# ---- mem_arbiter_flat ----
mem_arbiter_flat/final_congestion.png
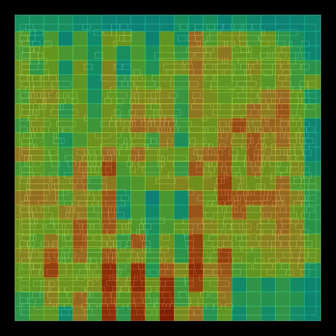

$ cat src/rtl/mem_arbiter_if.sv
// rtl/mem_arbiter_if.sv - fetch, load/store and RAM signal bundle for mem_arbiter
interface mem_arbiter_if #(
    parameter int ADDR_W = 16
);
    logic              if_req;
    logic [31:0]       if_addr;
    logic              if_ack;
    logic [31:0]       if_rdata;
    logic              if_err;

    logic              ls_req;
    logic              ls_we;
    logic [2:0]        ls_funct3;
    logic [31:0]       ls_addr;
    logic [31:0]       ls_wdata;
    logic              ls_ack;
    logic [31:0]       ls_rdata;
    logic              ls_err;

    logic              ram_en;
    logic              ram_we;
    logic [ADDR_W-1:0] ram_addr;
    logic [3:0]        ram_be;
    logic [31:0]       ram_wdata;
    logic [31:0]       ram_rdata;

    modport slave (
        input  if_req, if_addr, ls_req, ls_we, ls_funct3, ls_addr, ls_wdata, ram_rdata,
        output if_ack, if_rdata, if_err, ls_ack, ls_rdata, ls_err,
               ram_en, ram_we, ram_addr, ram_be, ram_wdata
    );

    modport master (
        output if_req, if_addr, ls_req, ls_we, ls_funct3, ls_addr, ls_wdata, ram_rdata,
        input  if_ack, if_rdata, if_err, ls_ack, ls_rdata, ls_err,
               ram_en, ram_we, ram_addr, ram_be, ram_wdata
    );
endinterface

$ cat src/rtl/mem_arbiter.sv
// rtl/mem_arbiter.sv - round-robin fetch/load-store arbiter for a single-port data RAM
module mem_arbiter #(
    parameter int ADDR_W = 16
) (
    input  logic         clk,
    input  logic         reset,
    mem_arbiter_if.slave bus
);
    typedef enum logic [1:0] {IDLE, ISSUE, WAIT, RESP} state_t;

    state_t            state, state_n;
    logic              gnt, gnt_n, last_grant, last_grant_n, we_q, we_n;
    logic [2:0]        f3_q, f3_n;
    logic [1:0]        lo_q, lo_n;
    logic              ram_en_n, ram_we_n;
    logic [ADDR_W-1:0] ram_addr_n;
    logic [3:0]        ram_be_n;
    logic [31:0]       ram_wdata_n;
    logic              if_ack_n, if_err_n, ls_ack_n, ls_err_n;
    logic [31:0]       if_rdata_n, ls_rdata_n;

    logic              pick, c_we, bad;
    logic [31:0]       c_addr, c_wdata;
    logic [2:0]        c_f3;
    logic [7:0]        rd_byte;
    logic [15:0]       rd_half;
    logic [31:0]       rd_fmt;

    // Fetch is treated as a word load so one checker covers both ports.
    always_comb begin
        pick    = (bus.if_req && bus.ls_req) ? ~last_grant : bus.ls_req;
        c_addr  = pick ? bus.ls_addr : bus.if_addr;
        c_f3    = pick ? bus.ls_funct3 : 3'b010;
        c_we    = pick & bus.ls_we;
        c_wdata = pick ? bus.ls_wdata : 32'd0;
        case (c_f3)
            3'b000:  bad = 1'b0;
            3'b001:  bad = c_addr[0];
            3'b010:  bad = |c_addr[1:0];
            3'b100:  bad = c_we;
            3'b101:  bad = c_we | c_addr[0];
            default: bad = 1'b1;
        endcase
        if ((c_addr >> (ADDR_W + 2)) != 32'd0) bad = 1'b1;
    end

    always_comb begin
        rd_byte = bus.ram_rdata[{lo_q, 3'b000} +: 8];
        rd_half = lo_q[1] ? bus.ram_rdata[31:16] : bus.ram_rdata[15:0];
        case (f3_q)
            3'b000:  rd_fmt = {{24{rd_byte[7]}}, rd_byte};
            3'b001:  rd_fmt = {{16{rd_half[15]}}, rd_half};
            3'b100:  rd_fmt = {24'd0, rd_byte};
            3'b101:  rd_fmt = {16'd0, rd_half};
            default: rd_fmt = bus.ram_rdata;
        endcase
        if (we_q) rd_fmt = 32'd0;
    end

    // Outputs are computed one state ahead and registered on the transition.
    always_comb begin
        state_n      = state;
        gnt_n        = gnt;
        last_grant_n = last_grant;
        we_n         = we_q;
        f3_n         = f3_q;
        lo_n         = lo_q;
        ram_en_n     = 1'b0;
        ram_we_n     = 1'b0;
        ram_addr_n   = '0;
        ram_be_n     = 4'b0000;
        ram_wdata_n  = 32'd0;
        if_ack_n     = 1'b0;
        ls_ack_n     = 1'b0;
        if_err_n     = bus.if_err;
        ls_err_n     = bus.ls_err;
        if_rdata_n   = bus.if_rdata;
        ls_rdata_n   = bus.ls_rdata;
        case (state)
            IDLE: begin
                if (bus.if_req || bus.ls_req) begin
                    gnt_n        = pick;
                    last_grant_n = pick;
                    we_n         = c_we;
                    f3_n         = c_f3;
                    lo_n         = c_addr[1:0];
                    if (bad) begin
                        state_n = RESP;
                        if (pick) begin
                            ls_ack_n   = 1'b1;
                            ls_err_n   = 1'b1;
                            ls_rdata_n = 32'd0;
                        end else begin
                            if_ack_n   = 1'b1;
                            if_err_n   = 1'b1;
                            if_rdata_n = 32'd0;
                        end
                    end else begin
                        state_n    = ISSUE;
                        ram_en_n   = 1'b1;
                        ram_we_n   = c_we;
                        ram_addr_n = c_addr[ADDR_W+1:2];
                        ram_be_n   = 4'b1111;
                        if (c_we) begin
                            case (c_f3[1:0])
                                2'b00: begin
                                    ram_be_n    = 4'b0001 << c_addr[1:0];
                                    ram_wdata_n = {4{c_wdata[7:0]}};
                                end
                                2'b01: begin
                                    ram_be_n    = 4'b0011 << c_addr[1:0];
                                    ram_wdata_n = {2{c_wdata[15:0]}};
                                end
                                default: ram_wdata_n = c_wdata;
                            endcase
                        end
                    end
                end
            end
            ISSUE: state_n = WAIT;
            WAIT: begin
                state_n = RESP;
                if (gnt) begin
                    ls_ack_n   = 1'b1;
                    ls_err_n   = 1'b0;
                    ls_rdata_n = rd_fmt;
                end else begin
                    if_ack_n   = 1'b1;
                    if_err_n   = 1'b0;
                    if_rdata_n = rd_fmt;
                end
            end
            RESP:    state_n = IDLE;
            default: state_n = IDLE;
        endcase
    end

    always_ff @(posedge clk or negedge reset) begin
        if (!reset) begin
            state         <= IDLE;
            gnt           <= 1'b0;
            last_grant    <= 1'b1;
            we_q          <= 1'b0;
            f3_q          <= 3'b000;
            lo_q          <= 2'b00;
            bus.ram_en    <= 1'b0;
            bus.ram_we    <= 1'b0;
            bus.ram_addr  <= '0;
            bus.ram_be    <= 4'b0000;
            bus.ram_wdata <= 32'd0;
            bus.if_ack    <= 1'b0;
            bus.if_err    <= 1'b0;
            bus.if_rdata  <= 32'd0;
            bus.ls_ack    <= 1'b0;
            bus.ls_err    <= 1'b0;
            bus.ls_rdata  <= 32'd0;
        end else begin
            state         <= state_n;
            gnt           <= gnt_n;
            last_grant    <= last_grant_n;
            we_q          <= we_n;
            f3_q          <= f3_n;
            lo_q          <= lo_n;
            bus.ram_en    <= ram_en_n;
            bus.ram_we    <= ram_we_n;
            bus.ram_addr  <= ram_addr_n;
            bus.ram_be    <= ram_be_n;
            bus.ram_wdata <= ram_wdata_n;
            bus.if_ack    <= if_ack_n;
            bus.if_err    <= if_err_n;
            bus.if_rdata  <= if_rdata_n;
            bus.ls_ack    <= ls_ack_n;
            bus.ls_err    <= ls_err_n;
            bus.ls_rdata  <= ls_rdata_n;
        end
    end
endmodule

$ cat src/flat_wrapper.sv
// flat-port wrapper written by rule: the top's interface ports become plain ports
module mem_arbiter_flat 
#(
    parameter int ADDR_W = 16
)
  (clk, reset, bus_if_req, bus_if_addr, bus_ls_req, bus_ls_we, bus_ls_funct3, bus_ls_addr, bus_ls_wdata, bus_ram_rdata, bus_if_ack, bus_if_rdata, bus_if_err, bus_ls_ack, bus_ls_rdata, bus_ls_err, bus_ram_en, bus_ram_we, bus_ram_addr, bus_ram_be, bus_ram_wdata);
  mem_arbiter_if #(.ADDR_W(ADDR_W)) bus_i ();
  input  logic clk;
  input  logic reset;
  input wire logic [$bits(bus_i.if_req)-1:0] bus_if_req;
  input wire logic [$bits(bus_i.if_addr)-1:0] bus_if_addr;
  input wire logic [$bits(bus_i.ls_req)-1:0] bus_ls_req;
  input wire logic [$bits(bus_i.ls_we)-1:0] bus_ls_we;
  input wire logic [$bits(bus_i.ls_funct3)-1:0] bus_ls_funct3;
  input wire logic [$bits(bus_i.ls_addr)-1:0] bus_ls_addr;
  input wire logic [$bits(bus_i.ls_wdata)-1:0] bus_ls_wdata;
  input wire logic [$bits(bus_i.ram_rdata)-1:0] bus_ram_rdata;
  output wire logic [$bits(bus_i.if_ack)-1:0] bus_if_ack;
  output wire logic [$bits(bus_i.if_rdata)-1:0] bus_if_rdata;
  output wire logic [$bits(bus_i.if_err)-1:0] bus_if_err;
  output wire logic [$bits(bus_i.ls_ack)-1:0] bus_ls_ack;
  output wire logic [$bits(bus_i.ls_rdata)-1:0] bus_ls_rdata;
  output wire logic [$bits(bus_i.ls_err)-1:0] bus_ls_err;
  output wire logic [$bits(bus_i.ram_en)-1:0] bus_ram_en;
  output wire logic [$bits(bus_i.ram_we)-1:0] bus_ram_we;
  output wire logic [$bits(bus_i.ram_addr)-1:0] bus_ram_addr;
  output wire logic [$bits(bus_i.ram_be)-1:0] bus_ram_be;
  output wire logic [$bits(bus_i.ram_wdata)-1:0] bus_ram_wdata;
  assign bus_i.if_req = bus_if_req;
  assign bus_i.if_addr = bus_if_addr;
  assign bus_i.ls_req = bus_ls_req;
  assign bus_i.ls_we = bus_ls_we;
  assign bus_i.ls_funct3 = bus_ls_funct3;
  assign bus_i.ls_addr = bus_ls_addr;
  assign bus_i.ls_wdata = bus_ls_wdata;
  assign bus_i.ram_rdata = bus_ram_rdata;
  assign bus_if_ack = bus_i.if_ack;
  assign bus_if_rdata = bus_i.if_rdata;
  assign bus_if_err = bus_i.if_err;
  assign bus_ls_ack = bus_i.ls_ack;
  assign bus_ls_rdata = bus_i.ls_rdata;
  assign bus_ls_err = bus_i.ls_err;
  assign bus_ram_en = bus_i.ram_en;
  assign bus_ram_we = bus_i.ram_we;
  assign bus_ram_addr = bus_i.ram_addr;
  assign bus_ram_be = bus_i.ram_be;
  assign bus_ram_wdata = bus_i.ram_wdata;
  mem_arbiter #(.ADDR_W(ADDR_W)) u_core (.clk(clk), .reset(reset), .bus(bus_i));
endmodule
$ cat config.mk
export PLATFORM = sky130hd
export DESIGN_NAME = mem_arbiter_flat
export DESIGN_NICKNAME = d
export VERILOG_FILES = /design/src/rtl/mem_arbiter_if.sv /design/src/rtl/mem_arbiter.sv /design/src/flat_wrapper.sv
export SDC_FILE = /design/constraint.sdc
export NUM_CORES = 1
export LEC_CHECK = 0
export CAP_MARGIN = 5
export CORE_MARGIN = 2
export CORE_UTILIZATION = 30
export CTS_CLUSTER_DIAMETER = 120
export CTS_CLUSTER_SIZE = 25
export DETAILED_ROUTE_END_ITERATION = 10
export HOLD_SLACK_MARGIN = 0.1
export SYNTH_ARGS = -nofsm -noshare
export SYNTH_HDL_FRONTEND = slang
export SYNTH_SLANG_ARGS = --single-unit
$ cat constraint.sdc
create_clock -name clk -period 2.65 [get_ports clk]
set_clock_uncertainty 0.15 [all_clocks]
set_input_delay 0.3975 -clock clk [delete_from_list [all_inputs] [get_ports clk]]
set_output_delay 0.3975 -clock clk [all_outputs]
set_load 0.01 [all_outputs]
# ---- matmul_seq_ctrl_flat ----
===== src/rtl/matmul_seq_ctrl_if.sv =====
// Bundle between the matrix-multiply sequencer, its requester and the
// external pipelined multiplier it time-shares.
interface matmul_seq_ctrl_if #(
   parameter int unsigned N     = 4,
   parameter int unsigned WIDTH = 16
);
   localparam int unsigned ACC_W = 2 * WIDTH + $clog2(N);

   logic                              start;
   logic                              ready;
   logic                              busy;
   logic                              done;
   logic [N-1:0][N-1:0][WIDTH-1:0]    A;
   logic [N-1:0][N-1:0][WIDTH-1:0]    B;
   logic [N-1:0][N-1:0][ACC_W-1:0]    C;
   logic [WIDTH-1:0]                  mul_a;
   logic [WIDTH-1:0]                  mul_b;
   logic [2*WIDTH-1:0]                mul_result;

   // Requester / multiplier side
   modport master (
      output start, A, B, mul_result,
      input  ready, busy, done, C, mul_a, mul_b
   );

   // Sequencer side
   modport slave (
      input  start, A, B, mul_result,
      output ready, busy, done, C, mul_a, mul_b
   );
endinterface


===== src/rtl/matmul_seq_ctrl.sv =====
// NxN matrix multiply C = A x B using one shared external pipelined
// multiplier. Operand pairs go out one per cycle (k innermost, then j, then i);
// a tag pipeline matched to the multiplier latency steers each returning
// product into the accumulator and, on the last k, into C[i][j].
module matmul_seq_ctrl #(
   parameter int unsigned N           = 4,
   parameter int unsigned WIDTH       = 16,
   parameter int unsigned PIPE_STAGES = 10
) (
   input  logic             clk,
   input  logic             rst,
   matmul_seq_ctrl_if.slave bus
);
   localparam int unsigned ACC_W = 2 * WIDTH + $clog2(N);
   localparam int unsigned CW    = (N > 1) ? $clog2(N) : 1;
   localparam logic [CW-1:0] LAST_IDX = CW'(N - 1);

   typedef enum logic [1:0] {
      S_IDLE,
      S_ISSUE,
      S_DRAIN,
      S_DONE
   } state_t;

   typedef struct packed {
      logic          vld;
      logic [CW-1:0] i;
      logic [CW-1:0] j;
      logic          first;
      logic          last;
   } tag_t;

   typedef logic [N-1:0][N-1:0][WIDTH-1:0] mat_t;
   typedef logic [N-1:0][N-1:0][ACC_W-1:0] cmat_t;

   state_t            state_q, state_d;
   logic [CW-1:0]     i_q, i_d;
   logic [CW-1:0]     j_q, j_d;
   logic [CW-1:0]     k_q, k_d;
   mat_t              a_q, a_d;
   mat_t              b_q, b_d;
   tag_t              tag_q [PIPE_STAGES];
   tag_t              tag_d [PIPE_STAGES];
   logic [ACC_W-1:0]  acc_q, acc_d;
   cmat_t             c_q, c_d;
   logic [WIDTH-1:0]  mul_a_q, mul_a_d;
   logic [WIDTH-1:0]  mul_b_q, mul_b_d;
   logic              ready_q, ready_d;
   logic              busy_q, busy_d;
   logic              done_q, done_d;

   tag_t              tag_in;
   tag_t              out_tag;
   logic [ACC_W-1:0]  prod_ext;
   logic [ACC_W-1:0]  sum;

   // Next-state, issue counters, tag shift, accumulate and registered outputs
   always_comb begin
      state_d  = state_q;
      i_d      = i_q;
      j_d      = j_q;
      k_d      = k_q;
      a_d      = a_q;
      b_d      = b_q;
      acc_d    = acc_q;
      c_d      = c_q;
      tag_in   = '0;
      out_tag  = tag_q[PIPE_STAGES-1];
      prod_ext = ACC_W'(bus.mul_result);
      sum      = '0;
      mul_a_d  = '0;
      mul_b_d  = '0;

      case (state_q)
         S_IDLE: begin
            if (bus.start) begin
               a_d     = bus.A;
               b_d     = bus.B;
               i_d     = '0;
               j_d     = '0;
               k_d     = '0;
               state_d = S_ISSUE;
            end
         end
         S_ISSUE: begin
            tag_in.vld   = 1'b1;
            tag_in.i     = i_q;
            tag_in.j     = j_q;
            tag_in.first = (k_q == '0);
            tag_in.last  = (k_q == LAST_IDX);
            if (k_q == LAST_IDX) begin
               k_d = '0;
               if (j_q == LAST_IDX) begin
                  j_d = '0;
                  if (i_q == LAST_IDX) begin
                     i_d     = '0;
                     state_d = S_DRAIN;
                  end else begin
                     i_d = i_q + CW'(1);
                  end
               end else begin
                  j_d = j_q + CW'(1);
               end
            end else begin
               k_d = k_q + CW'(1);
            end
         end
         S_DRAIN: begin
            // The final element's last product marks the end of the run
            if (out_tag.vld && out_tag.last &&
                out_tag.i == LAST_IDX && out_tag.j == LAST_IDX) begin
               state_d = S_DONE;
            end
         end
         S_DONE: begin
            state_d = S_IDLE;
         end
         default: begin
            state_d = S_IDLE;
         end
      endcase

      tag_d[0] = tag_in;
      for (int s = 1; s < PIPE_STAGES; s++) begin
         tag_d[s] = tag_q[s-1];
      end

      sum = out_tag.first ? prod_ext : acc_q + prod_ext;
      if (out_tag.vld) begin
         acc_d = sum;
         if (out_tag.last) begin
            c_d[out_tag.i][out_tag.j] = sum;
         end
      end

      // Operands are registered from next-cycle counters so they appear in
      // the same cycle the counters address them
      if (state_d == S_ISSUE) begin
         mul_a_d = a_d[i_d][k_d];
         mul_b_d = b_d[k_d][j_d];
      end
      ready_d = (state_d == S_IDLE);
      busy_d  = (state_d == S_ISSUE) || (state_d == S_DRAIN);
      done_d  = (state_d == S_DONE);
   end

   // State and datapath registers; reset aborts any run and clears C
   always_ff @(posedge clk) begin
      if (rst) begin
         state_q <= S_IDLE;
         i_q     <= '0;
         j_q     <= '0;
         k_q     <= '0;
         a_q     <= '0;
         b_q     <= '0;
         acc_q   <= '0;
         c_q     <= '0;
         mul_a_q <= '0;
         mul_b_q <= '0;
         ready_q <= 1'b1;
         busy_q  <= 1'b0;
         done_q  <= 1'b0;
         for (int s = 0; s < PIPE_STAGES; s++) begin
            tag_q[s] <= '0;
         end
      end else begin
         state_q <= state_d;
         i_q     <= i_d;
         j_q     <= j_d;
         k_q     <= k_d;
         a_q     <= a_d;
         b_q     <= b_d;
         acc_q   <= acc_d;
         c_q     <= c_d;
         mul_a_q <= mul_a_d;
         mul_b_q <= mul_b_d;
         ready_q <= ready_d;
         busy_q  <= busy_d;
         done_q  <= done_d;
         for (int s = 0; s < PIPE_STAGES; s++) begin
            tag_q[s] <= tag_d[s];
         end
      end
   end

   assign bus.ready = ready_q;
   assign bus.busy  = busy_q;
   assign bus.done  = done_q;
   assign bus.C     = c_q;
   assign bus.mul_a = mul_a_q;
   assign bus.mul_b = mul_b_q;

endmodule


===== src/flat_wrapper.sv =====
// flat-port wrapper written by rule: the top's interface ports become plain ports
module matmul_seq_ctrl_flat 
#(
   parameter int unsigned N           = 4,
   parameter int unsigned WIDTH       = 16,
   parameter int unsigned PIPE_STAGES = 10
)
  (clk, rst, bus_start, bus_A, bus_B, bus_mul_result, bus_ready, bus_busy, bus_done, bus_C, bus_mul_a, bus_mul_b);
  matmul_seq_ctrl_if #(.N(N), .WIDTH(WIDTH)) bus_i ();
  input  logic clk;
  input  logic rst;
  input wire logic [$bits(bus_i.start)-1:0] bus_start;
  input wire logic [$bits(bus_i.A)-1:0] bus_A;
  input wire logic [$bits(bus_i.B)-1:0] bus_B;
  input wire logic [$bits(bus_i.mul_result)-1:0] bus_mul_result;
  output wire logic [$bits(bus_i.ready)-1:0] bus_ready;
  output wire logic [$bits(bus_i.busy)-1:0] bus_busy;
  output wire logic [$bits(bus_i.done)-1:0] bus_done;
  output wire logic [$bits(bus_i.C)-1:0] bus_C;
  output wire logic [$bits(bus_i.mul_a)-1:0] bus_mul_a;
  output wire logic [$bits(bus_i.mul_b)-1:0] bus_mul_b;
  assign bus_i.start = bus_start;
  assign bus_i.A = bus_A;
  assign bus_i.B = bus_B;
  assign bus_i.mul_result = bus_mul_result;
  assign bus_ready = bus_i.ready;
  assign bus_busy = bus_i.busy;
  assign bus_done = bus_i.done;
  assign bus_C = bus_i.C;
  assign bus_mul_a = bus_i.mul_a;
  assign bus_mul_b = bus_i.mul_b;
  matmul_seq_ctrl #(.N(N), .WIDTH(WIDTH), .PIPE_STAGES(PIPE_STAGES)) u_core (.clk(clk), .rst(rst), .bus(bus_i));
endmodule

===== config.mk =====
export PLATFORM = sky130hd
export DESIGN_NAME = matmul_seq_ctrl_flat
export DESIGN_NICKNAME = d
export VERILOG_FILES = /design/src/rtl/matmul_seq_ctrl_if.sv /design/src/rtl/matmul_seq_ctrl.sv /design/src/flat_wrapper.sv
export SDC_FILE = /design/constraint.sdc
export NUM_CORES = 2
export LEC_CHECK = 0
export ABC_CLOCK_PERIOD_IN_PS = 9000
export CORE_AREA = 5 5 437 439
export DETAILED_ROUTE_END_ITERATION = 16
export DIE_AREA = 0 0 442 444
export PLACE_DENSITY = 0.51
export SLEW_MARGIN = 5
export SYNTH_ARGS = -nofsm -noshare
export SYNTH_HDL_FRONTEND = slang
export SYNTH_SLANG_ARGS = --single-unit

===== constraint.sdc =====
create_clock -name clk -period 9 [get_ports clk]
set_clock_uncertainty 0.1 [all_clocks]
set_input_delay 2.7 -clock clk [delete_from_list [all_inputs] [get_ports clk]]
set_output_delay 2.7 -clock clk [all_outputs]
set_load 0.02 [all_outputs]

matmul_seq_ctrl_flat/final_congestion.png
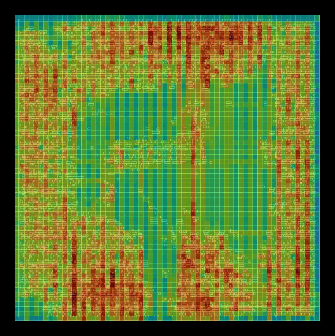
met1 routing resource usage after global routing: 23.5%
routing layer with the top usage in global route: met2

matmul_seq_ctrl_flat/pins.png
Scale: 1 px per um. Pins as bars across the die edge, other pins in gray.
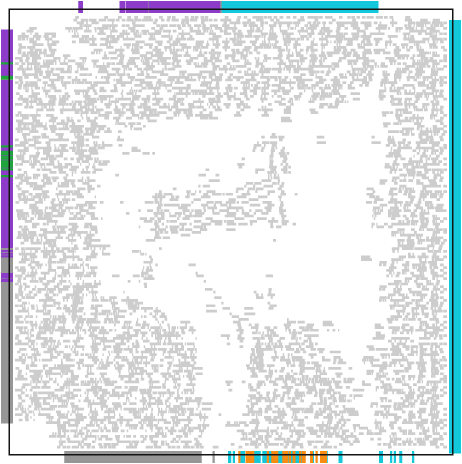
legend:
  purple:
    port: bus_B
    pins: 256
    direction: input
    edge: 151 left, 105 top
  green:
    port: bus_mul_b
    pins: 16
    direction: output
    edge: left
  orange:
    port: bus_mul_result
    pins: 32
    direction: input
    edge: bottom
  cyan:
    port: bus_C
    pins: 544
    direction: output
    edge: 318 right, 169 top, 57 bottom
all pins by edge: 318 right, 289 left, 281 top, 238 bottom

==> flow_metrics.tcl, matmul_seq_ctrl_flat <==
# yosys + openroad results
set metrics [dict create \
    status "finished clean" \
    finalWirelength_um 209000 \
    yosysSeqAreaShare_pct 48.8 \
    via_per_inst 4.84 \
    dpl.hpwl_um 151000 \
    place_worst_setup_slack_ns 2.34 \
    floorplan.initialDensity_pct 26.4 \
    static-leakage-power_nw 23.4 \
    buffer_area_share_pct 17.8 \
    ctsRootBufferMaster "sky130_fd_sc_hd__clkbuf_16" \
    wp_depth 11 \
    max_slew_margin_pct 21.2 \
    grt_util_met2_pct 35.2 \
    postCtsSetupRepairBufs 0 \
    detailroute.via_count 44300 \
    edf_count 0 \
    crit_arrival_ns 6.34 \
    synth_warnings 0 \
    hold_path.class "reg2reg" \
    ys_ff 1203 \
    fp.dieArea_um2 196000 \
    syn-num-nets 6272 \
    post-route-worst-setup-slack_ns 3.17 \
    grt_antenna_before_repair 55 \
    cts_buffer_depth 3 \
    top_cell_area_share_pct 48.8 \
    hold-path-cell-count 1 \
    timing.critical_path.slowest_stage_cell "sky130_fd_sc_hd__o211ai_2" \
    pin_count_of_the_biggest_net_entering_global_routing 186 \
    nNonClkInverters 18 \
    worst_slew_pin_slew_ns 1.18 \
    worst-path-buf-inv 1 \
    slew_violations 0 \
]
## matmul_seq_ctrl_flat: power by group
| part | switching (mW) | total [mW] | internal, mW |
|---|---|---|---|
| sequential | 0.0866 | 5.57 | 5.49 |
| clock | 2.42 | 5.99 | 3.57 |
| combinational | 0.737 | 1.31 | 0.570 |
## matmul_seq_ctrl_flat: flip-flops by register name (all words and copies together) (netlist names), 16 cells and up
signal,flops
u_core.bus.C,544
u_core.bus.mul_a,16
u_core.tag_q,70
u_core.bus.mul_b,16
u_core.a_q,256
u_core.acc_q,34
u_core.b_q,256
## matmul_seq_ctrl_flat: metal layers
layer | vias up | wire (um)
met5 | - | 274
met4 | 40 | 8270
met3 | 344 | 16000
met2 | 1583 | 103000
met1 | 20900 | 82100
li1 | 21400 | -
## matmul_seq_ctrl_flat: cell families after synthesis
kind of cell / share of synthesized area, %
AND-OR/OR-AND: 17.7
XOR/XNOR: 0.462
adder cells (fa/ha/maj): 1.03
buffers and inverters: 4.40
flip-flops: 48.8
multiplexers: 9.76
AND/OR/NAND/NOR: 17.8
mem_arbiter_flat/zoom.png
Region (60, 31) to (85, 56) um. Cells in gray, sequential cells in the stronger gray; small squares are vias.
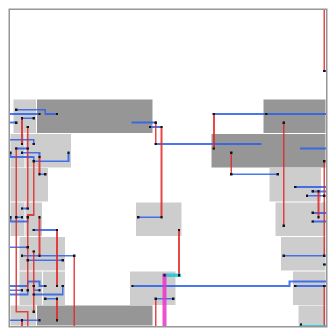
legend:
  blue:
    layer: met1
  magenta:
    layer: met4
  cyan:
    layer: met3
  red:
    layer: met2
sequential cells in the window: 4
netlist names of flops here include: u_core.bus.ls_rdata (2), u_core.bus.ram_wdata (2)
cells with their middle in the window: 20
most frequent: clkdlybuf4s50_1 (5), dfrtp_1 (4)

## Picture notes: mem_arbiter_flat/final_congestion.png
wire length per cell: 17.0 um
routing layer with the top usage in global route: met2

==> flow_metrics.tcl, mem_arbiter_flat <==
# yosys + openroad results
set metrics [dict create \
    synth_async_sr_flop_share_pct 100 \
    ys_area_um2 6030 \
    post_layout_nonfiller_instances 1129 \
    drtPass1Iterations 5 \
    cts_buffer_depth 2 \
    post_cts_hold_fix_buffer_tally 1 \
    clock_power_share_pct 25.4 \
    postCtsSetupRepairBufs 0 \
    r2r_start "u_core.last_grant$_DFFE_PN1P_" \
    status "finished clean" \
    power_clock_mw 2.30 \
    finalWirelength_um 19200 \
    grt_first_pass_wirelength_um 30400 \
    place_worst_setup_slack_ns -0.202 \
    grt_use_total_pct 18.3 \
    syn-num-nets 703 \
]
mem_arbiter_flat: layout make-up:
cell class / instances / area [um2]
clock buffer: 18 / 439
clock inverter: 14 / 141
timing repair buffer: 300 / 2950
tap: 265 / 332
fill: 1809 / 9890
inverter: 48 / 180
sequential: 132 / 3300
multi-input combinational: 352 / 2360
mem_arbiter_flat: layout by cell type, fill, tap and decap left out, drive strengths merged, types with 28 or more instances in the layout:
cell type      netlist  final
buf                 15     43
clkdlybuf4s50        0    256
o21ai               28     28
mux2i               31     31
a21oi               59     59
nor2                45     45
mux2                53     53
nand2               64     64
inv                 48     54
dfrtp              131    131
mem_arbiter_flat: sequential cells by signal, indices dropped and copies added, names as in the netlist:
signal,flops
u_core.bus.if_rdata,32
u_core.bus.ls_rdata,32
u_core.bus.ram_wdata,32
u_core.bus.ram_addr,16
u_core.bus.ram_be,4
u_core.f3_q,3
u_core.lo_q,2
u_core.state,2
u_core.bus.if_ack,1
u_core.bus.if_err,1
u_core.bus.ls_ack,1
u_core.bus.ls_err,1
u_core.bus.ram_en,1
u_core.bus.ram_we,1
u_core.gnt,1
u_core.last_grant,1
u_core.we_q,1

==> gallery <==
Register map, names as in the netlist.
picture 1
Scale: 2 px per um. Other sequential cells in the stronger gray, the rest of the logic in the fainter gray.
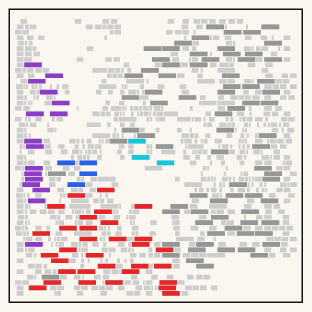
picture 2
Scale: 1 px per um. Other sequential cells in the stronger gray, the rest of the logic in the fainter gray.
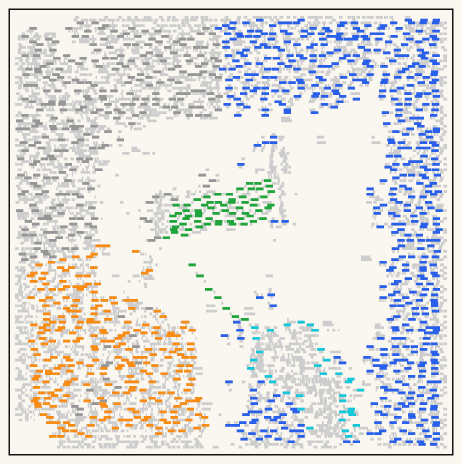
| from | picture |
|---|---|
| matmul_seq_ctrl_flat | picture 2 |
| mem_arbiter_flat | picture 1 |


# ---- dht11_receiver ----
dht11_receiver/final_congestion.png
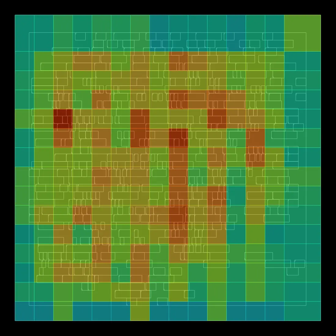

--- config.mk ---
export PLATFORM = sky130hd
export DESIGN_NAME = dht11_receiver
export DESIGN_NICKNAME = d
export VERILOG_FILES = /design/src/rtl/dht11_pkg.sv /design/src/rtl/dht_line_sync.sv /design/src/rtl/dht11_receiver.sv
export SDC_FILE = /design/constraint.sdc
export NUM_CORES = 1
export LEC_CHECK = 0
export CAP_MARGIN = 0
export CORE_MARGIN = 5
export CORE_UTILIZATION = 45
export CTS_CLUSTER_DIAMETER = 60
export DETAILED_ROUTE_END_ITERATION = 10
export GPL_TIMING_DRIVEN = 0
export PLACE_DENSITY = 0.63
export SLEW_MARGIN = 25
export SYNTH_ARGS = -nofsm -noshare
export SYNTH_HDL_FRONTEND = slang
export SYNTH_SLANG_ARGS = --single-unit
--- constraint.sdc ---
create_clock -name clk -period 6.55 [get_ports clk]
set_clock_uncertainty 0.1 [all_clocks]
set_input_delay 1.31 -clock clk [delete_from_list [all_inputs] [get_ports clk]]
set_output_delay 1.31 -clock clk [all_outputs]
set_load 0.05 [all_outputs]
--- src/rtl/dht11_pkg.sv ---
// dht11_pkg: shared types and timing defaults for the DHT11 receiver.
// Holds the receiver state enum, the frame length and a checksum helper.
package dht11_pkg;

   typedef enum logic [2:0] {
      IDLE,
      WAIT_FALL,
      BIT_LOW,
      BIT_HIGH,
      CHECK
   } state_t;

   localparam int FRAME_BITS        = 40;
   localparam int DEF_CLK_PER_US    = 1;
   localparam int DEF_BIT_THRESH_US = 40;
   localparam int DEF_TIMEOUT_US    = 120;

   // Sum of the four data bytes modulo 256 must equal the last byte.
   function automatic logic frame_ok(
      input logic [FRAME_BITS-1:0] f
   );
      logic [7:0] s;
      s = f[39:32] + f[31:24] + f[23:16] + f[15:8];
      return (s == f[7:0]);
   endfunction

endpackage

--- src/rtl/dht_line_sync.sv ---
// dht_line_sync: 2-FF synchronizer for the DHT11 data line plus edge strobes.
// Ports: clk, rst (async active-low), dht_in (raw line), rise/fall (1-cycle).
module dht_line_sync (
   input  logic clk,
   input  logic rst,
   input  logic dht_in,
   output logic rise,
   output logic fall
);

   logic meta;
   logic line;
   logic line_q;

   always_ff @(posedge clk or negedge rst) begin
      if (!rst) begin
         meta   <= 1'b0;
         line   <= 1'b0;
         line_q <= 1'b0;
      end else begin
         meta   <= dht_in;
         line   <= meta;
         line_q <= line;
      end
   end

   assign rise = line & ~line_q;
   assign fall = ~line & line_q;

endmodule

--- src/rtl/dht11_receiver.sv ---
// dht11_receiver: decodes the 40-bit DHT11 frame after the start stage
// confirms the sensor response, checks the checksum and reports errors.
// Ports: clk, rst (async active-low), start (level), dht_in (raw line),
// hum_int/hum_dec/temp_int/temp_dec (bytes), data_valid, checksum_err,
// timeout_err (1-cycle pulses), busy (high outside IDLE).
module dht11_receiver
   import dht11_pkg::*;
#(
   parameter int CLK_PER_US    = DEF_CLK_PER_US,
   parameter int BIT_THRESH_US = DEF_BIT_THRESH_US,
   parameter int TIMEOUT_US    = DEF_TIMEOUT_US
)(
   input  logic       clk,
   input  logic       rst,
   input  logic       start,
   input  logic       dht_in,
   output logic [7:0] hum_int,
   output logic [7:0] hum_dec,
   output logic [7:0] temp_int,
   output logic [7:0] temp_dec,
   output logic       data_valid,
   output logic       checksum_err,
   output logic       timeout_err,
   output logic       busy
);

   localparam int PW = (CLK_PER_US > 1) ? $clog2(CLK_PER_US) : 1;
   localparam int CW = $clog2(TIMEOUT_US + 2);
   localparam logic [5:0] LAST_BIT = 6'(FRAME_BITS - 1);

   state_t state;
   state_t state_nx;

   logic rise;
   logic fall;
   logic start_q;
   logic start_rise;

   logic [PW-1:0] pre_q;
   logic [CW-1:0] us_q;
   logic [CW-1:0] us_inc;
   logic tick;
   logic tmo;
   logic bit_val;

   logic [5:0] bit_q;
   logic [FRAME_BITS-1:0] sh_q;

   logic clr;
   logic shift_en;
   logic dv_nx;
   logic ck_nx;
   logic to_nx;

   dht_line_sync u_sync (
      .clk    (clk),
      .rst    (rst),
      .dht_in (dht_in),
      .rise   (rise),
      .fall   (fall)
   );

   assign start_rise = start & ~start_q;
   assign tick       = (pre_q == PW'(CLK_PER_US - 1));

   // Count including the microsecond that ends in this cycle, so a
   // pulse of N us reads N on the cycle its closing edge is seen.
   assign us_inc  = us_q + CW'(tick);
   assign tmo     = (us_inc > CW'(TIMEOUT_US));
   assign bit_val = (us_inc > CW'(BIT_THRESH_US));

   assign busy = (state != IDLE);

   always_comb begin
      state_nx = state;
      clr      = 1'b0;
      shift_en = 1'b0;
      dv_nx    = 1'b0;
      ck_nx    = 1'b0;
      to_nx    = 1'b0;
      unique case (state)
         IDLE: begin
            if (start_rise) begin
               state_nx = WAIT_FALL;
               clr      = 1'b1;
            end
         end
         WAIT_FALL: begin
            if (tmo) begin
               state_nx = IDLE;
               to_nx    = 1'b1;
            end else if (fall) begin
               state_nx = BIT_LOW;
               clr      = 1'b1;
            end
         end
         BIT_LOW: begin
            if (tmo) begin
               state_nx = IDLE;
               to_nx    = 1'b1;
            end else if (rise) begin
               state_nx = BIT_HIGH;
               clr      = 1'b1;
            end
         end
         BIT_HIGH: begin
            if (tmo) begin
               state_nx = IDLE;
               to_nx    = 1'b1;
            end else if (fall) begin
               shift_en = 1'b1;
               clr      = 1'b1;
               state_nx = (bit_q == LAST_BIT) ? CHECK : BIT_LOW;
            end
         end
         CHECK: begin
            state_nx = IDLE;
            if (frame_ok(sh_q)) dv_nx = 1'b1;
            else                ck_nx = 1'b1;
         end
         default: state_nx = IDLE;
      endcase
   end

   always_ff @(posedge clk or negedge rst) begin
      if (!rst) begin
         state <= IDLE;
      end else begin
         state <= state_nx;
      end
   end

   // start_q comes out of reset high: a start level held across reset
   // is not an edge, so the block waits for a fresh one.
   always_ff @(posedge clk or negedge rst) begin
      if (!rst) begin
         start_q <= 1'b1;
      end else begin
         start_q <= start;
      end
   end

   always_ff @(posedge clk or negedge rst) begin
      if (!rst) begin
         pre_q <= '0;
         us_q  <= '0;
      end else if (clr || state == IDLE) begin
         pre_q <= '0;
         us_q  <= '0;
      end else begin
         pre_q <= tick ? '0 : pre_q + PW'(1);
         us_q  <= us_inc;
      end
   end

   always_ff @(posedge clk or negedge rst) begin
      if (!rst) begin
         bit_q <= '0;
         sh_q  <= '0;
      end else if (state == IDLE) begin
         bit_q <= '0;
         sh_q  <= '0;
      end else if (shift_en) begin
         bit_q <= (bit_q == LAST_BIT) ? bit_q : bit_q + 6'd1;
         sh_q  <= {sh_q[FRAME_BITS-2:0], bit_val};
      end
   end

   always_ff @(posedge clk or negedge rst) begin
      if (!rst) begin
         data_valid   <= 1'b0;
         checksum_err <= 1'b0;
         timeout_err  <= 1'b0;
         hum_int      <= '0;
         hum_dec      <= '0;
         temp_int     <= '0;
         temp_dec     <= '0;
      end else begin
         data_valid   <= dv_nx;
         checksum_err <= ck_nx;
         timeout_err  <= to_nx;
         if (dv_nx) begin
            hum_int  <= sh_q[39:32];
            hum_dec  <= sh_q[31:24];
            temp_int <= sh_q[23:16];
            temp_dec <= sh_q[15:8];
         end
      end
   end

endmodule

# ---- spi_sram_responder_flat ----
[config.mk]
export PLATFORM = sky130hd
export DESIGN_NAME = spi_sram_responder_flat
export DESIGN_NICKNAME = d
export VERILOG_FILES = /design/src/rtl/spi_sram_responder_if.sv /design/src/rtl/spi_sram_responder.sv /design/src/flat_wrapper.sv
export SDC_FILE = /design/constraint.sdc
export NUM_CORES = 1
export LEC_CHECK = 0
export CORE_MARGIN = 2
export CORE_UTILIZATION = 50
export CTS_BUF_LIST = sky130_fd_sc_hd__clkbuf_4
export CTS_CLUSTER_SIZE = 30
export DETAILED_ROUTE_END_ITERATION = 16
export PLACE_DENSITY = 0.66
export SYNTH_ARGS = -nofsm -noshare
export SYNTH_HDL_FRONTEND = slang
export SYNTH_SLANG_ARGS = --single-unit
[constraint.sdc]
create_clock -name sck -period 2.8 [get_ports sck]
set_input_delay 0.84 -clock sck [delete_from_list [all_inputs] [get_ports sck]]
set_output_delay 0.84 -clock sck [all_outputs]
set_load 0.005 [all_outputs]
[src/rtl/spi_sram_responder_if.sv]
// SPI target pin bundle plus status outputs of the SPI-to-SRAM responder.
// Slave side is the responder; master side is the initiator driving cs_n/mosi.
interface spi_sram_responder_if;
  logic       cs_n;
  logic       mosi;
  logic       miso;
  logic       frame_active;
  logic       cmd_err;
  logic       wr_strobe;
  logic [4:0] cur_addr;

  modport slave (
    input  cs_n, mosi,
    output miso, frame_active, cmd_err, wr_strobe, cur_addr
  );

  modport master (
    output cs_n, mosi,
    input  miso, frame_active, cmd_err, wr_strobe, cur_addr
  );
endinterface

[src/rtl/spi_sram_responder.sv]
// SPI target decoding READ(0x03)/WRITE(0x02) frames on sck into a 32x8 register file.
// Optional macro SPI_SRAM_AUTOINC_EN: pointer advances after every data byte (burst mode).
module spi_sram_responder (
  input  logic                        sck,
  input  logic                        rst_n,
  spi_sram_responder_if.slave         bus
);
  localparam logic [2:0] S_IDLE   = 3'd0;
  localparam logic [2:0] S_CMD    = 3'd1;
  localparam logic [2:0] S_ADDR   = 3'd2;
  localparam logic [2:0] S_RD     = 3'd3;
  localparam logic [2:0] S_WR     = 3'd4;
  localparam logic [2:0] S_IGNORE = 3'd5;

  logic [2:0] r_state;
  logic [2:0] r_bit_cnt;
  logic [6:0] r_shift;
  logic [6:0] r_tx;
  logic       r_is_read;
  logic [4:0] r_addr;
  logic       r_miso;
  logic       r_cmd_err;
  logic       r_wr_strobe;
  logic [7:0] r_mem [32];

  logic [7:0] w_byte;
  logic [4:0] w_next_addr;

  // Byte completed by the bit being sampled on this edge.
  assign w_byte = {r_shift, bus.mosi};

`ifdef SPI_SRAM_AUTOINC_EN
  assign w_next_addr = r_addr + 5'd1;
`else
  assign w_next_addr = r_addr;
`endif

  always_ff @(posedge sck or negedge rst_n) begin
    if (!rst_n) begin
      r_state     <= S_IDLE;
      r_bit_cnt   <= 3'd0;
      r_shift     <= 7'd0;
      r_tx        <= 7'd0;
      r_is_read   <= 1'b0;
      r_addr      <= 5'd0;
      r_miso      <= 1'b0;
      r_cmd_err   <= 1'b0;
      r_wr_strobe <= 1'b0;
      for (int i = 0; i < 32; i++) begin
        r_mem[i] <= 8'h00;
      end
    end else begin
      r_cmd_err   <= 1'b0;
      r_wr_strobe <= 1'b0;
      if (bus.cs_n) begin
        r_state   <= S_IDLE;
        r_bit_cnt <= 3'd0;
        r_shift   <= 7'd0;
        r_miso    <= 1'b0;
      end else begin
        case (r_state)
          S_IDLE: begin
            r_shift   <= w_byte[6:0];
            r_bit_cnt <= 3'd1;
            r_miso    <= 1'b0;
            r_state   <= S_CMD;
          end
          S_CMD: begin
            r_shift   <= w_byte[6:0];
            r_bit_cnt <= r_bit_cnt + 3'd1;
            if (r_bit_cnt == 3'd7) begin
              if (w_byte == 8'h03) begin
                r_is_read <= 1'b1;
                r_state   <= S_ADDR;
              end else if (w_byte == 8'h02) begin
                r_is_read <= 1'b0;
                r_state   <= S_ADDR;
              end else begin
                r_cmd_err <= 1'b1;
                r_state   <= S_IGNORE;
              end
            end
          end
          S_ADDR: begin
            r_shift   <= w_byte[6:0];
            r_bit_cnt <= r_bit_cnt + 3'd1;
            if (r_bit_cnt == 3'd7) begin
              r_addr <= w_byte[4:0];
              if (r_is_read) begin
                // First data bit leaves on the same edge that samples address bit 0.
                r_miso  <= r_mem[w_byte[4:0]][7];
                r_tx    <= r_mem[w_byte[4:0]][6:0];
                r_state <= S_RD;
              end else begin
                r_state <= S_WR;
              end
            end
          end
          S_RD: begin
            r_bit_cnt <= r_bit_cnt + 3'd1;
            if (r_bit_cnt == 3'd7) begin
              r_addr <= w_next_addr;
              r_miso <= r_mem[w_next_addr][7];
              r_tx   <= r_mem[w_next_addr][6:0];
            end else begin
              r_miso <= r_tx[6];
              r_tx   <= {r_tx[5:0], 1'b0};
            end
          end
          S_WR: begin
            r_shift   <= w_byte[6:0];
            r_bit_cnt <= r_bit_cnt + 3'd1;
            if (r_bit_cnt == 3'd7) begin
              r_mem[r_addr] <= w_byte;
              r_wr_strobe   <= 1'b1;
              r_addr        <= w_next_addr;
            end
          end
          S_IGNORE: begin
            r_miso <= 1'b0;
          end
          default: begin
            r_state <= S_IDLE;
            r_miso  <= 1'b0;
          end
        endcase
      end
    end
  end

  assign bus.miso         = r_miso;
  assign bus.frame_active = (r_state != S_IDLE);
  assign bus.cmd_err      = r_cmd_err;
  assign bus.wr_strobe    = r_wr_strobe;
  assign bus.cur_addr     = r_addr;

endmodule

[src/flat_wrapper.sv]
// flat-port wrapper written by rule: the top's interface ports become plain ports
module spi_sram_responder_flat 
  (sck, rst_n, bus_cs_n, bus_mosi, bus_miso, bus_frame_active, bus_cmd_err, bus_wr_strobe, bus_cur_addr);
  spi_sram_responder_if bus_i ();
  input  logic sck;
  input  logic rst_n;
  input wire logic [$bits(bus_i.cs_n)-1:0] bus_cs_n;
  input wire logic [$bits(bus_i.mosi)-1:0] bus_mosi;
  output wire logic [$bits(bus_i.miso)-1:0] bus_miso;
  output wire logic [$bits(bus_i.frame_active)-1:0] bus_frame_active;
  output wire logic [$bits(bus_i.cmd_err)-1:0] bus_cmd_err;
  output wire logic [$bits(bus_i.wr_strobe)-1:0] bus_wr_strobe;
  output wire logic [$bits(bus_i.cur_addr)-1:0] bus_cur_addr;
  assign bus_i.cs_n = bus_cs_n;
  assign bus_i.mosi = bus_mosi;
  assign bus_miso = bus_i.miso;
  assign bus_frame_active = bus_i.frame_active;
  assign bus_cmd_err = bus_i.cmd_err;
  assign bus_wr_strobe = bus_i.wr_strobe;
  assign bus_cur_addr = bus_i.cur_addr;
  spi_sram_responder u_core (.sck(sck), .rst_n(rst_n), .bus(bus_i));
endmodule
# ---- spike_input_frontend ----
### src/rtl/spike_input_frontend.sv
// Spike input front end: synchronizes async spike lines and enables, optionally
// converts levels to rising-edge pulses, registers spikes for the RSNN core and
// keeps per-channel saturating debug counters with sticky overflow flags.
module spike_input_frontend #(
    parameter int unsigned NUM_CH      = 3,
    parameter int unsigned SYNC_STAGES = 2,
    parameter int unsigned CNT_W       = 8
) (
    input  logic                      clk,
    input  logic                      reset_n,
    input  logic                      system_enable,
    input  logic                      capture_enable,
    input  logic                      edge_mode,
    input  logic [NUM_CH-1:0]         async_spikes,
    input  logic                      count_clear,
    output logic [NUM_CH-1:0]         spikes_out,
    output logic                      spikes_valid,
    output logic [NUM_CH*CNT_W-1:0]   spike_counts,
    output logic [NUM_CH-1:0]         overflow
);

    localparam logic [CNT_W-1:0] CNT_MAX = '1;

    logic [NUM_CH-1:0]      spk_pipe [SYNC_STAGES];
    logic [SYNC_STAGES-1:0] sys_pipe;
    logic [SYNC_STAGES-1:0] cap_pipe;
    logic [NUM_CH-1:0]      prev;
    logic [CNT_W-1:0]       count [NUM_CH];

    logic [NUM_CH-1:0]      sync_spk;
    logic                   sync_sys_en;
    logic                   sync_cap_en;
    logic [NUM_CH-1:0]      det;
    logic                   cap;

    assign sync_spk    = spk_pipe[SYNC_STAGES-1];
    assign sync_sys_en = sys_pipe[SYNC_STAGES-1];
    assign sync_cap_en = cap_pipe[SYNC_STAGES-1];

    // Synchronizer chains; they shift every cycle regardless of the enables
    always_ff @(posedge clk) begin
        if (!reset_n) begin
            for (int unsigned s = 0; s < SYNC_STAGES; s++) begin
                spk_pipe[s] <= '0;
            end
            sys_pipe <= '0;
            cap_pipe <= '0;
        end else begin
            spk_pipe[0] <= async_spikes;
            for (int unsigned s = 1; s < SYNC_STAGES; s++) begin
                spk_pipe[s] <= spk_pipe[s-1];
            end
            sys_pipe <= {sys_pipe[SYNC_STAGES-2:0], system_enable};
            cap_pipe <= {cap_pipe[SYNC_STAGES-2:0], capture_enable};
        end
    end

    // Edge history for rising-edge detection, always tracking the synced lines
    always_ff @(posedge clk) begin
        if (!reset_n) begin
            prev <= '0;
        end else begin
            prev <= sync_spk;
        end
    end

    // Level or rising-edge detection and the combined capture condition
    always_comb begin
        det = sync_spk;
        if (edge_mode) begin
            det = sync_spk & ~prev;
        end
        cap = sync_sys_en & sync_cap_en;
    end

    // Output register: updated only while capturing, otherwise holds
    always_ff @(posedge clk) begin
        if (!reset_n) begin
            spikes_out   <= '0;
            spikes_valid <= 1'b0;
        end else begin
            spikes_valid <= cap;
            if (cap) begin
                spikes_out <= det;
            end
        end
    end

    // Saturating per-channel counters; clear wins over a same-cycle increment
    always_ff @(posedge clk) begin
        if (!reset_n) begin
            for (int unsigned i = 0; i < NUM_CH; i++) begin
                count[i] <= '0;
            end
            overflow <= '0;
        end else begin
            for (int unsigned i = 0; i < NUM_CH; i++) begin
                if (count_clear) begin
                    count[i]    <= '0;
                    overflow[i] <= 1'b0;
                end else if (cap && det[i]) begin
                    if (count[i] == CNT_MAX) begin
                        overflow[i] <= 1'b1;
                    end else begin
                        count[i] <= count[i] + CNT_W'(1);
                    end
                end
            end
        end
    end

    // Flatten counters onto the debug bus
    for (genvar g = 0; g < NUM_CH; g++) begin : g_cnt
        assign spike_counts[g*CNT_W +: CNT_W] = count[g];
    end

endmodule
### config.mk
export PLATFORM = sky130hd
export DESIGN_NAME = spike_input_frontend
export DESIGN_NICKNAME = d
export VERILOG_FILES = /design/src/rtl/spike_input_frontend.sv
export SDC_FILE = /design/constraint.sdc
export NUM_CORES = 1
export LEC_CHECK = 0
export CORE_UTILIZATION = 45
export CTS_CLUSTER_SIZE = 12
export DETAILED_ROUTE_END_ITERATION = 10
export PLACE_DENSITY = 0.74
export SETUP_SLACK_MARGIN = 0.1
export SLEW_MARGIN = 10
export SYNTH_ARGS = -nofsm -noshare
export SYNTH_HDL_FRONTEND = slang
export SYNTH_SLANG_ARGS = --single-unit
### constraint.sdc
create_clock -name clk -period 1.8 [get_ports clk]
set_input_delay 0.18 -clock clk [delete_from_list [all_inputs] [get_ports clk]]
set_output_delay 0.18 -clock clk [all_outputs]
set_load 0.005 [all_outputs]
# ---- serial_addsub_sequencer ----
--- src/rtl/addsub_pkg.sv ---
// Shared types and helpers for the serial add/subtract sequencer.
package addsub_pkg;

   localparam int unsigned NIBBLE_W = 4;

   typedef enum logic [1:0] {
      IDLE,
      RUN,
      DONE
   } seq_state_t;

   // Index width for a nibble counter: ceil(log2(n)), never less than 1 bit.
   function automatic int unsigned clog2(input int unsigned n);
      int unsigned w;
      w = 1;
      while ((32'd1 << w) < n) begin
         w = w + 1;
      end
      return w;
   endfunction

endpackage

--- src/rtl/nibble_cla_slice.sv ---
// 4-bit carry-lookahead adder slice; b arrives already inverted for subtraction.
module nibble_cla_slice
   import addsub_pkg::*;
(
   input  logic [NIBBLE_W-1:0] a,
   input  logic [NIBBLE_W-1:0] b,
   input  logic                cin,
   output logic [NIBBLE_W-1:0] sum,
   output logic                cout,
   output logic                c3
);

   logic [NIBBLE_W-1:0] g;
   logic [NIBBLE_W-1:0] p;
   logic [NIBBLE_W:0]   c;

   // Generate/propagate terms and flattened lookahead carries.
   always_comb begin
      g    = a & b;
      p    = a ^ b;
      c[0] = cin;
      c[1] = g[0] | (p[0] & cin);
      c[2] = g[1] | (p[1] & g[0]) | (p[1] & p[0] & cin);
      c[3] = g[2] | (p[2] & g[1]) | (p[2] & p[1] & g[0])
           | (p[2] & p[1] & p[0] & cin);
      c[4] = g[3] | (p[3] & g[2]) | (p[3] & p[2] & g[1])
           | (p[3] & p[2] & p[1] & g[0]) | (p[3] & p[2] & p[1] & p[0] & cin);
      sum  = p ^ c[NIBBLE_W-1:0];
      cout = c[4];
      c3   = c[3];
   end

endmodule

--- src/rtl/serial_addsub_sequencer.sv ---
// Wide add/subtract streamed LSB nibble first through one lookahead slice.
module serial_addsub_sequencer
   import addsub_pkg::*;
#(
   parameter  int unsigned NIBBLES = 4,
   localparam int unsigned W       = NIBBLE_W * NIBBLES
)(
   input  logic         clk,
   input  logic         rst_n,
   input  logic         start,
   input  logic         op_sub,
   input  logic [W-1:0] a,
   input  logic [W-1:0] b,
   output logic         busy,
   output logic         done,
   output logic [W-1:0] result,
   output logic         carry_out,
   output logic         overflow
);

   localparam int unsigned IW = clog2(NIBBLES);

   seq_state_t           state_q, state_d;
   logic [W-1:0]         a_q, b_q;
   logic                 sub_q;
   logic                 carry_q;
   logic [IW-1:0]        idx_q;
   logic [W-1:0]         result_q;
   logic                 carry_out_q;
   logic                 overflow_q;

   logic                 load;
   logic                 last;
   logic [NIBBLE_W-1:0]  a_nib, b_nib, sum_nib;
   logic                 slice_cout, slice_c3;

   assign load = start && ((state_q == IDLE) || (state_q == DONE));
   assign last = (idx_q == IW'(NIBBLES - 1));

   // Select the current operand nibble; inverting b plus carry-in 1 forms -B.
   always_comb begin
      a_nib = a_q[idx_q * NIBBLE_W +: NIBBLE_W];
      b_nib = b_q[idx_q * NIBBLE_W +: NIBBLE_W] ^ {NIBBLE_W{sub_q}};
   end

   nibble_cla_slice u_slice (
      .a    (a_nib),
      .b    (b_nib),
      .cin  (carry_q),
      .sum  (sum_nib),
      .cout (slice_cout),
      .c3   (slice_c3)
   );

   // State register.
   always_ff @(posedge clk or negedge rst_n) begin
      if (!rst_n) state_q <= IDLE;
      else        state_q <= state_d;
   end

   // Next-state: DONE with start relaunches directly for back-to-back use.
   always_comb begin
      state_d = state_q;
      unique case (state_q)
         IDLE:    if (start) state_d = RUN;
         RUN:     if (last)  state_d = DONE;
         DONE:    state_d = start ? RUN : IDLE;
         default: state_d = IDLE;
      endcase
   end

   // Operand latch, carry chain and per-nibble result write-back.
   always_ff @(posedge clk or negedge rst_n) begin
      if (!rst_n) begin
         a_q         <= '0;
         b_q         <= '0;
         sub_q       <= 1'b0;
         carry_q     <= 1'b0;
         idx_q       <= '0;
         result_q    <= '0;
         carry_out_q <= 1'b0;
         overflow_q  <= 1'b0;
      end else if (load) begin
         a_q     <= a;
         b_q     <= b;
         sub_q   <= op_sub;
         carry_q <= op_sub;
         idx_q   <= '0;
      end else if (state_q == RUN) begin
         result_q[idx_q * NIBBLE_W +: NIBBLE_W] <= sum_nib;
         carry_q <= slice_cout;
         if (last) begin
            carry_out_q <= slice_cout;
            overflow_q  <= slice_c3 ^ slice_cout;
         end else begin
            idx_q <= idx_q + 1'b1;
         end
      end
   end

   assign busy      = (state_q == RUN);
   assign done      = (state_q == DONE);
   assign result    = result_q;
   assign carry_out = carry_out_q;
   assign overflow  = overflow_q;

endmodule
--- config.mk ---
export PLATFORM = sky130hd
export DESIGN_NAME = serial_addsub_sequencer
export DESIGN_NICKNAME = d
export VERILOG_FILES = /design/src/rtl/addsub_pkg.sv /design/src/rtl/nibble_cla_slice.sv /design/src/rtl/serial_addsub_sequencer.sv
export SDC_FILE = /design/constraint.sdc
export NUM_CORES = 1
export LEC_CHECK = 0
export ABC_AREA = 1
export CAP_MARGIN = 40
export CORE_MARGIN = 2
export CORE_UTILIZATION = 46
export DETAILED_ROUTE_END_ITERATION = 8
export PLACE_DENSITY = 0.75
export RECOVER_POWER = 100
export SLEW_MARGIN = 20
export SYNTH_ARGS = -nofsm -noshare
export SYNTH_HDL_FRONTEND = slang
export SYNTH_SLANG_ARGS = --single-unit
--- constraint.sdc ---
create_clock -name clk -period 2.1 [get_ports clk]
set_input_delay 0.21 -clock clk [delete_from_list [all_inputs] [get_ports clk]]
set_output_delay 0.21 -clock clk [all_outputs]
set_load 0.05 [all_outputs]
# ---- toggle_cover_detect ----
<file path="config.mk">
export PLATFORM = sky130hd
export DESIGN_NAME = toggle_cover_detect
export DESIGN_NICKNAME = d
export VERILOG_FILES = /design/src/rtl/toggle_cover_detect.sv
export SDC_FILE = /design/constraint.sdc
export NUM_CORES = 1
export LEC_CHECK = 0
export CORE_UTILIZATION = 50
export DETAILED_ROUTE_END_ITERATION = 10
export PLACE_DENSITY = 0.91
export SLEW_MARGIN = 10
export SYNTH_ARGS = -nofsm -noshare
export SYNTH_HDL_FRONTEND = slang
export SYNTH_SLANG_ARGS = --single-unit
</file>
<file path="constraint.sdc">
create_clock -name clock -period 8.4 [get_ports clock]
set_input_delay 1.68 -clock clock [delete_from_list [all_inputs] [get_ports clock]]
set_output_delay 1.68 -clock clock [all_outputs]
set_load 0.005 [all_outputs]
</file>
<file path="src/rtl/toggle_cover_detect.sv">
// Per-bit rise/fall toggle detector with sticky coverage map and distinct-point counter.
// Define TOGGLE_COVER_DEDUP_EN to pulse valid only on the first hit of each point.
module toggle_cover_detect #(
    parameter  int WIDTH = 20,
    localparam int CNT_W = $clog2(2*WIDTH+1)
) (
    input  logic               clock,
    input  logic               reset,
    input  logic [WIDTH-1:0]   sig,
    input  logic               en,
    input  logic               clear,
    output logic [2*WIDTH-1:0] valid,
    output logic [2*WIDTH-1:0] covered,
    output logic [CNT_W-1:0]   cover_cnt,
    output logic               all_covered
);

    typedef enum logic {DISARMED, ARMED} state_t;

    state_t             state, state_nx;
    logic               armed;
    logic [WIDTH-1:0]   sig_q;
    logic [2*WIDTH-1:0] hit;
    logic [2*WIDTH-1:0] new_hit;
    logic [2*WIDTH-1:0] valid_nx;
    logic [CNT_W-1:0]   cnt_nx;
    logic               all_nx;

    function automatic logic [CNT_W-1:0] popcnt(input logic [2*WIDTH-1:0] v);
        logic [CNT_W-1:0] c;
        c = '0;
        for (int k = 0; k < 2*WIDTH; k++) begin
            c = c + CNT_W'(v[k]);
        end
        return c;
    endfunction

    always_ff @(posedge clock) begin
        if (reset) begin
            state <= DISARMED;
        end else begin
            state <= state_nx;
        end
    end

    // The first non-reset edge only loads sig_q; events start one cycle later.
    always_comb begin
        state_nx = state;
        armed    = 1'b0;
        unique case (state)
            DISARMED: state_nx = ARMED;
            ARMED: begin
                state_nx = ARMED;
                armed    = 1'b1;
            end
            default: state_nx = DISARMED;
        endcase
    end

    always_comb begin
        hit = '0;
        for (int i = 0; i < WIDTH; i++) begin
            hit[2*i]   = armed & en & sig[i] & ~sig_q[i];
            hit[2*i+1] = armed & en & ~sig[i] & sig_q[i];
        end
    end

    assign new_hit = hit & ~covered;
    assign cnt_nx  = cover_cnt + popcnt(new_hit);
    assign all_nx  = (cnt_nx == CNT_W'(2*WIDTH));

`ifdef TOGGLE_COVER_DEDUP_EN
    assign valid_nx = new_hit;
`else
    assign valid_nx = hit;
`endif

    always_ff @(posedge clock) begin
        if (reset) begin
            sig_q       <= '0;
            valid       <= '0;
            covered     <= '0;
            cover_cnt   <= '0;
            all_covered <= 1'b0;
        end else begin
            sig_q <= sig;
            if (clear) begin
                valid       <= '0;
                covered     <= '0;
                cover_cnt   <= '0;
                all_covered <= 1'b0;
            end else begin
                valid       <= valid_nx;
                covered     <= covered | hit;
                cover_cnt   <= cnt_nx;
                all_covered <= all_nx;
            end
        end
    end

endmodule

</file>
toggle_cover_detect/zoom.png
Region (37, 17) to (62, 42) um. Cells in gray, sequential cells in the stronger gray; small squares are vias.
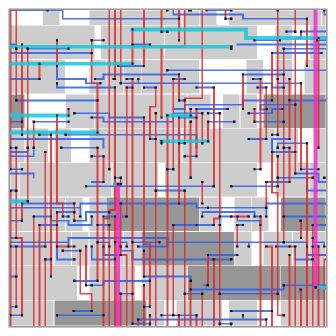
legend:
  blue:
    layer: met1
  cyan:
    layer: met3
  red:
    layer: met2
  magenta:
    layer: met4
netlist names of flops here include: covered (5)
sequential cells in the window: 5
most frequent: nor2_1 (18), fa_1 (8)
cells with their middle in the window: 58

==> flow_metrics.tcl, toggle_cover_detect <==
# yosys + openroad results
set metrics [dict create \
    gp_routability_congestion 0.811 \
    rsz_0062_raised_after_global_routing "no" \
    cp-end-kind "register" \
    detailroute.via_count 3632 \
    final_area_um2 6040 \
    cp.required_ns 8.70 \
    layout.cells.most_common "sky130_fd_sc_hd__nor2_1" \
    mi_logic_area_um2 2260 \
    violations_in_the_final_reports "design-rule violations" \
    grt_pass1_vias 3806 \
    timing.final.crit_period_ns 8.05 \
    worstRegToRegCells 19 \
    num-multi-input-gates 339 \
    layout.clock.cell_area_share_pct 3.50 \
    fin_util_pct 68.3 \
    synth.cellmix.adderShare_pct 18.5 \
    timing.critical_path.slowest_stage_cell "sky130_fd_sc_hd__fa_1" \
    mean_instance_size_in_the_synthesized_netlist_um2 9.35 \
    worstHoldEndpoint "covered[37]$_SDFF_PP0_" \
    fp.dieArea_um2 9700 \
    setup-tns-final_ns 0 \
    remaining_drc_errors 8 \
    cts_max_level 3 \
    hold_slack_ns 0.504 \
    buffer_area_share_pct 19.1 \
    cap_violations 0 \
    cts_buffer_count 9 \
    grt_antenna_before_repair 0 \
    hold_path.class "reg2reg" \
    synth_async_sr_flop_share_pct 0 \
    nClkBuffers 12 \
    critical_path.endpoint "all_covered$_SDFF_PP0_" \
    status "complete, but fails checks" \
    crit_arrival_ns 8.35 \
    area_dominant_class "multi-input combinational cells" \
]
-- toggle_cover_detect: sequential cells by signal (all words and copies together), names as in the netlist --
name,flops
state,1
sig_q,20
covered,40
all_covered,1
cover_cnt,6
valid,40
-- toggle_cover_detect: per-layer routing --
layer / GRT usage [%] / up-vias / wire length [um]
met1: 29.0 / 1747 / 4460
met4: 9.30 / 0 / 284
met3: 3.90 / 22 / 552
met5: 0 / - / 0
met2: 42.7 / 115 / 5580
li1: - / 1748 / -
-- toggle_cover_detect: critical path: cells and delay by family --
| kind | cells | cell delay, ns |
|---|---|---|
| simple gates | 5 | 1.03 |
| fa+ha+maj | 9 | 4.55 |
| compound gates | 1 | 0.10 |
| xor+xnor | 1 | 0.14 |
| buf+inv | 4 | 0.86 |
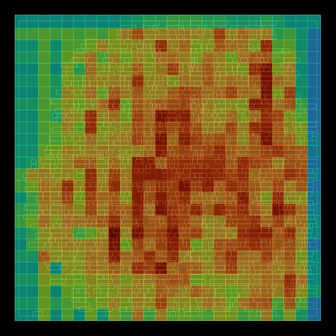
spi_sram_responder_flat/final_congestion.png
global routing usage summed across all routing layers: 30.3%
routing layer with the top usage in global route: met2
wire length per cell: 27.7 um
met3 GRT Util: 7.74%

==> flow_metrics.tcl, spi_sram_responder_flat <==
# yosys + openroad results
set metrics [dict create \
    family_with_the_most_delay_on_the_worst_path "flip-flops" \
    setup_viol 1 \
    mean_instance_size_in_the_synthesized_netlist_um2 13.4 \
    ctsRootBufferMaster "sky130_fd_sc_hd__clkbuf_4" \
    crit_arrival_ns 1.96 \
    synth_cell_type_count 70 \
    violations_in_the_final_reports "negative setup slack" \
    synth-cells-yosys 1158 \
    synthSimpleGateAreaFrac_pct 6.56 \
    fin_util_pct 59.3 \
    f_max_ghz 0.357 \
    die.size.x_um 180 \
    remaining_drc_errors 0 \
    setup-tns-final_ns -0.000526 \
    post-route-worst-setup-slack_ns -0.000526 \
    cp.required_ns 1.96 \
    drtPass1Iterations 5 \
    globalRoute.totalOverflow 0 \
    status "complete, but fails checks" \
    cp-end-kind "output pin" \
]
spi_sram_responder_flat: layout make-up:
cell class	count	area share [%]
antenna	2	0.0276
clock inverter	20	0.434
inverter	8	0.166
tap	396	2.73
timing repair buffer	152	8.59
sequential	285	39.4
multi-input combinational	770	43.8
clock buffer	117	4.84
spi_sram_responder_flat: routing by layer:
| metal | wire, um | global-route usage, % | share of wire [%] | up-vias |
|---|---|---|---|---|
| met4 | 1730 | 11.6 | 3.6 | 0 |
| met5 | 0 | 0 | 0 | - |
| met3 | 4070 | 7.74 | 8.4 | 110 |
| met2 | 22000 | 45.0 | 45 | 520 |
| li1 | - | - | - | 4751 |
| met1 | 20700 | 42.9 | 43 | 5907 |
spi_sram_responder_flat: repair_timing:
action                     CTS  global route
hold endpoints to repair     0             0
buffers inserted             3             1
hold buffers                 0             0
setup endpoints to repair    4             1
cloned                       1             0
resized                      9             0
pin swaps                    1             0
spike_input_frontend/zoom.png
Region (21, 8) to (46, 33) um. Cells in gray, sequential cells in the stronger gray; small squares are vias.
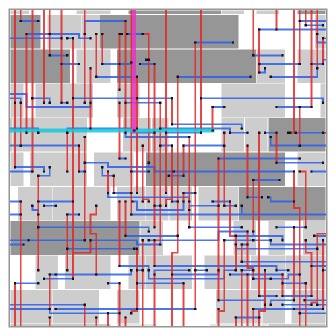
legend:
  blue:
    layer: met1
  red:
    layer: met2
  magenta:
    layer: met4
  cyan:
    layer: met3
cells with their middle in the window: 47
sequential cells in the window: 6
most frequent: edfxtp_1 (5), clkdlybuf4s50_1 (5)
netlist names of flops here include: count (5), prev (1)

==> flow_metrics.tcl, spike_input_frontend <==
# yosys + openroad results
set metrics [dict create \
    timing.critical_path.slowest_stage_cell "sky130_fd_sc_hd__edfxtp_1" \
    route.layer.met1.wl_um 1760 \
    clk_pin_slew_ns 0.08 \
    mi_logic_area_um2 807 \
    fillers 329 \
    status "finished clean" \
    finalWirelength_um 3830 \
    synth_cells 170 \
    cell_by_cell_listing_of_the_critical_path "ha_1 -> nand4_1 -> nor2_1 -> buf_4 -> nor3b_1" \
    yosysSeqAreaShare_pct 58.4 \
    cts_buffer_count 5 \
    family_with_the_most_delay_on_the_worst_path "simple AND/OR/NAND/NOR gates" \
    timing.final.crit_period_ns 1.57 \
    final_min_period_over_clock_period_pct 87.2 \
    grt_use_total_pct 19.0 \
    port_buffers 39 \
    synth-cells-yosys 170 \
    edf_count 24 \
    synthToLayoutAreaGrowth_pct 34.8 \
    grt_pass1_vias 1423 \
    crit_arrival_ns 1.61 \
    worst_clock_skew_on_the_final_layout_ns 0.00936 \
    drtPass1Iterations 4 \
    fp.dieArea_um2 4530 \
    top_cell_area_share_pct 37.5 \
    drtIter0Drc 66 \
    critical_path.startpoint_type "register" \
    globalRoute.totalOverflow 0 \
    tool_warnings 26 \
    nets_final 242 \
    sequential_cell_area_um2 1120 \
    dieHeight_um 67.3 \
    post_route_cells_drive_above_1_share_pct 16.0 \
    remaining_drc_errors 0 \
]
## spike_input_frontend: worst paths after layout
check	from	endpoint	slack [ns]	cells after the start
max	count[1][0]$_SDFFCE_PN0P_	count[1][1]$_SDFFCE_PN0P_	0.23	5
min	spk_pipe[0][2]$_SDFF_PN0_	spk_pipe[0][5]$_SDFF_PN0_	0.44	1
max reg2reg	count[1][0]$_SDFFCE_PN0P_	count[1][1]$_SDFFCE_PN0P_	0.23	5
min reg2reg	spk_pipe[0][2]$_SDFF_PN0_	spk_pipe[0][5]$_SDFF_PN0_	0.44	1
## spike_input_frontend: layout make-up
type                    count  share of cell area, %
well taps                  50                   2.42
repair buffers             56                   20.0
clock inverters             1                  0.145
clock buffers               7                   2.95
multi-input cells         123                   31.2
flip-flops and latches     44                   43.3
## spike_input_frontend: through the flow
stage / hold slack [ns] / util [%]
6_report: 0.437 / 63.8
3_3_place_gp: 0.415 / 61.3
5_1_grt: 0.443 / 63.8
3_5_place_dp: 0.420 / 61.3
4_1_cts: 0.440 / 63.3
2_1_floorplan: 0.302 / -
## spike_input_frontend: timing repair
item,4_1_cts,5_1_grt
resized,0,2
setup buffers,0,1
endpoints found under the setup margin,0,16
hold buffers,0,0
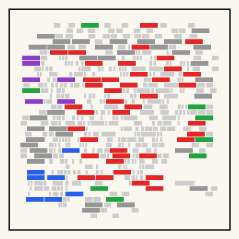
dht11_receiver/registers.png
Scale: 2 px per um. Other sequential cells in the stronger gray, the rest of the logic in the fainter gray.
legend:
  red:
    name_in_the_netlist: sh_q
    flops: 40
  green:
    name_in_the_netlist: hum_int
    flops: 8
  purple:
    name_in_the_netlist: bit_q
    flops: 6
  blue:
    name_in_the_netlist: us_q
    flops: 7
    where: lower left
not colored: 34
flop share of the area: 45.5%
total area of sequential cells: 2380 um2

dht11_receiver/pins.png
Scale: 4 px per um. Pins as bars across the die edge, other pins in gray.
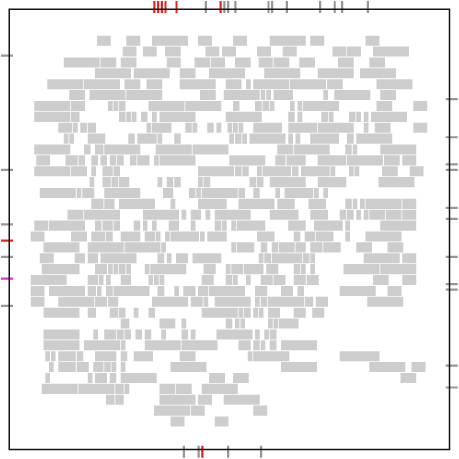
legend:
  magenta:
    port: timeout_err
    pins: 1
    direction: output
    edge: left
  red:
    port: hum_dec
    pins: 8
    direction: output
    edge: 6 top, 1 left, 1 bottom
all pins by edge: 17 top, 11 right, 7 left, 5 bottom
tally of buffers added on design ports: 39
die width: 110 um
die height: 110 um

About dht11_receiver/final_congestion.png:
met3 GRT Util: 2.82%
global routing usage summed across all routing layers: 16.4%
routing usage on met2: 25.7%
wire length per cell: 15.4 um

==> flow_metrics.tcl, dht11_receiver <==
# yosys + openroad results
set metrics [dict create \
    pin_count_of_the_biggest_net_entering_global_routing 57 \
    clock_latency_ns 0.36 \
    fp-row-count 36 \
    mi_logic_area_um2 1930 \
    crit-reg2reg-capture "hum_dec[1]$_DFFE_PN0P_" \
    hold_path.class "reg2reg" \
    slew_violations 0 \
    buffers 57 \
    critical_path.startpoint_type "register" \
    fp.dieArea_um2 12000 \
    status "finished clean" \
    nFlopsAndLatches 95 \
    post_synth_instance_area_um2 4470 \
    edf_count 0 \
    cp.required_ns 6.70 \
    top_cell_area_share_pct 52.6 \
    antenna_left 0 \
    hold_slack_ns 0.264 \
    synth_top_cell_by_area "sky130_fd_sc_hd__dfrtp_1" \
    startpoint "sh_q[25]$_DFFE_PN0P_" \
    detailroute.via_count 3043 \
    syn-num-nets 426 \
    final_min_period_over_clock_period_pct 65.2 \
    f_max_ghz 0.234 \
    family_with_the_most_delay_on_the_worst_path "adder cells" \
    regToRegSetupSlack_ns 2.28 \
    gp_routability_congestion 0.817 \
    r2r_start "sh_q[25]$_DFFE_PN0P_" \
    cts_max_level 3 \
    critical_path.endpoint "hum_dec[1]$_DFFE_PN0P_" \
    mostFrequentLayoutCells "94 x sky130_fd_sc_hd__dfrtp_1, 73 x sky130_fd_sc_hd__nand2_1, 38 x sky130_fd_sc_hd__clkdlybuf4s50_1" \
    nClkBuffers 11 \
    synth-cells-yosys 398 \
    common_cells "94 x sky130_fd_sc_hd__dfrtp_1, 73 x sky130_fd_sc_hd__nand2_1, 31 x sky130_fd_sc_hd__mux2_2, 30 x sky130_fd_sc_hd__nand3_1, 25 x sky130_fd_sc_hd__o21ai_0" \
    final_area_um2 5230 \
]
==> dht11_receiver: layer usage <==
metal  global-route usage, %  wire length [um]  vias up
met1                    22.9              4080     1517
li1                        -                 -     1458
met5                       0                 0        -
met2                    25.7              4420       56
met3                    2.82               358       12
met4                    6.32               165        0
==> dht11_receiver: cells by family after synthesis <==
kind of cell / count (synthesis) / share of synthesized area, %
DFF: 95 / 53.2
buffers and inverters: 33 / 3.69
and+or+nand+nor: 138 / 14.0
muxes: 34 / 8.51
adders and majority gates: 24 / 9.07
AOI/OAI and AO/OA: 52 / 7.19
xor gates and xnor gates: 22 / 4.31
==> dht11_receiver: worst reg2reg max path: cells and delay by family (launching register included) <==
family | cells | cell delay [ns]
fa+ha+maj | 4 | 1.62
mux | 1 | 0.36
simple gates | 1 | 0.52
buf+inv | 3 | 0.34
flops | 1 | 0.47
xor+xnor | 1 | 0.19
compound gates | 3 | 0.56
serial_addsub_sequencer/pins.png
Scale: 6 px per um. Pins as bars across the die edge, other pins in gray.
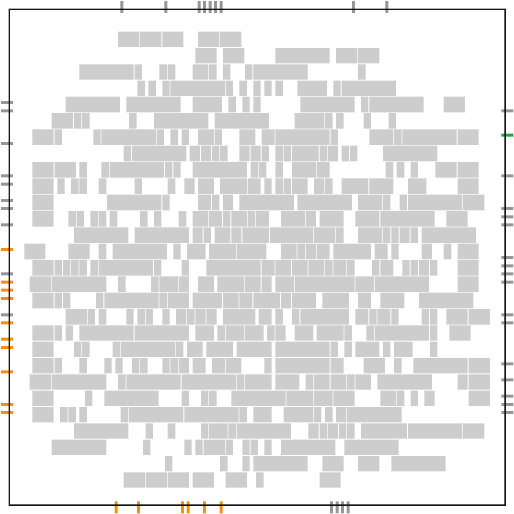
legend:
  green:
    port: done
    pins: 1
    direction: output
    edge: right
  orange:
    port: b
    pins: 16
    direction: input
    edge: 10 left, 6 bottom
all pins by edge: 20 left, 17 right, 10 bottom, 9 top

==> flow_metrics.tcl, serial_addsub_sequencer <==
# yosys + openroad results
set metrics [dict create \
    common_cells "138 x sky130_fd_sc_hd__nand2_1, 56 x sky130_fd_sc_hd__dfrtp_1, 22 x sky130_fd_sc_hd__inv_1, 19 x sky130_fd_sc_hd__nor2_1, 16 x sky130_fd_sc_hd__o21ai_0" \
    mean_instance_size_in_the_synthesized_netlist_um2 8.44 \
    worst-path-buf-inv 2 \
    cp-end-kind "register" \
    grt_pass1_vias 2230 \
    finalWirelength_um 6530 \
    die.size.x_um 82.4 \
    critical_path.startpoint_type "register" \
    post-route-worst-setup-slack_ns -0.191 \
    route.layer.met1.wl_um 2920 \
    setup_viol 17 \
    topCellsByArea "sky130_fd_sc_hd__dfrtp_1 50%, sky130_fd_sc_hd__nand2_1 18%, sky130_fd_sc_hd__ha_1 4.9%" \
    area_dominant_class "flip-flops and latches" \
    crit-reg2reg-capture "result[15]$_DFFE_PN0P_" \
    violations_in_the_final_reports "negative setup slack" \
    rsz_0062_raised_after_global_routing "yes" \
    post_synth_instance_area_um2 2830 \
    drtIter0Drc 86 \
    status "complete, but fails checks" \
    use_met1_pct 25.5 \
]
serial_addsub_sequencer: worst max path at each step:
stage | slack (ns) | end | start
2_1_floorplan | 0.05 | result[15]$_DFFE_PN0P_ | idx_q[0]$_DFFE_PN0P_
3_3_place_gp | -0.02 | overflow$_DFFE_PN0P_ | idx_q[0]$_DFFE_PN0P_
3_5_place_dp | -0.08 | result[15]$_DFFE_PN0P_ | idx_q[0]$_DFFE_PN0P_
4_1_cts | -0.08 | result[15]$_DFFE_PN0P_ | idx_q[0]$_DFFE_PN0P_
5_1_grt | -0.31 | result[15]$_DFFE_PN0P_ | idx_q[0]$_DFFE_PN0P_
6_report | -0.19 | result[15]$_DFFE_PN0P_ | idx_q[0]$_DFFE_PN0P_
serial_addsub_sequencer: metrics by stage:
| stage | utilization, % | cells |
|---|---|---|
| after floorplan | - | 335 |
| after global placement | 59.9 | 471 |
| after detailed placement | 59.9 | 471 |
| after CTS | 62.1 | 481 |
| after global routing | 64.4 | 488 |
| final | 64.4 | 488 |

==> layout pictures side by side <==
Gate-type map.
panel A
Scale: 3 px per um.
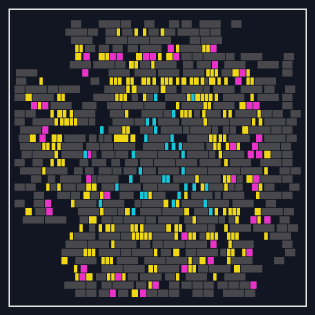
panel B
Scale: 2 px per um.
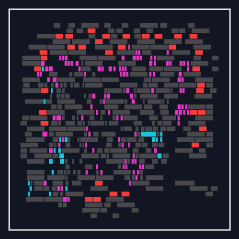
panel C
Scale: 1.5 px per um.
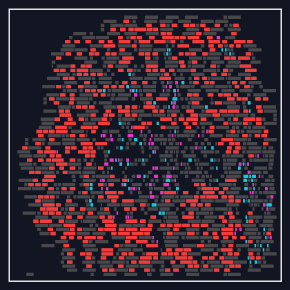
panel D
Scale: 4 px per um.
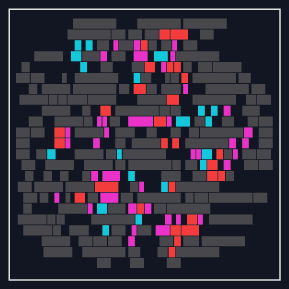
panel E
Scale: 3 px per um.
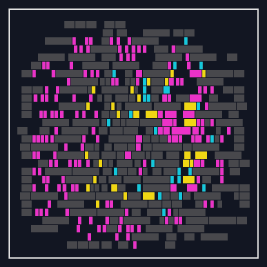
The one with the smallest die is panel D.
The one with the largest die is panel C.
Panel D is spike_input_frontend.
Panel C is spi_sram_responder_flat.
Panel B is dht11_receiver.
Panel A is toggle_cover_detect.
Panel E is serial_addsub_sequencer.


# ---- ctrl_seq ----
ctrl_seq/final_congestion.png
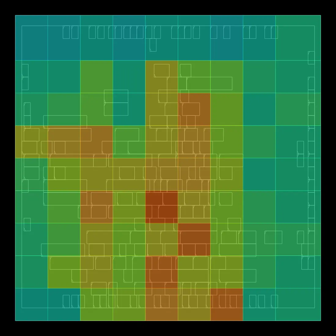

===== config.mk =====
export PLATFORM = sky130hd
export DESIGN_NAME = ctrl_seq
export DESIGN_NICKNAME = d
export VERILOG_FILES = /design/src/rtl/ctrl_pkg.sv /design/src/rtl/ctrl_decode.sv /design/src/rtl/ctrl_seq.sv
export SDC_FILE = /design/constraint.sdc
export NUM_CORES = 1
export LEC_CHECK = 0
export CAP_MARGIN = 20
export CORE_UTILIZATION = 30
export DETAILED_ROUTE_END_ITERATION = 7
export PLACE_DENSITY = 0.77
export SLEW_MARGIN = 20
export SYNTH_ARGS = -nofsm -noshare
export SYNTH_HDL_FRONTEND = slang
export SYNTH_SLANG_ARGS = --single-unit

===== constraint.sdc =====
create_clock -name clk -period 1.5 [get_ports clk]
set_clock_uncertainty 0.15 [all_clocks]
set_input_delay 0.3 -clock clk [delete_from_list [all_inputs] [get_ports clk]]
set_output_delay 0.3 -clock clk [all_outputs]
set_load 0.005 [all_outputs]

===== src/rtl/ctrl_pkg.sv =====
// ctrl_pkg: opcode codes, sequencer state encoding and the top legal opcode
// shared by the command sequencer and its decoder.
package ctrl_pkg;

   localparam int unsigned OP_ADD     = 1;
   localparam int unsigned OP_SUB     = 2;
   localparam int unsigned OP_MUL     = 3;
   localparam int unsigned OP_AND     = 4;
   localparam int unsigned OP_OR      = 5;
   localparam int unsigned OP_NOT     = 6;
   localparam int unsigned OP_XOR     = 7;
   localparam int unsigned OP_SHL     = 8;
   localparam int unsigned OP_SHR     = 9;
   localparam int unsigned OP_GT      = 10;
   localparam int unsigned OP_LT      = 11;
   localparam int unsigned OP_EQ      = 12;
   localparam int unsigned OP_CNT_SET = 13;
   localparam int unsigned OP_CNT_INC = 14;
   localparam int unsigned OP_CNT_DEC = 15;

   localparam int unsigned OP_MAX     = 15;

   typedef enum logic [1:0] {
      ST_IDLE = 2'd0,
      ST_EXEC = 2'd1,
      ST_DONE = 2'd2
   } state_e;

endpackage


===== src/rtl/ctrl_decode.sv =====
// ctrl_decode: combinational opcode decoder. Codes 1..OP_MAX map straight
// onto the ALU select with a register write; anything else (zero, above
// OP_MAX, or with high bits set) is flagged illegal with all controls low.
module ctrl_decode
   import ctrl_pkg::*;
#(
   parameter int CMD_W  = 16,
   parameter int CTRL_W = 8
) (
   input  logic [CMD_W-1:0]  code,
   output logic [CTRL_W-1:0] alu_control,
   output logic              regwrite_control,
   output logic              illegal
);

   logic legal;

   // A code is legal only if the full-width value lies in 1..OP_MAX.
   always_comb begin
      legal            = (code != '0) && (code <= CMD_W'(OP_MAX));
      alu_control      = legal ? code[CTRL_W-1:0] : '0;
      regwrite_control = legal;
      illegal          = ~legal;
   end

endmodule


===== src/rtl/ctrl_seq.sv =====
// ctrl_seq: single-command sequencer. Accepts one command in IDLE, spends a
// down-counted number of cycles in EXEC (MUL_LAT for MUL, one otherwise),
// then presents the registered decode in DONE until the consumer takes it.
// Illegal codes skip EXEC. Optional performance counters are built only
// when CTRL_PERF_CNT_EN is defined; otherwise the count ports tie to 0.
//
// state | meaning
// IDLE  | waiting for a command, cmd_ready high, controls zero
// EXEC  | command executing, cycle counter running down to 0
// DONE  | decoded control word offered, held until out_ready
module ctrl_seq
   import ctrl_pkg::*;
#(
   parameter int CMD_W   = 16,
   parameter int CTRL_W  = 8,
   parameter int MUL_LAT = 4
) (
   input  logic              clk,
   input  logic              rst_n,
   input  logic              cmd_valid,
   input  logic [CMD_W-1:0]  cmd_code,
   output logic              cmd_ready,
   output logic              out_valid,
   input  logic              out_ready,
   output logic [CTRL_W-1:0] alu_control,
   output logic              regwrite_control,
   output logic              illegal,
   output logic [31:0]       cmd_count,
   output logic [31:0]       illegal_count
);

   localparam int CNT_W = (MUL_LAT > 1) ? $clog2(MUL_LAT) : 1;

   state_e            state_q, state_d;
   logic [CNT_W-1:0]  cnt_q, cnt_d;
   logic [CTRL_W-1:0] alu_q, alu_d;
   logic              rw_q, rw_d;
   logic              ill_q, ill_d;

   logic [CTRL_W-1:0] dec_alu;
   logic              dec_rw;
   logic              dec_ill;

   ctrl_decode #(
      .CMD_W  (CMD_W),
      .CTRL_W (CTRL_W)
   ) u_decode (
      .code             (cmd_code),
      .alu_control      (dec_alu),
      .regwrite_control (dec_rw),
      .illegal          (dec_ill)
   );

   // State, cycle counter and decoded-control registers.
   always_ff @(posedge clk or negedge rst_n) begin
      if (!rst_n) begin
         state_q <= ST_IDLE;
         cnt_q   <= '0;
         alu_q   <= '0;
         rw_q    <= 1'b0;
         ill_q   <= 1'b0;
      end else begin
         state_q <= state_d;
         cnt_q   <= cnt_d;
         alu_q   <= alu_d;
         rw_q    <= rw_d;
         ill_q   <= ill_d;
      end
   end

   // Next-state logic; controls load on accept and clear on handshake.
   always_comb begin
      state_d = state_q;
      cnt_d   = cnt_q;
      alu_d   = alu_q;
      rw_d    = rw_q;
      ill_d   = ill_q;
      unique case (state_q)
         ST_IDLE: begin
            if (cmd_valid) begin
               alu_d = dec_alu;
               rw_d  = dec_rw;
               ill_d = dec_ill;
               if (dec_ill) begin
                  state_d = ST_DONE;
               end else begin
                  state_d = ST_EXEC;
                  cnt_d   = (cmd_code == CMD_W'(OP_MUL)) ? CNT_W'(MUL_LAT - 1) : '0;
               end
            end
         end
         ST_EXEC: begin
            if (cnt_q == '0) state_d = ST_DONE;
            else             cnt_d   = cnt_q - CNT_W'(1);
         end
         ST_DONE: begin
            if (out_ready) begin
               state_d = ST_IDLE;
               alu_d   = '0;
               rw_d    = 1'b0;
               ill_d   = 1'b0;
            end
         end
         default: begin
            state_d = ST_IDLE;
            alu_d   = '0;
            rw_d    = 1'b0;
            ill_d   = 1'b0;
         end
      endcase
   end

   assign cmd_ready        = (state_q == ST_IDLE);
   assign out_valid        = (state_q == ST_DONE);
   assign alu_control      = alu_q;
   assign regwrite_control = rw_q;
   assign illegal          = ill_q;

`ifdef CTRL_PERF_CNT_EN
   logic [31:0] cmd_cnt_q;
   logic [31:0] ill_cnt_q;
   logic        hs;

   assign hs = out_valid & out_ready;

   // Completed-command counters; wrap naturally at 2^32.
   always_ff @(posedge clk or negedge rst_n) begin
      if (!rst_n) begin
         cmd_cnt_q <= '0;
         ill_cnt_q <= '0;
      end else if (hs) begin
         cmd_cnt_q <= cmd_cnt_q + 32'd1;
         if (ill_q) ill_cnt_q <= ill_cnt_q + 32'd1;
      end
   end

   assign cmd_count     = cmd_cnt_q;
   assign illegal_count = ill_cnt_q;
`else
   assign cmd_count     = '0;
   assign illegal_count = '0;
`endif

endmodule


# ---- stream_sink_fifo ----
--- src/rtl/stream_sink_fifo.sv ---
// Stream sink: FWFT buffer with registered early backpressure, a valid/ready
// output handshake and a stride checker on dequeued values.
module stream_sink_fifo #(
  parameter int WIDTH      = 32,
  parameter int FIFO_DEPTH = 8,
  parameter int STRIDE     = 2
) (
  input  logic                          clk,
  input  logic                          reset,
  input  logic [WIDTH-1:0]              in_data,
  input  logic                          in_valid,
  input  logic                          in_flush,
  output logic                          out_stall,
  output logic [WIDTH-1:0]              out_data,
  output logic                          out_valid,
  input  logic                          out_ready,
  output logic [$clog2(FIFO_DEPTH):0]   count,
  output logic [15:0]                   seq_err_cnt,
  output logic                          overflow
);
  localparam int PTR_W = $clog2(FIFO_DEPTH);
  localparam int CNT_W = PTR_W + 1;
  localparam logic [CNT_W-1:0] DEPTH_C  = CNT_W'(FIFO_DEPTH);
  localparam logic [CNT_W-1:0] STALL_TH = CNT_W'(FIFO_DEPTH - 2);
  localparam logic [WIDTH-1:0] STRIDE_C = WIDTH'(STRIDE);

  logic [WIDTH-1:0] mem [FIFO_DEPTH];
  logic [PTR_W-1:0] wr_ptr, rd_ptr, wr_ptr_nxt, rd_ptr_nxt, wr_addr;
  logic [CNT_W-1:0] count_nxt;
  logic             full, pop, wr_en, drop, chk_err;
  logic             expect_valid;
  logic [WIDTH-1:0] expected;

  assign out_valid = (count != '0);
  assign out_data  = out_valid ? mem[rd_ptr] : '0;
  assign full      = (count == DEPTH_C);
  // A flush swallows any pop in the same cycle.
  assign pop       = out_valid & out_ready & ~in_flush;
  assign chk_err   = pop & expect_valid & (out_data != expected);

  always_comb begin
    wr_en      = 1'b0;
    drop       = 1'b0;
    wr_addr    = wr_ptr;
    wr_ptr_nxt = wr_ptr;
    rd_ptr_nxt = rd_ptr;
    count_nxt  = count;
    if (in_flush) begin
      // Concurrent beat becomes the sole entry at slot 0.
      rd_ptr_nxt = '0;
      wr_addr    = '0;
      wr_en      = in_valid;
      wr_ptr_nxt = in_valid ? PTR_W'(1) : '0;
      count_nxt  = in_valid ? CNT_W'(1) : '0;
    end else begin
      if (pop) rd_ptr_nxt = rd_ptr + PTR_W'(1);
      if (in_valid) begin
        if (!full || pop) begin
          wr_en      = 1'b1;
          wr_ptr_nxt = wr_ptr + PTR_W'(1);
        end else begin
          drop = 1'b1;
        end
      end
      count_nxt = count + CNT_W'(wr_en) - CNT_W'(pop);
    end
  end

  always_ff @(posedge clk) begin
    if (wr_en) mem[wr_addr] <= in_data;
  end

  always_ff @(posedge clk or negedge reset) begin
    if (!reset) begin
      wr_ptr       <= '0;
      rd_ptr       <= '0;
      count        <= '0;
      out_stall    <= 1'b0;
      overflow     <= 1'b0;
      seq_err_cnt  <= '0;
      expect_valid <= 1'b0;
      expected     <= '0;
    end else begin
      wr_ptr    <= wr_ptr_nxt;
      rd_ptr    <= rd_ptr_nxt;
      count     <= count_nxt;
      // Two spare slots cover the producer's one-cycle reaction plus one beat in flight.
      out_stall <= (count_nxt >= STALL_TH);
      if (drop) overflow <= 1'b1;
      if (chk_err && seq_err_cnt != 16'hFFFF) seq_err_cnt <= seq_err_cnt + 16'd1;
      if (in_flush) begin
        expect_valid <= 1'b0;
      end else if (pop) begin
        expect_valid <= 1'b1;
        expected     <= out_data + STRIDE_C;
      end
    end
  end
endmodule
--- config.mk ---
export PLATFORM = sky130hd
export DESIGN_NAME = stream_sink_fifo
export DESIGN_NICKNAME = d
export VERILOG_FILES = /design/src/rtl/stream_sink_fifo.sv
export SDC_FILE = /design/constraint.sdc
export NUM_CORES = 1
export LEC_CHECK = 0
export CAP_MARGIN = 20
export CORE_UTILIZATION = 55
export DETAILED_ROUTE_END_ITERATION = 10
export MAX_ROUTING_LAYER = met4
export PLACE_DENSITY = 0.78
export SYNTH_ARGS = -nofsm -noshare
export SYNTH_HDL_FRONTEND = slang
export SYNTH_SLANG_ARGS = --single-unit
--- constraint.sdc ---
create_clock -name clk -period 6.6 [get_ports clk]
set_input_delay 0.66 -clock clk [delete_from_list [all_inputs] [get_ports clk]]
set_output_delay 0.66 -clock clk [all_outputs]
set_load 0.05 [all_outputs]
# ---- spi_master_multi_flat ----
===== src/rtl/spi_master_multi_pkg.sv =====
// Shared types for the SPI master: FSM states, SPI mode encoding {cpol,cpha}
// and a width helper that never returns zero.
package spi_pkg;

  typedef enum logic [1:0] {
    IDLE  = 2'd0,
    LEAD  = 2'd1,
    XFER  = 2'd2,
    TRAIL = 2'd3
  } state_t;

  typedef enum logic [1:0] {
    MODE0 = 2'b00,
    MODE1 = 2'b01,
    MODE2 = 2'b10,
    MODE3 = 2'b11
  } spi_mode_t;

  function automatic int min1_clog2(input int n);
    return (n > 1) ? $clog2(n) : 1;
  endfunction

  function automatic int sel_width(input int num_slaves);
    return min1_clog2(num_slaves);
  endfunction

endpackage


===== src/rtl/spi_master_multi_if.sv =====
// Host handshake plus SPI pin bundle for spi_master_multi. The master modport
// is the controller's view; the slave modport is the host/pin-side view.
interface spi_master_multi_if
  import spi_pkg::*;
#(
  parameter int DATA_W     = 8,
  parameter int NUM_SLAVES = 4,
  parameter int SEL_W      = sel_width(NUM_SLAVES)
);

  logic                  start;
  logic [SEL_W-1:0]      slave_sel;
  logic                  cpol;
  logic                  cpha;
  logic [DATA_W-1:0]     tx_data;
  logic [DATA_W-1:0]     rx_data;
  logic                  busy;
  logic                  done;
  logic                  sclk;
  logic                  mosi;
  logic                  miso;
  logic [NUM_SLAVES-1:0] cs_n;

  modport master (
    input  start, slave_sel, cpol, cpha, tx_data, miso,
    output rx_data, busy, done, sclk, mosi, cs_n
  );

  modport slave (
    output start, slave_sel, cpol, cpha, tx_data, miso,
    input  rx_data, busy, done, sclk, mosi, cs_n
  );

endinterface


===== src/rtl/spi_clk_gen.sv =====
// SCLK half-period generator: toggles sclk every CLK_DIV cycles while enabled
// and flags which toggle is a leading or trailing edge one cycle ahead of it.
module spi_clk_gen
  import spi_pkg::*;
#(
  parameter int CLK_DIV = 2
) (
  input  logic clk,
  input  logic rst_n,
  input  logic en,
  input  logic idle_level,
  output logic sclk,
  output logic lead_edge,
  output logic trail_edge
);

  localparam int            CW        = min1_clog2(CLK_DIV);
  localparam logic [CW-1:0] HALF_LAST = CW'(CLK_DIV - 1);

  logic [CW-1:0] half_cnt;
  logic          tick;

  // Strobes are valid in the cycle whose closing edge toggles sclk.
  assign tick       = en && (half_cnt == HALF_LAST);
  assign lead_edge  = tick && (sclk == idle_level);
  assign trail_edge = tick && (sclk != idle_level);

  always_ff @(posedge clk or negedge rst_n) begin
    if (!rst_n) begin
      half_cnt <= '0;
      sclk     <= 1'b0;
    end else if (!en) begin
      half_cnt <= '0;
      sclk     <= idle_level;
    end else if (tick) begin
      half_cnt <= '0;
      sclk     <= ~sclk;
    end else begin
      half_cnt <= half_cnt + 1'b1;
    end
  end

endmodule


===== src/rtl/spi_master_multi.sv =====
// Parametrised SPI master: one DATA_W-bit full-duplex word per transfer to one
// of NUM_SLAVES chip selects, all four CPOL/CPHA modes, start/busy/done handshake.
module spi_master_multi
  import spi_pkg::*;
#(
  parameter int DATA_W     = 8,
  parameter int NUM_SLAVES = 4,
  parameter int CLK_DIV    = 2,
  parameter int SEL_W      = sel_width(NUM_SLAVES)
) (
  input logic                clk,
  input logic                rst_n,
  spi_master_multi_if.master bus
);

  localparam int               CW        = min1_clog2(CLK_DIV);
  localparam int               EW        = min1_clog2(2 * DATA_W);
  localparam logic [CW-1:0]    CNT_LAST  = CW'(CLK_DIV - 1);
  localparam logic [EW-1:0]    EDGE_LAST = EW'(2 * DATA_W - 1);
  localparam logic [SEL_W:0]   SEL_LIMIT = (SEL_W + 1)'(NUM_SLAVES);

  state_t                state, state_nxt;
  logic [CW-1:0]         cnt;
  logic [EW-1:0]         edge_cnt;
  logic [SEL_W-1:0]      sel_q;
  spi_mode_t             mode_q;
  logic [DATA_W-1:0]     shreg;
  logic [DATA_W-1:0]     rx_q;
  logic [NUM_SLAVES-1:0] cs_n_q;
  logic                  rx_bit;
  logic                  mosi_q;
  logic                  busy_q;
  logic                  done_q;
  logic                  done_nxt;
  logic                  accept;
  logic                  last_edge;
  logic                  lead_edge;
  logic                  trail_edge;
  logic                  sclk_int;
  logic                  idle_level;
  logic                  cpol_q;
  logic                  cpha_q;

  function automatic logic [NUM_SLAVES-1:0] cs_decode(input logic [SEL_W-1:0] sel);
    logic [NUM_SLAVES-1:0] cs;
    cs = '1;
    for (int i = 0; i < NUM_SLAVES; i++)
      if (sel == SEL_W'(i)) cs[i] = 1'b0;
    return cs;
  endfunction

  assign accept     = (state == IDLE) && bus.start && ({1'b0, bus.slave_sel} < SEL_LIMIT);
  assign last_edge  = (edge_cnt == EDGE_LAST);
  assign cpol_q     = (mode_q == MODE2) || (mode_q == MODE3);
  assign cpha_q     = (mode_q == MODE1) || (mode_q == MODE3);
  // Before a transfer sclk tracks the live cpol input; once latched it is frozen.
  assign idle_level = (state == IDLE) ? bus.cpol : cpol_q;

  spi_clk_gen #(
    .CLK_DIV (CLK_DIV)
  ) u_clk_gen (
    .clk        (clk),
    .rst_n      (rst_n),
    .en         (state == XFER),
    .idle_level (idle_level),
    .sclk       (sclk_int),
    .lead_edge  (lead_edge),
    .trail_edge (trail_edge)
  );

  always_comb begin
    state_nxt = state;
    done_nxt  = 1'b0;
    case (state)
      IDLE:  if (accept) state_nxt = LEAD;
      LEAD:  if (cnt == CNT_LAST) state_nxt = XFER;
      XFER:  if (trail_edge && last_edge) state_nxt = TRAIL;
      TRAIL: if (cnt == CNT_LAST) begin
               state_nxt = IDLE;
               done_nxt  = 1'b1;
             end
      default: state_nxt = IDLE;
    endcase
  end

  always_ff @(posedge clk or negedge rst_n) begin
    if (!rst_n) begin
      state    <= IDLE;
      cnt      <= '0;
      edge_cnt <= '0;
      sel_q    <= '0;
      mode_q   <= MODE0;
      busy_q   <= 1'b0;
      done_q   <= 1'b0;
      cs_n_q   <= '1;
    end else begin
      state  <= state_nxt;
      done_q <= done_nxt;
      busy_q <= (state_nxt != IDLE);
      if ((state_nxt != state) || (state == IDLE) || (state == XFER))
        cnt <= '0;
      else
        cnt <= cnt + 1'b1;
      if (state != XFER)
        edge_cnt <= '0;
      else if (lead_edge || trail_edge)
        edge_cnt <= edge_cnt + 1'b1;
      if (accept) begin
        sel_q  <= bus.slave_sel;
        mode_q <= spi_mode_t'({bus.cpol, bus.cpha});
        cs_n_q <= cs_decode(bus.slave_sel);
      end else if (state_nxt == IDLE) begin
        cs_n_q <= '1;
      end
    end
  end

  // CPHA=0 shifts mosi on trailing edges (never the last); CPHA=1 on leading edges.
  always_ff @(posedge clk or negedge rst_n) begin
    if (!rst_n) begin
      mosi_q <= 1'b0;
      rx_q   <= '0;
    end else begin
      if (done_nxt) rx_q <= shreg;
      if (accept)
        mosi_q <= bus.cpha ? 1'b0 : bus.tx_data[DATA_W-1];
      else if (state_nxt == IDLE)
        mosi_q <= 1'b0;
      else if (lead_edge && cpha_q)
        mosi_q <= shreg[DATA_W-1];
      else if (trail_edge && !cpha_q && !last_edge)
        mosi_q <= shreg[DATA_W-2];
    end
  end

  // Single shift register: the miso bit taken on the sampling edge enters the
  // LSB on each trailing edge (held in rx_bit for CPHA=0).
  always_ff @(posedge clk) begin
    if (accept)
      shreg <= bus.tx_data;
    else if (trail_edge)
      shreg <= {shreg[DATA_W-2:0], cpha_q ? bus.miso : rx_bit};
    if (lead_edge) rx_bit <= bus.miso;
  end

  assign bus.rx_data = rx_q;
  assign bus.busy    = busy_q;
  assign bus.done    = done_q;
  assign bus.sclk    = sclk_int;
  assign bus.mosi    = mosi_q;
  assign bus.cs_n    = cs_n_q;

endmodule


===== src/flat_wrapper.sv =====
// flat-port wrapper written by rule: the top's interface ports become plain ports
module spi_master_multi_flat import spi_pkg::*;
#(
  parameter int DATA_W     = 8,
  parameter int NUM_SLAVES = 4,
  parameter int CLK_DIV    = 2,
  parameter int SEL_W      = sel_width(NUM_SLAVES)
)
  (clk, rst_n, bus_start, bus_slave_sel, bus_cpol, bus_cpha, bus_tx_data, bus_miso, bus_rx_data, bus_busy, bus_done, bus_sclk, bus_mosi, bus_cs_n);
  spi_master_multi_if #(.DATA_W(DATA_W), .NUM_SLAVES(NUM_SLAVES), .SEL_W(SEL_W)) bus_i ();
  input logic clk;
  input logic rst_n;
  input wire logic [$bits(bus_i.start)-1:0] bus_start;
  input wire logic [$bits(bus_i.slave_sel)-1:0] bus_slave_sel;
  input wire logic [$bits(bus_i.cpol)-1:0] bus_cpol;
  input wire logic [$bits(bus_i.cpha)-1:0] bus_cpha;
  input wire logic [$bits(bus_i.tx_data)-1:0] bus_tx_data;
  input wire logic [$bits(bus_i.miso)-1:0] bus_miso;
  output wire logic [$bits(bus_i.rx_data)-1:0] bus_rx_data;
  output wire logic [$bits(bus_i.busy)-1:0] bus_busy;
  output wire logic [$bits(bus_i.done)-1:0] bus_done;
  output wire logic [$bits(bus_i.sclk)-1:0] bus_sclk;
  output wire logic [$bits(bus_i.mosi)-1:0] bus_mosi;
  output wire logic [$bits(bus_i.cs_n)-1:0] bus_cs_n;
  assign bus_i.start = bus_start;
  assign bus_i.slave_sel = bus_slave_sel;
  assign bus_i.cpol = bus_cpol;
  assign bus_i.cpha = bus_cpha;
  assign bus_i.tx_data = bus_tx_data;
  assign bus_i.miso = bus_miso;
  assign bus_rx_data = bus_i.rx_data;
  assign bus_busy = bus_i.busy;
  assign bus_done = bus_i.done;
  assign bus_sclk = bus_i.sclk;
  assign bus_mosi = bus_i.mosi;
  assign bus_cs_n = bus_i.cs_n;
  spi_master_multi #(.DATA_W(DATA_W), .NUM_SLAVES(NUM_SLAVES), .CLK_DIV(CLK_DIV), .SEL_W(SEL_W)) u_core (.clk(clk), .rst_n(rst_n), .bus(bus_i));
endmodule

===== config.mk =====
export PLATFORM = sky130hd
export DESIGN_NAME = spi_master_multi_flat
export DESIGN_NICKNAME = d
export VERILOG_FILES = /design/src/rtl/spi_master_multi_pkg.sv /design/src/rtl/spi_master_multi_if.sv /design/src/rtl/spi_clk_gen.sv /design/src/rtl/spi_master_multi.sv /design/src/flat_wrapper.sv
export SDC_FILE = /design/constraint.sdc
export NUM_CORES = 1
export LEC_CHECK = 0
export ABC_AREA = 0
export CAP_MARGIN = 20
export CORE_ASPECT_RATIO = 1.1
export CORE_MARGIN = 4
export CORE_UTILIZATION = 49
export CTS_CLUSTER_DIAMETER = 30
export CTS_CLUSTER_SIZE = 12
export DETAILED_ROUTE_END_ITERATION = 10
export PLACE_DENSITY = 0.84
export SLEW_MARGIN = 20
export SYNTH_ARGS = -nofsm -noshare
export SYNTH_HDL_FRONTEND = slang
export SYNTH_SLANG_ARGS = --single-unit

===== constraint.sdc =====
create_clock -name clk -period 1.72 [get_ports clk]
set_input_delay 0.344 -clock clk [delete_from_list [all_inputs] [get_ports clk]]
set_output_delay 0.344 -clock clk [all_outputs]
set_load 0.005 [all_outputs]

stream_sink_fifo/zoom.png
Region (67, 35) to (92, 60) um. Cells in gray, sequential cells in the stronger gray; small squares are vias.
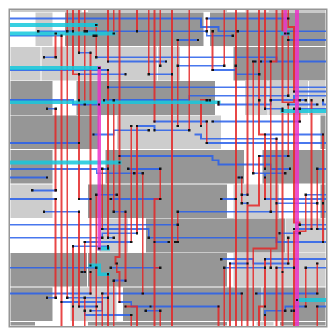
legend:
  magenta:
    layer: met4
  cyan:
    layer: met3
  blue:
    layer: met1
  red:
    layer: met2
cells with their middle in the window: 23
most frequent: edfxtp_1 (11), mux4_2 (2), mux2i_1 (2)
netlist names of flops here include: mem (11)
sequential cells in the window: 11

==> flow_metrics.tcl, stream_sink_fifo <==
# yosys + openroad results
set metrics [dict create \
    clk_pin_slew_ns 0.06 \
    grt_antenna_before_repair 0 \
    cap_violations 0 \
    taps 319 \
    hold_path.class "in2async" \
    synth_top_flop_cell "sky130_fd_sc_hd__edfxtp_1" \
    setup-tns-final_ns 0 \
    status "finished clean" \
    yosys.cell_count.top_type "sky130_fd_sc_hd__edfxtp_1" \
    num_antenna_cells 0 \
    numClockSinks 317 \
    cts_buffer_depth 3 \
    cell_by_cell_listing_of_the_critical_path "inv_1 -> nor2_1 -> buf_4 -> a22o_1 -> clkdlybuf4s50_1" \
    ys_area_um2 13400 \
    area_dominant_class "flip-flops and latches" \
    largest_reg_flops 256 \
    seqPwrFrac_pct 39.8 \
    die.size.x_um 158 \
    synth_cell_type_count 58 \
]
## stream_sink_fifo: through the flow
| step | cell area [um2] | std cells | hold slack, ns | util, % |
|---|---|---|---|---|
| 2_1_floorplan | 13400 | 816 | 0.364 | - |
| 3_3_place_gp | 14600 | 1194 | 0.472 | 61.4 |
| 3_5_place_dp | 14600 | 1196 | 0.475 | 61.6 |
| 4_1_cts | 15700 | 1253 | 0.293 | 66.1 |
| 5_1_grt | 15800 | 1257 | 0.335 | 66.5 |
| 6_report | 15800 | 1257 | 0.265 | 66.5 |
## stream_sink_fifo: kinds of logic after synthesis
kind of cell / Yosys count / share of synthesized area [%]
flops: 317 / 68.7
simple gates: 213 / 8.09
xor+xnor: 80 / 5.23
mux: 74 / 11.1
compound gates: 72 / 3.57
buf+inv: 50 / 2.29
fa+ha+maj: 10 / 0.989
## stream_sink_fifo: power by group through the flow
stage / clock network, mW / registers (mW) / logic, mW
after global routing: 1.91 / 2.55 / 2.12
after CTS: 1.83 / 2.52 / 2.00
after global placement: 0 / 2.55 / 1.94
final: 1.81 / 2.52 / 2.01
after floorplan: 0 / 2.54 / 1.39
after detailed placement: 0 / 2.56 / 1.97
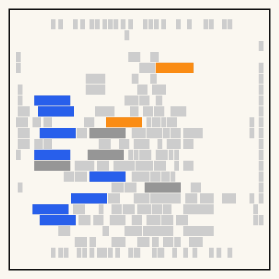
ctrl_seq/registers.png
Scale: 4 px per um. Other sequential cells in the stronger gray, the rest of the logic in the fainter gray.
legend:
  orange:
    name_in_the_netlist: state_q
    flops: 2
  blue:
    name_in_the_netlist: alu_control
    flops: 8
Seq. pwr: 401 uW
Core Util, Final: 40.9%
total area of sequential cells: 352 um2
flop share of the area: 23.1%

ctrl_seq/zoom.png
Region (20, 7) to (45, 32) um. Cells in gray, sequential cells in the stronger gray; small squares are vias.
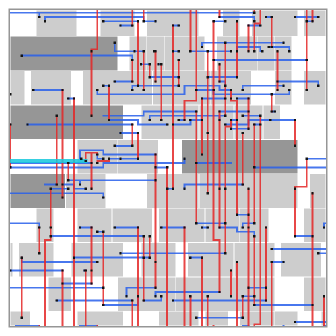
legend:
  cyan:
    layer: met3
  blue:
    layer: met1
  red:
    layer: met2
cells with their middle in the window: 45
sequential cells in the window: 3
netlist names of flops here include: cnt_q (2), alu_control (1)
most frequent: buf_4 (7), dlygate4sd2_1 (5)

Notes on ctrl_seq/final_congestion.png above:
wire length per cell: 9.37 um
global routing usage summed across all routing layers: 10.1%
routing layer with the top usage in global route: met2
met1 routing resource usage after global routing: 11.2%

==> flow_metrics.tcl, ctrl_seq <==
# yosys + openroad results
set metrics [dict create \
    status "complete, but fails checks" \
    violations_in_the_final_reports "negative setup slack" \
    setup_viol 1 \
    irDropWorstVdd_uv 485 \
    power_switching_uw 262 \
    startpoint "state_q[0]$_DFFE_PN0P_" \
    remaining_drc_errors 0 \
    power_clock_uw 362 \
    critical_path.endpoint "cnt_q[0]$_DFFE_PN0P_" \
    power_top_consumer "sequential cells" \
    timing.critical_path.slowest_stage_cell "sky130_fd_sc_hd__dfrtp_1" \
    post_route_cells_drive_above_1_share_pct 27.4 \
    num-multi-input-gates 104 \
    clk_pin_slew_ns 0.06 \
    post-route-worst-setup-slack_ns -0.0185 \
    seqPwrFrac_pct 40.8 \
    fp.dieArea_um2 4200 \
    io-pin-count 96 \
    sw_frac_of_total_pct 26.6 \
    comb_area_share_pct 40.5 \
    regToRegSetupSlack_ns -0.02 \
    cts_tree "done" \
]
==> ctrl_seq: cells in the mapped netlist (all sizes together) <==
cell / count
a211o: 1
a21o: 1
a22o: 4
a2bb2oi: 1
a31oi: 1
a32o: 1
a32oi: 1
and2: 1
and3: 4
buf: 64
clkbuf: 1
conb: 1
dfrtp: 14
ha: 1
inv: 5
mux2i: 1
nand2: 5
nand4: 3
nor2: 4
nor2b: 1
nor4: 4
o211ai: 1
o21ai: 3
o22ai: 1
or4: 1
==> ctrl_seq: cells by family (layout without fill, tap and decap cells) <==
family | after synthesis | after routing | synth area share [%]
adder cells (fa/ha/maj) | 1 | 1 | 1.06
AND-OR/OR-AND | 15 | 15 | 9.63
buffers and inverters | 70 | 61 | 42.5
flip-flops | 14 | 14 | 29.6
AND/OR/NAND/NOR | 23 | 23 | 16.0
other | 1 | 64 | 0.317
multiplexers | 1 | 1 | 0.847
==> ctrl_seq: layer usage <==
layer	up-vias	share of wire, %	wire [um]
met5	-	0	0
met1	398	38	813
li1	398	-	-
met3	3	6.2	132
met4	0	0.80	17
met2	39	55	1160
==> ctrl_seq: registers in the layout, indices dropped and copies added (netlist names) <==
register	flops
illegal	1
alu_control	8
state_q	2
cnt_q	2
regwrite_control	1
spi_master_multi_flat/final_congestion.png
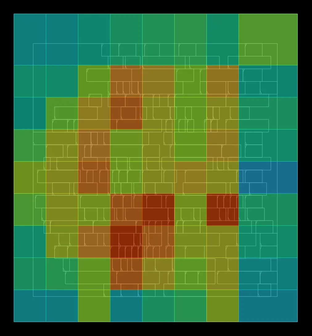
global routing usage summed across all routing layers: 17.5%
routing usage on met2: 29.3%
wire length per cell: 14.1 um
met3 GRT Util: 5.86%

spi_master_multi_flat/pins.png
Scale: 8 px per um. Pins as bars across the die edge, other pins in gray.
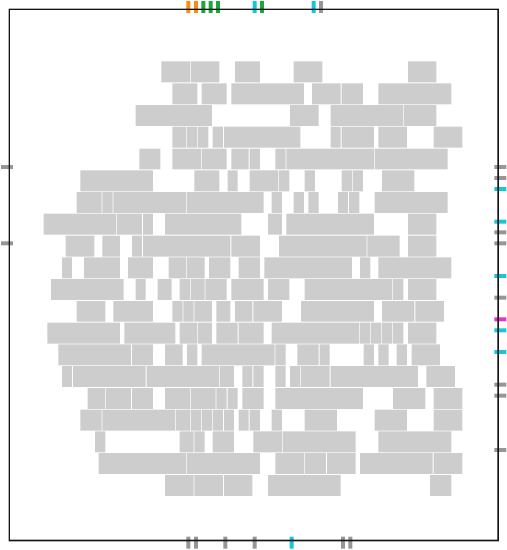
legend:
  orange:
    port: bus_slave_sel
    pins: 2
    direction: input
    edge: top
  cyan:
    port: bus_tx_data
    pins: 8
    direction: input
    edge: 5 right, 2 top, 1 bottom
  magenta:
    port: bus_mosi
    pins: 1
    direction: output
    edge: right
  green:
    port: bus_cs_n
    pins: 4
    direction: output
    edge: top
all pins by edge: 14 right, 9 top, 7 bottom, 2 left

==> flow_metrics.tcl, spi_master_multi_flat <==
# yosys + openroad results
set metrics [dict create \
    p_seq_mw 1.49 \
    sequential_cell_area_um2 926 \
    comb-power_mw 1.24 \
    synthSimpleGateAreaFrac_pct 17.8 \
    status "finished clean" \
    power_switching_mw 1.04 \
    fp-row-count 20 \
    static-leakage-power_nw 0.836 \
    ctsResizeCount 4 \
    port_buffers 31 \
    floorplan.initialDensity_pct 52.9 \
    yosysSeqAreaShare_pct 61.3 \
    synth_cell_type_count 34 \
    yosys.cell_count.top_type "sky130_fd_sc_hd__nand2_1" \
    startpoint "u_core.u_clk_gen.sclk$_DFFE_PN0P_" \
    fillers 238 \
    drtPass1Iterations 3 \
    io-pin-count 32 \
    dpl.hpwl_um 2200 \
]
## spi_master_multi_flat: worst reg2reg max path, cell delays in order, from the launching register on
cell	delay, ns
sky130_fd_sc_hd__dfrtp_1	0.52
sky130_fd_sc_hd__nor2b_1	0.25
sky130_fd_sc_hd__nand3_1	0.15
sky130_fd_sc_hd__nand2_1	0.30
## spi_master_multi_flat: per-layer routing
| metal | part of all wire (%) | up-vias | GRT usage, % |
|---|---|---|---|
| li1 | - | 534 | - |
| met1 | 40 | 533 | 19.9 |
| met2 | 53 | 21 | 29.3 |
| met3 | 5.6 | 7 | 5.86 |
| met4 | 2.0 | 0 | 7.59 |
| met5 | 0 | - | 0 |
## spi_master_multi_flat: flip-flops by register name, summed over array words and instances, names as in the netlist
| signal | flops |
|---|---|
| u_core.bus.rx_data | 8 |
| u_core.shreg | 8 |
| u_core.bus.cs_n | 4 |
| u_core.edge_cnt | 4 |
| u_core.mode_q | 2 |
| u_core.state | 2 |
| u_core.bus.busy | 1 |
| u_core.bus.done | 1 |
| u_core.bus.mosi | 1 |
| u_core.cnt | 1 |
| u_core.rx_bit | 1 |
| u_core.u_clk_gen.half_cnt | 1 |
| u_core.u_clk_gen.sclk | 1 |

# ---- shift_seq_ctrl ----
**src/rtl/shift_seq_pkg.sv**
```systemverilog
// Shared state encoding and parity-width constant for the serializer controller.
// Optional parity slot is enabled by SHIFT_SEQ_CTRL_PARITY_EN.
package shift_seq_pkg;
`ifdef SHIFT_SEQ_CTRL_PARITY_EN
  localparam int PAR_W = 1;
  typedef enum logic [1:0] {
    ST_IDLE  = 2'd0,
    ST_SHIFT = 2'd1,
    ST_PAR   = 2'd2,
    ST_DONE  = 2'd3
  } state_e;
`else
  localparam int PAR_W = 0;
  typedef enum logic [1:0] {
    ST_IDLE  = 2'd0,
    ST_SHIFT = 2'd1,
    ST_DONE  = 2'd3
  } state_e;
`endif
endpackage

```
**src/rtl/piso_shift_reg.sv**
```systemverilog
// Parallel-in serial-out register; MSB_FIRST selects which end is presented
// on sout and the shift direction.
module piso_shift_reg #(
  parameter int WIDTH     = 4,
  parameter int MSB_FIRST = 1
) (
  input  logic             clk,
  input  logic             rst,
  input  logic             load,
  input  logic             shift_en,
  input  logic [WIDTH-1:0] din,
  output logic             sout
);
  logic [WIDTH-1:0] sr_q;

  always_ff @(posedge clk or negedge rst) begin
    if (!rst) begin
      sr_q <= '0;
    end else if (load) begin
      sr_q <= din;
    end else if (shift_en) begin
      if (MSB_FIRST != 0) sr_q <= {sr_q[WIDTH-2:0], 1'b0};
      else                sr_q <= {1'b0, sr_q[WIDTH-1:1]};
    end
  end

  assign sout = (MSB_FIRST != 0) ? sr_q[WIDTH-1] : sr_q[0];
endmodule

```
**src/rtl/shift_seq_ctrl.sv**
```systemverilog
// Frame serializer: accepts a parallel word, shifts it out holding each bit
// CLK_DIV cycles, then pulses done. SHIFT_SEQ_CTRL_PARITY_EN adds an even-parity bit.
//
// state    | meaning
// ST_IDLE  | waiting for a word, in_ready high once out of reset
// ST_SHIFT | data bits on sout, sout_en high
// ST_PAR   | even-parity bit on sout (parity build only)
// ST_DONE  | one-cycle done pulse, then back to idle
module shift_seq_ctrl
  import shift_seq_pkg::*;
#(
  parameter int WIDTH     = 4,
  parameter int CLK_DIV   = 1,
  parameter int MSB_FIRST = 1
) (
  input  logic             clk,
  input  logic             rst,
  input  logic             in_valid,
  input  logic [WIDTH-1:0] in_data,
  output logic             in_ready,
  output logic             sout,
  output logic             sout_en,
  output logic             busy,
  output logic             done
);
  // Bit counter also walks the parity slot, so it is sized for the whole frame.
  localparam int FRAME_BITS = WIDTH + PAR_W;
  localparam int BIT_W = (FRAME_BITS > 1) ? $clog2(FRAME_BITS) : 1;
  localparam int DIV_W = (CLK_DIV > 1) ? $clog2(CLK_DIV) : 1;

  state_e           state_q, state_d;
  logic [BIT_W-1:0] bit_q;
  logic [DIV_W-1:0] div_q;
  logic             armed_q;
  logic             load, shift_en, sr_out;
  logic             div_last, bit_data_last, bit_term;

  assign div_last      = (div_q == DIV_W'(CLK_DIV - 1));
  assign bit_data_last = (bit_q == BIT_W'(WIDTH - 1));
  assign bit_term      = (bit_q == BIT_W'(FRAME_BITS - 1));

  piso_shift_reg #(.WIDTH(WIDTH), .MSB_FIRST(MSB_FIRST)) u_sr (
    .clk      (clk),
    .rst      (rst),
    .load     (load),
    .shift_en (shift_en),
    .din      (in_data),
    .sout     (sr_out)
  );

`ifdef SHIFT_SEQ_CTRL_PARITY_EN
  logic par_q;
  always_ff @(posedge clk or negedge rst) begin
    if (!rst)      par_q <= 1'b0;
    else if (load) par_q <= ^in_data;
  end
`endif

  // Keeps in_ready low until the first edge after reset release.
  always_ff @(posedge clk or negedge rst) begin
    if (!rst) armed_q <= 1'b0;
    else      armed_q <= 1'b1;
  end

  always_ff @(posedge clk or negedge rst) begin
    if (!rst) state_q <= ST_IDLE;
    else      state_q <= state_d;
  end

  always_ff @(posedge clk or negedge rst) begin
    if (!rst) begin
      div_q <= '0;
      bit_q <= '0;
    end else if (load) begin
      div_q <= '0;
      bit_q <= '0;
    end else if (busy) begin
      if (div_last) begin
        div_q <= '0;
        if (!bit_term) bit_q <= bit_q + 1'b1;
      end else begin
        div_q <= div_q + 1'b1;
      end
    end
  end

  always_comb begin
    state_d  = state_q;
    load     = 1'b0;
    shift_en = 1'b0;
    in_ready = 1'b0;
    sout     = 1'b0;
    sout_en  = 1'b0;
    busy     = 1'b0;
    done     = 1'b0;
    case (state_q)
      ST_IDLE: begin
        in_ready = armed_q;
        if (in_valid && armed_q) begin
          load    = 1'b1;
          state_d = ST_SHIFT;
        end
      end
      ST_SHIFT: begin
        sout    = sr_out;
        sout_en = 1'b1;
        busy    = 1'b1;
        if (div_last) begin
          shift_en = 1'b1;
`ifdef SHIFT_SEQ_CTRL_PARITY_EN
          if (bit_data_last) state_d = ST_PAR;
`else
          if (bit_data_last) state_d = ST_DONE;
`endif
        end
      end
`ifdef SHIFT_SEQ_CTRL_PARITY_EN
      ST_PAR: begin
        sout    = par_q;
        sout_en = 1'b1;
        busy    = 1'b1;
        if (div_last) state_d = ST_DONE;
      end
`endif
      ST_DONE: begin
        done    = 1'b1;
        state_d = ST_IDLE;
      end
      default: state_d = ST_IDLE;
    endcase
  end
endmodule

```
**config.mk**
```make
export PLATFORM = sky130hd
export DESIGN_NAME = shift_seq_ctrl
export DESIGN_NICKNAME = d
export VERILOG_FILES = /design/src/rtl/shift_seq_pkg.sv /design/src/rtl/piso_shift_reg.sv /design/src/rtl/shift_seq_ctrl.sv
export SDC_FILE = /design/constraint.sdc
export NUM_CORES = 1
export LEC_CHECK = 0
export CELL_PAD_IN_SITES_DETAIL_PLACEMENT = 0
export CELL_PAD_IN_SITES_GLOBAL_PLACEMENT = 1
export CORE_MARGIN = 4
export CORE_UTILIZATION = 30
export CTS_CLUSTER_SIZE = 8
export DETAILED_ROUTE_END_ITERATION = 16
export MAX_ROUTING_LAYER = met4
export PLACE_DENSITY_LB_ADDON = 0.1
export SYNTH_ARGS = -nofsm -noshare
export SYNTH_HDL_FRONTEND = slang
export SYNTH_SLANG_ARGS = --single-unit
```
**constraint.sdc**
```tcl
create_clock -name clk -period 1.21 [get_ports clk]
set_input_delay 0.1815 -clock clk [delete_from_list [all_inputs] [get_ports clk]]
set_output_delay 0.1815 -clock clk [all_outputs]
set_load 0.05 [all_outputs]
```
shift_seq_ctrl/final_congestion.png
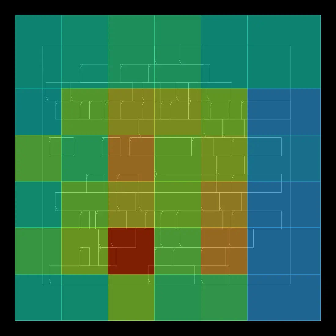
routing layer with the top usage in global route: met2
global routing usage summed across all routing layers: 9.62%
Core Util, Final: 56.3%

==> flow_metrics.tcl <==
# yosys + openroad results
set metrics [dict create \
    critical_path_class "reg2out" \
    rsz_0062_raised_after_global_routing "yes" \
    f_max_ghz 0.735 \
    io-pin-count 12 \
    synth.cellmix.adderShare_pct 2.99 \
    floorplan.initialDensity_pct 32.2 \
    syn-num-nets 45 \
    mean_instance_size_in_the_synthesized_netlist_um2 11.3 \
    cp-end-kind "output pin" \
    tool_warnings 29 \
    post-route-worst-setup-slack_ns -0.150 \
    synth_cells 37 \
    yosysSeqAreaShare_pct 53.7 \
    synth-cells-yosys 37 \
    ys_area_um2 419 \
    finalPower_mw 2.14 \
    status "complete, but fails checks" \
    top_cell_area_share_pct 53.7 \
    violations_in_the_final_reports "negative setup slack" \
    setup_viol 10 \
    timing.critical_path.slowest_cell_delay_ns 0.38 \
    crit_arrival_ns 1.18 \
    mostFrequentLayoutCells "9 x sky130_fd_sc_hd__dfrtp_1, 7 x sky130_fd_sc_hd__buf_4, 6 x sky130_fd_sc_hd__clkdlybuf4s50_1" \
    post_synth_mux_area_share_pct 4.78 \
    synth_cell_type_count 20 \
    slew_violations 0 \
    layout.cells.most_common "sky130_fd_sc_hd__dfrtp_1" \
    via_per_inst 4.48 \
    synth_xor_xnor_area_share_pct 2.09 \
    synth_warnings 0 \
    final_min_period_over_clock_period_pct 112 \
    numClockSinks 9 \
    timing.final.crit_period_ns 1.36 \
    detailroute.via_count 336 \
    post_layout_nonfiller_instances 75 \
    pwr_density_cell_nw_per_um2 2920 \
    finalWirelength_um 847 \
    cts_buffer_count 3 \
]
shift_seq_ctrl/pins.png
Scale: 10 px per um. Pins as bars across the die edge, other pins in gray.
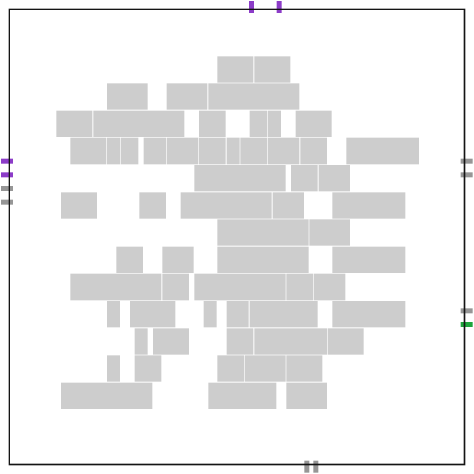
legend:
  green:
    port: done
    pins: 1
    direction: output
    edge: right
  purple:
    port: in_data
    pins: 4
    direction: input
    edge: 2 left, 2 top

==> layout make-up <==
cell class	instances	area, um2	area share (%)
Timing Repair Buffer	22	258	35.2
Sequential cell	9	225	30.8
Multi-Input combinational cell	24	200	27.4
Clock buffer	4	26.3	3.59
Tap cell	15	18.8	2.56
Inverter	1	3.75	0.513
==> power by group through the flow <==
stage	combinational [mW]	sequential (mW)	clock, mW
after floorplan	0.725	0.489	0
after global placement	1.23	0.481	0
after detailed placement	1.27	0.490	0
after CTS	1.39	0.490	0.239
after global routing	1.51	0.504	0.260
final	1.42	0.493	0.224
==> per-stage QoR <==
step	area, um2	util [%]
after global placement	653	50.2
final	732	56.3
after floorplan	433	-
after global routing	732	56.3
after CTS	718	55.2
after detailed placement	653	50.2
==> worst max-delay path, delay by kind of cell, from the launching register on <==
kind,cells,cell delay [ns]
AND/OR/NAND/NOR,2,0.42
flip-flops,1,0.38
buffers and inverters,1,0.13
==> flip-flops by register name (all words and copies together) (netlist names) <==
name / cells
bit_q: 2
armed_q: 1
state_q: 2
u_sr.sr_q: 4
==> kinds of logic after synthesis <==
family          count (synthesis)
simple gates                   13
flops                           9
compound gates                  6
buf+inv                         4
mux                             2
fa+ha+maj                       1
other cells                     1
xor+xnor                        1


## Gallery

Register map, names as in the netlist.
shot_01.png
Scale: 1.5 px per um. Other sequential cells in the stronger gray, the rest of the logic in the fainter gray.
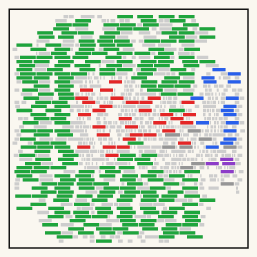
shot_02.png
Scale: 4 px per um. Other sequential cells in the stronger gray, the rest of the logic in the fainter gray.
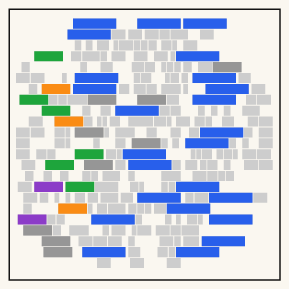
shot_03.png
Scale: 3 px per um. Other sequential cells in the stronger gray, the rest of the logic in the fainter gray.
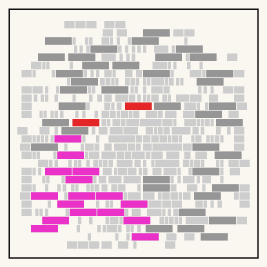
shot_04.png
Scale: 6 px per um. Other sequential cells in the stronger gray, the rest of the logic in the fainter gray.
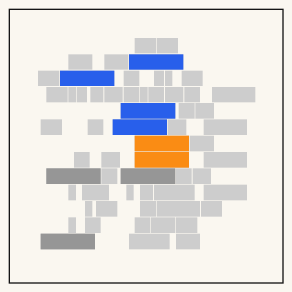
shot_05.png
Scale: 4 px per um. Other sequential cells in the stronger gray, the rest of the logic in the fainter gray.
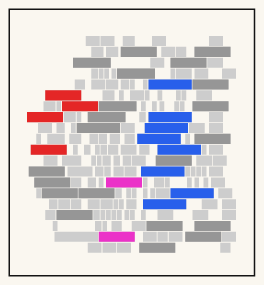
shot_06.png
Scale: 1.5 px per um. Other sequential cells in the stronger gray, the rest of the logic in the fainter gray.
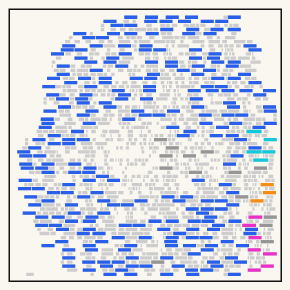
- fewest sequential cells: shot_04.png
- fewest cells: shot_04.png
For stream_sink_fifo, see shot_01.png.
For shift_seq_ctrl, see shot_04.png.
For spike_input_frontend, see shot_02.png.
For spi_master_multi_flat, see shot_05.png.
For serial_addsub_sequencer, see shot_03.png.
For spi_sram_responder_flat, see shot_06.png.

Key to shot_05.png:
legend:
  red:
    name_in_the_netlist: u_core.edge_cnt
    flops: 4
    where: middle left
  blue:
    name_in_the_netlist: u_core.shreg
    flops: 8
  magenta:
    name_in_the_netlist: u_core.mode_q
    flops: 2
not colored: 21


==> notes/layouts.md <==
Pictures saved along the way, in no particular order.

Routing congestion.
(a)
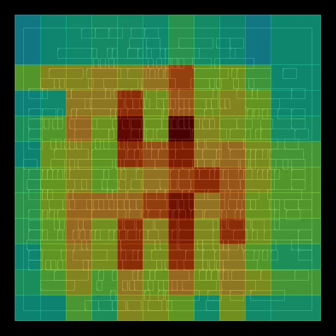
(b)
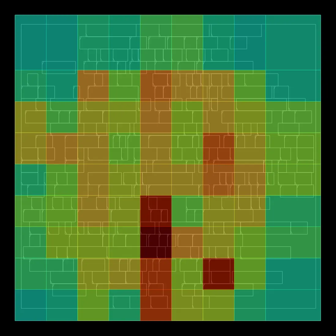
(c)
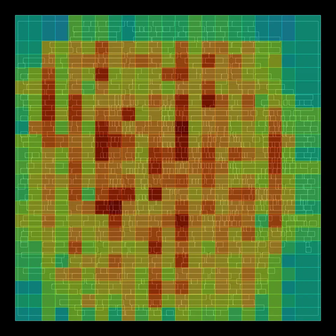
(d)
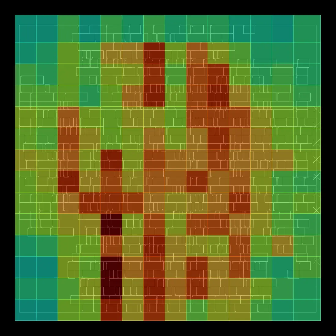
- (b) = spike_input_frontend
- (c) = stream_sink_fifo
- (d) = toggle_cover_detect
- (a) = serial_addsub_sequencer

Power and IR drop assume default switching activity.
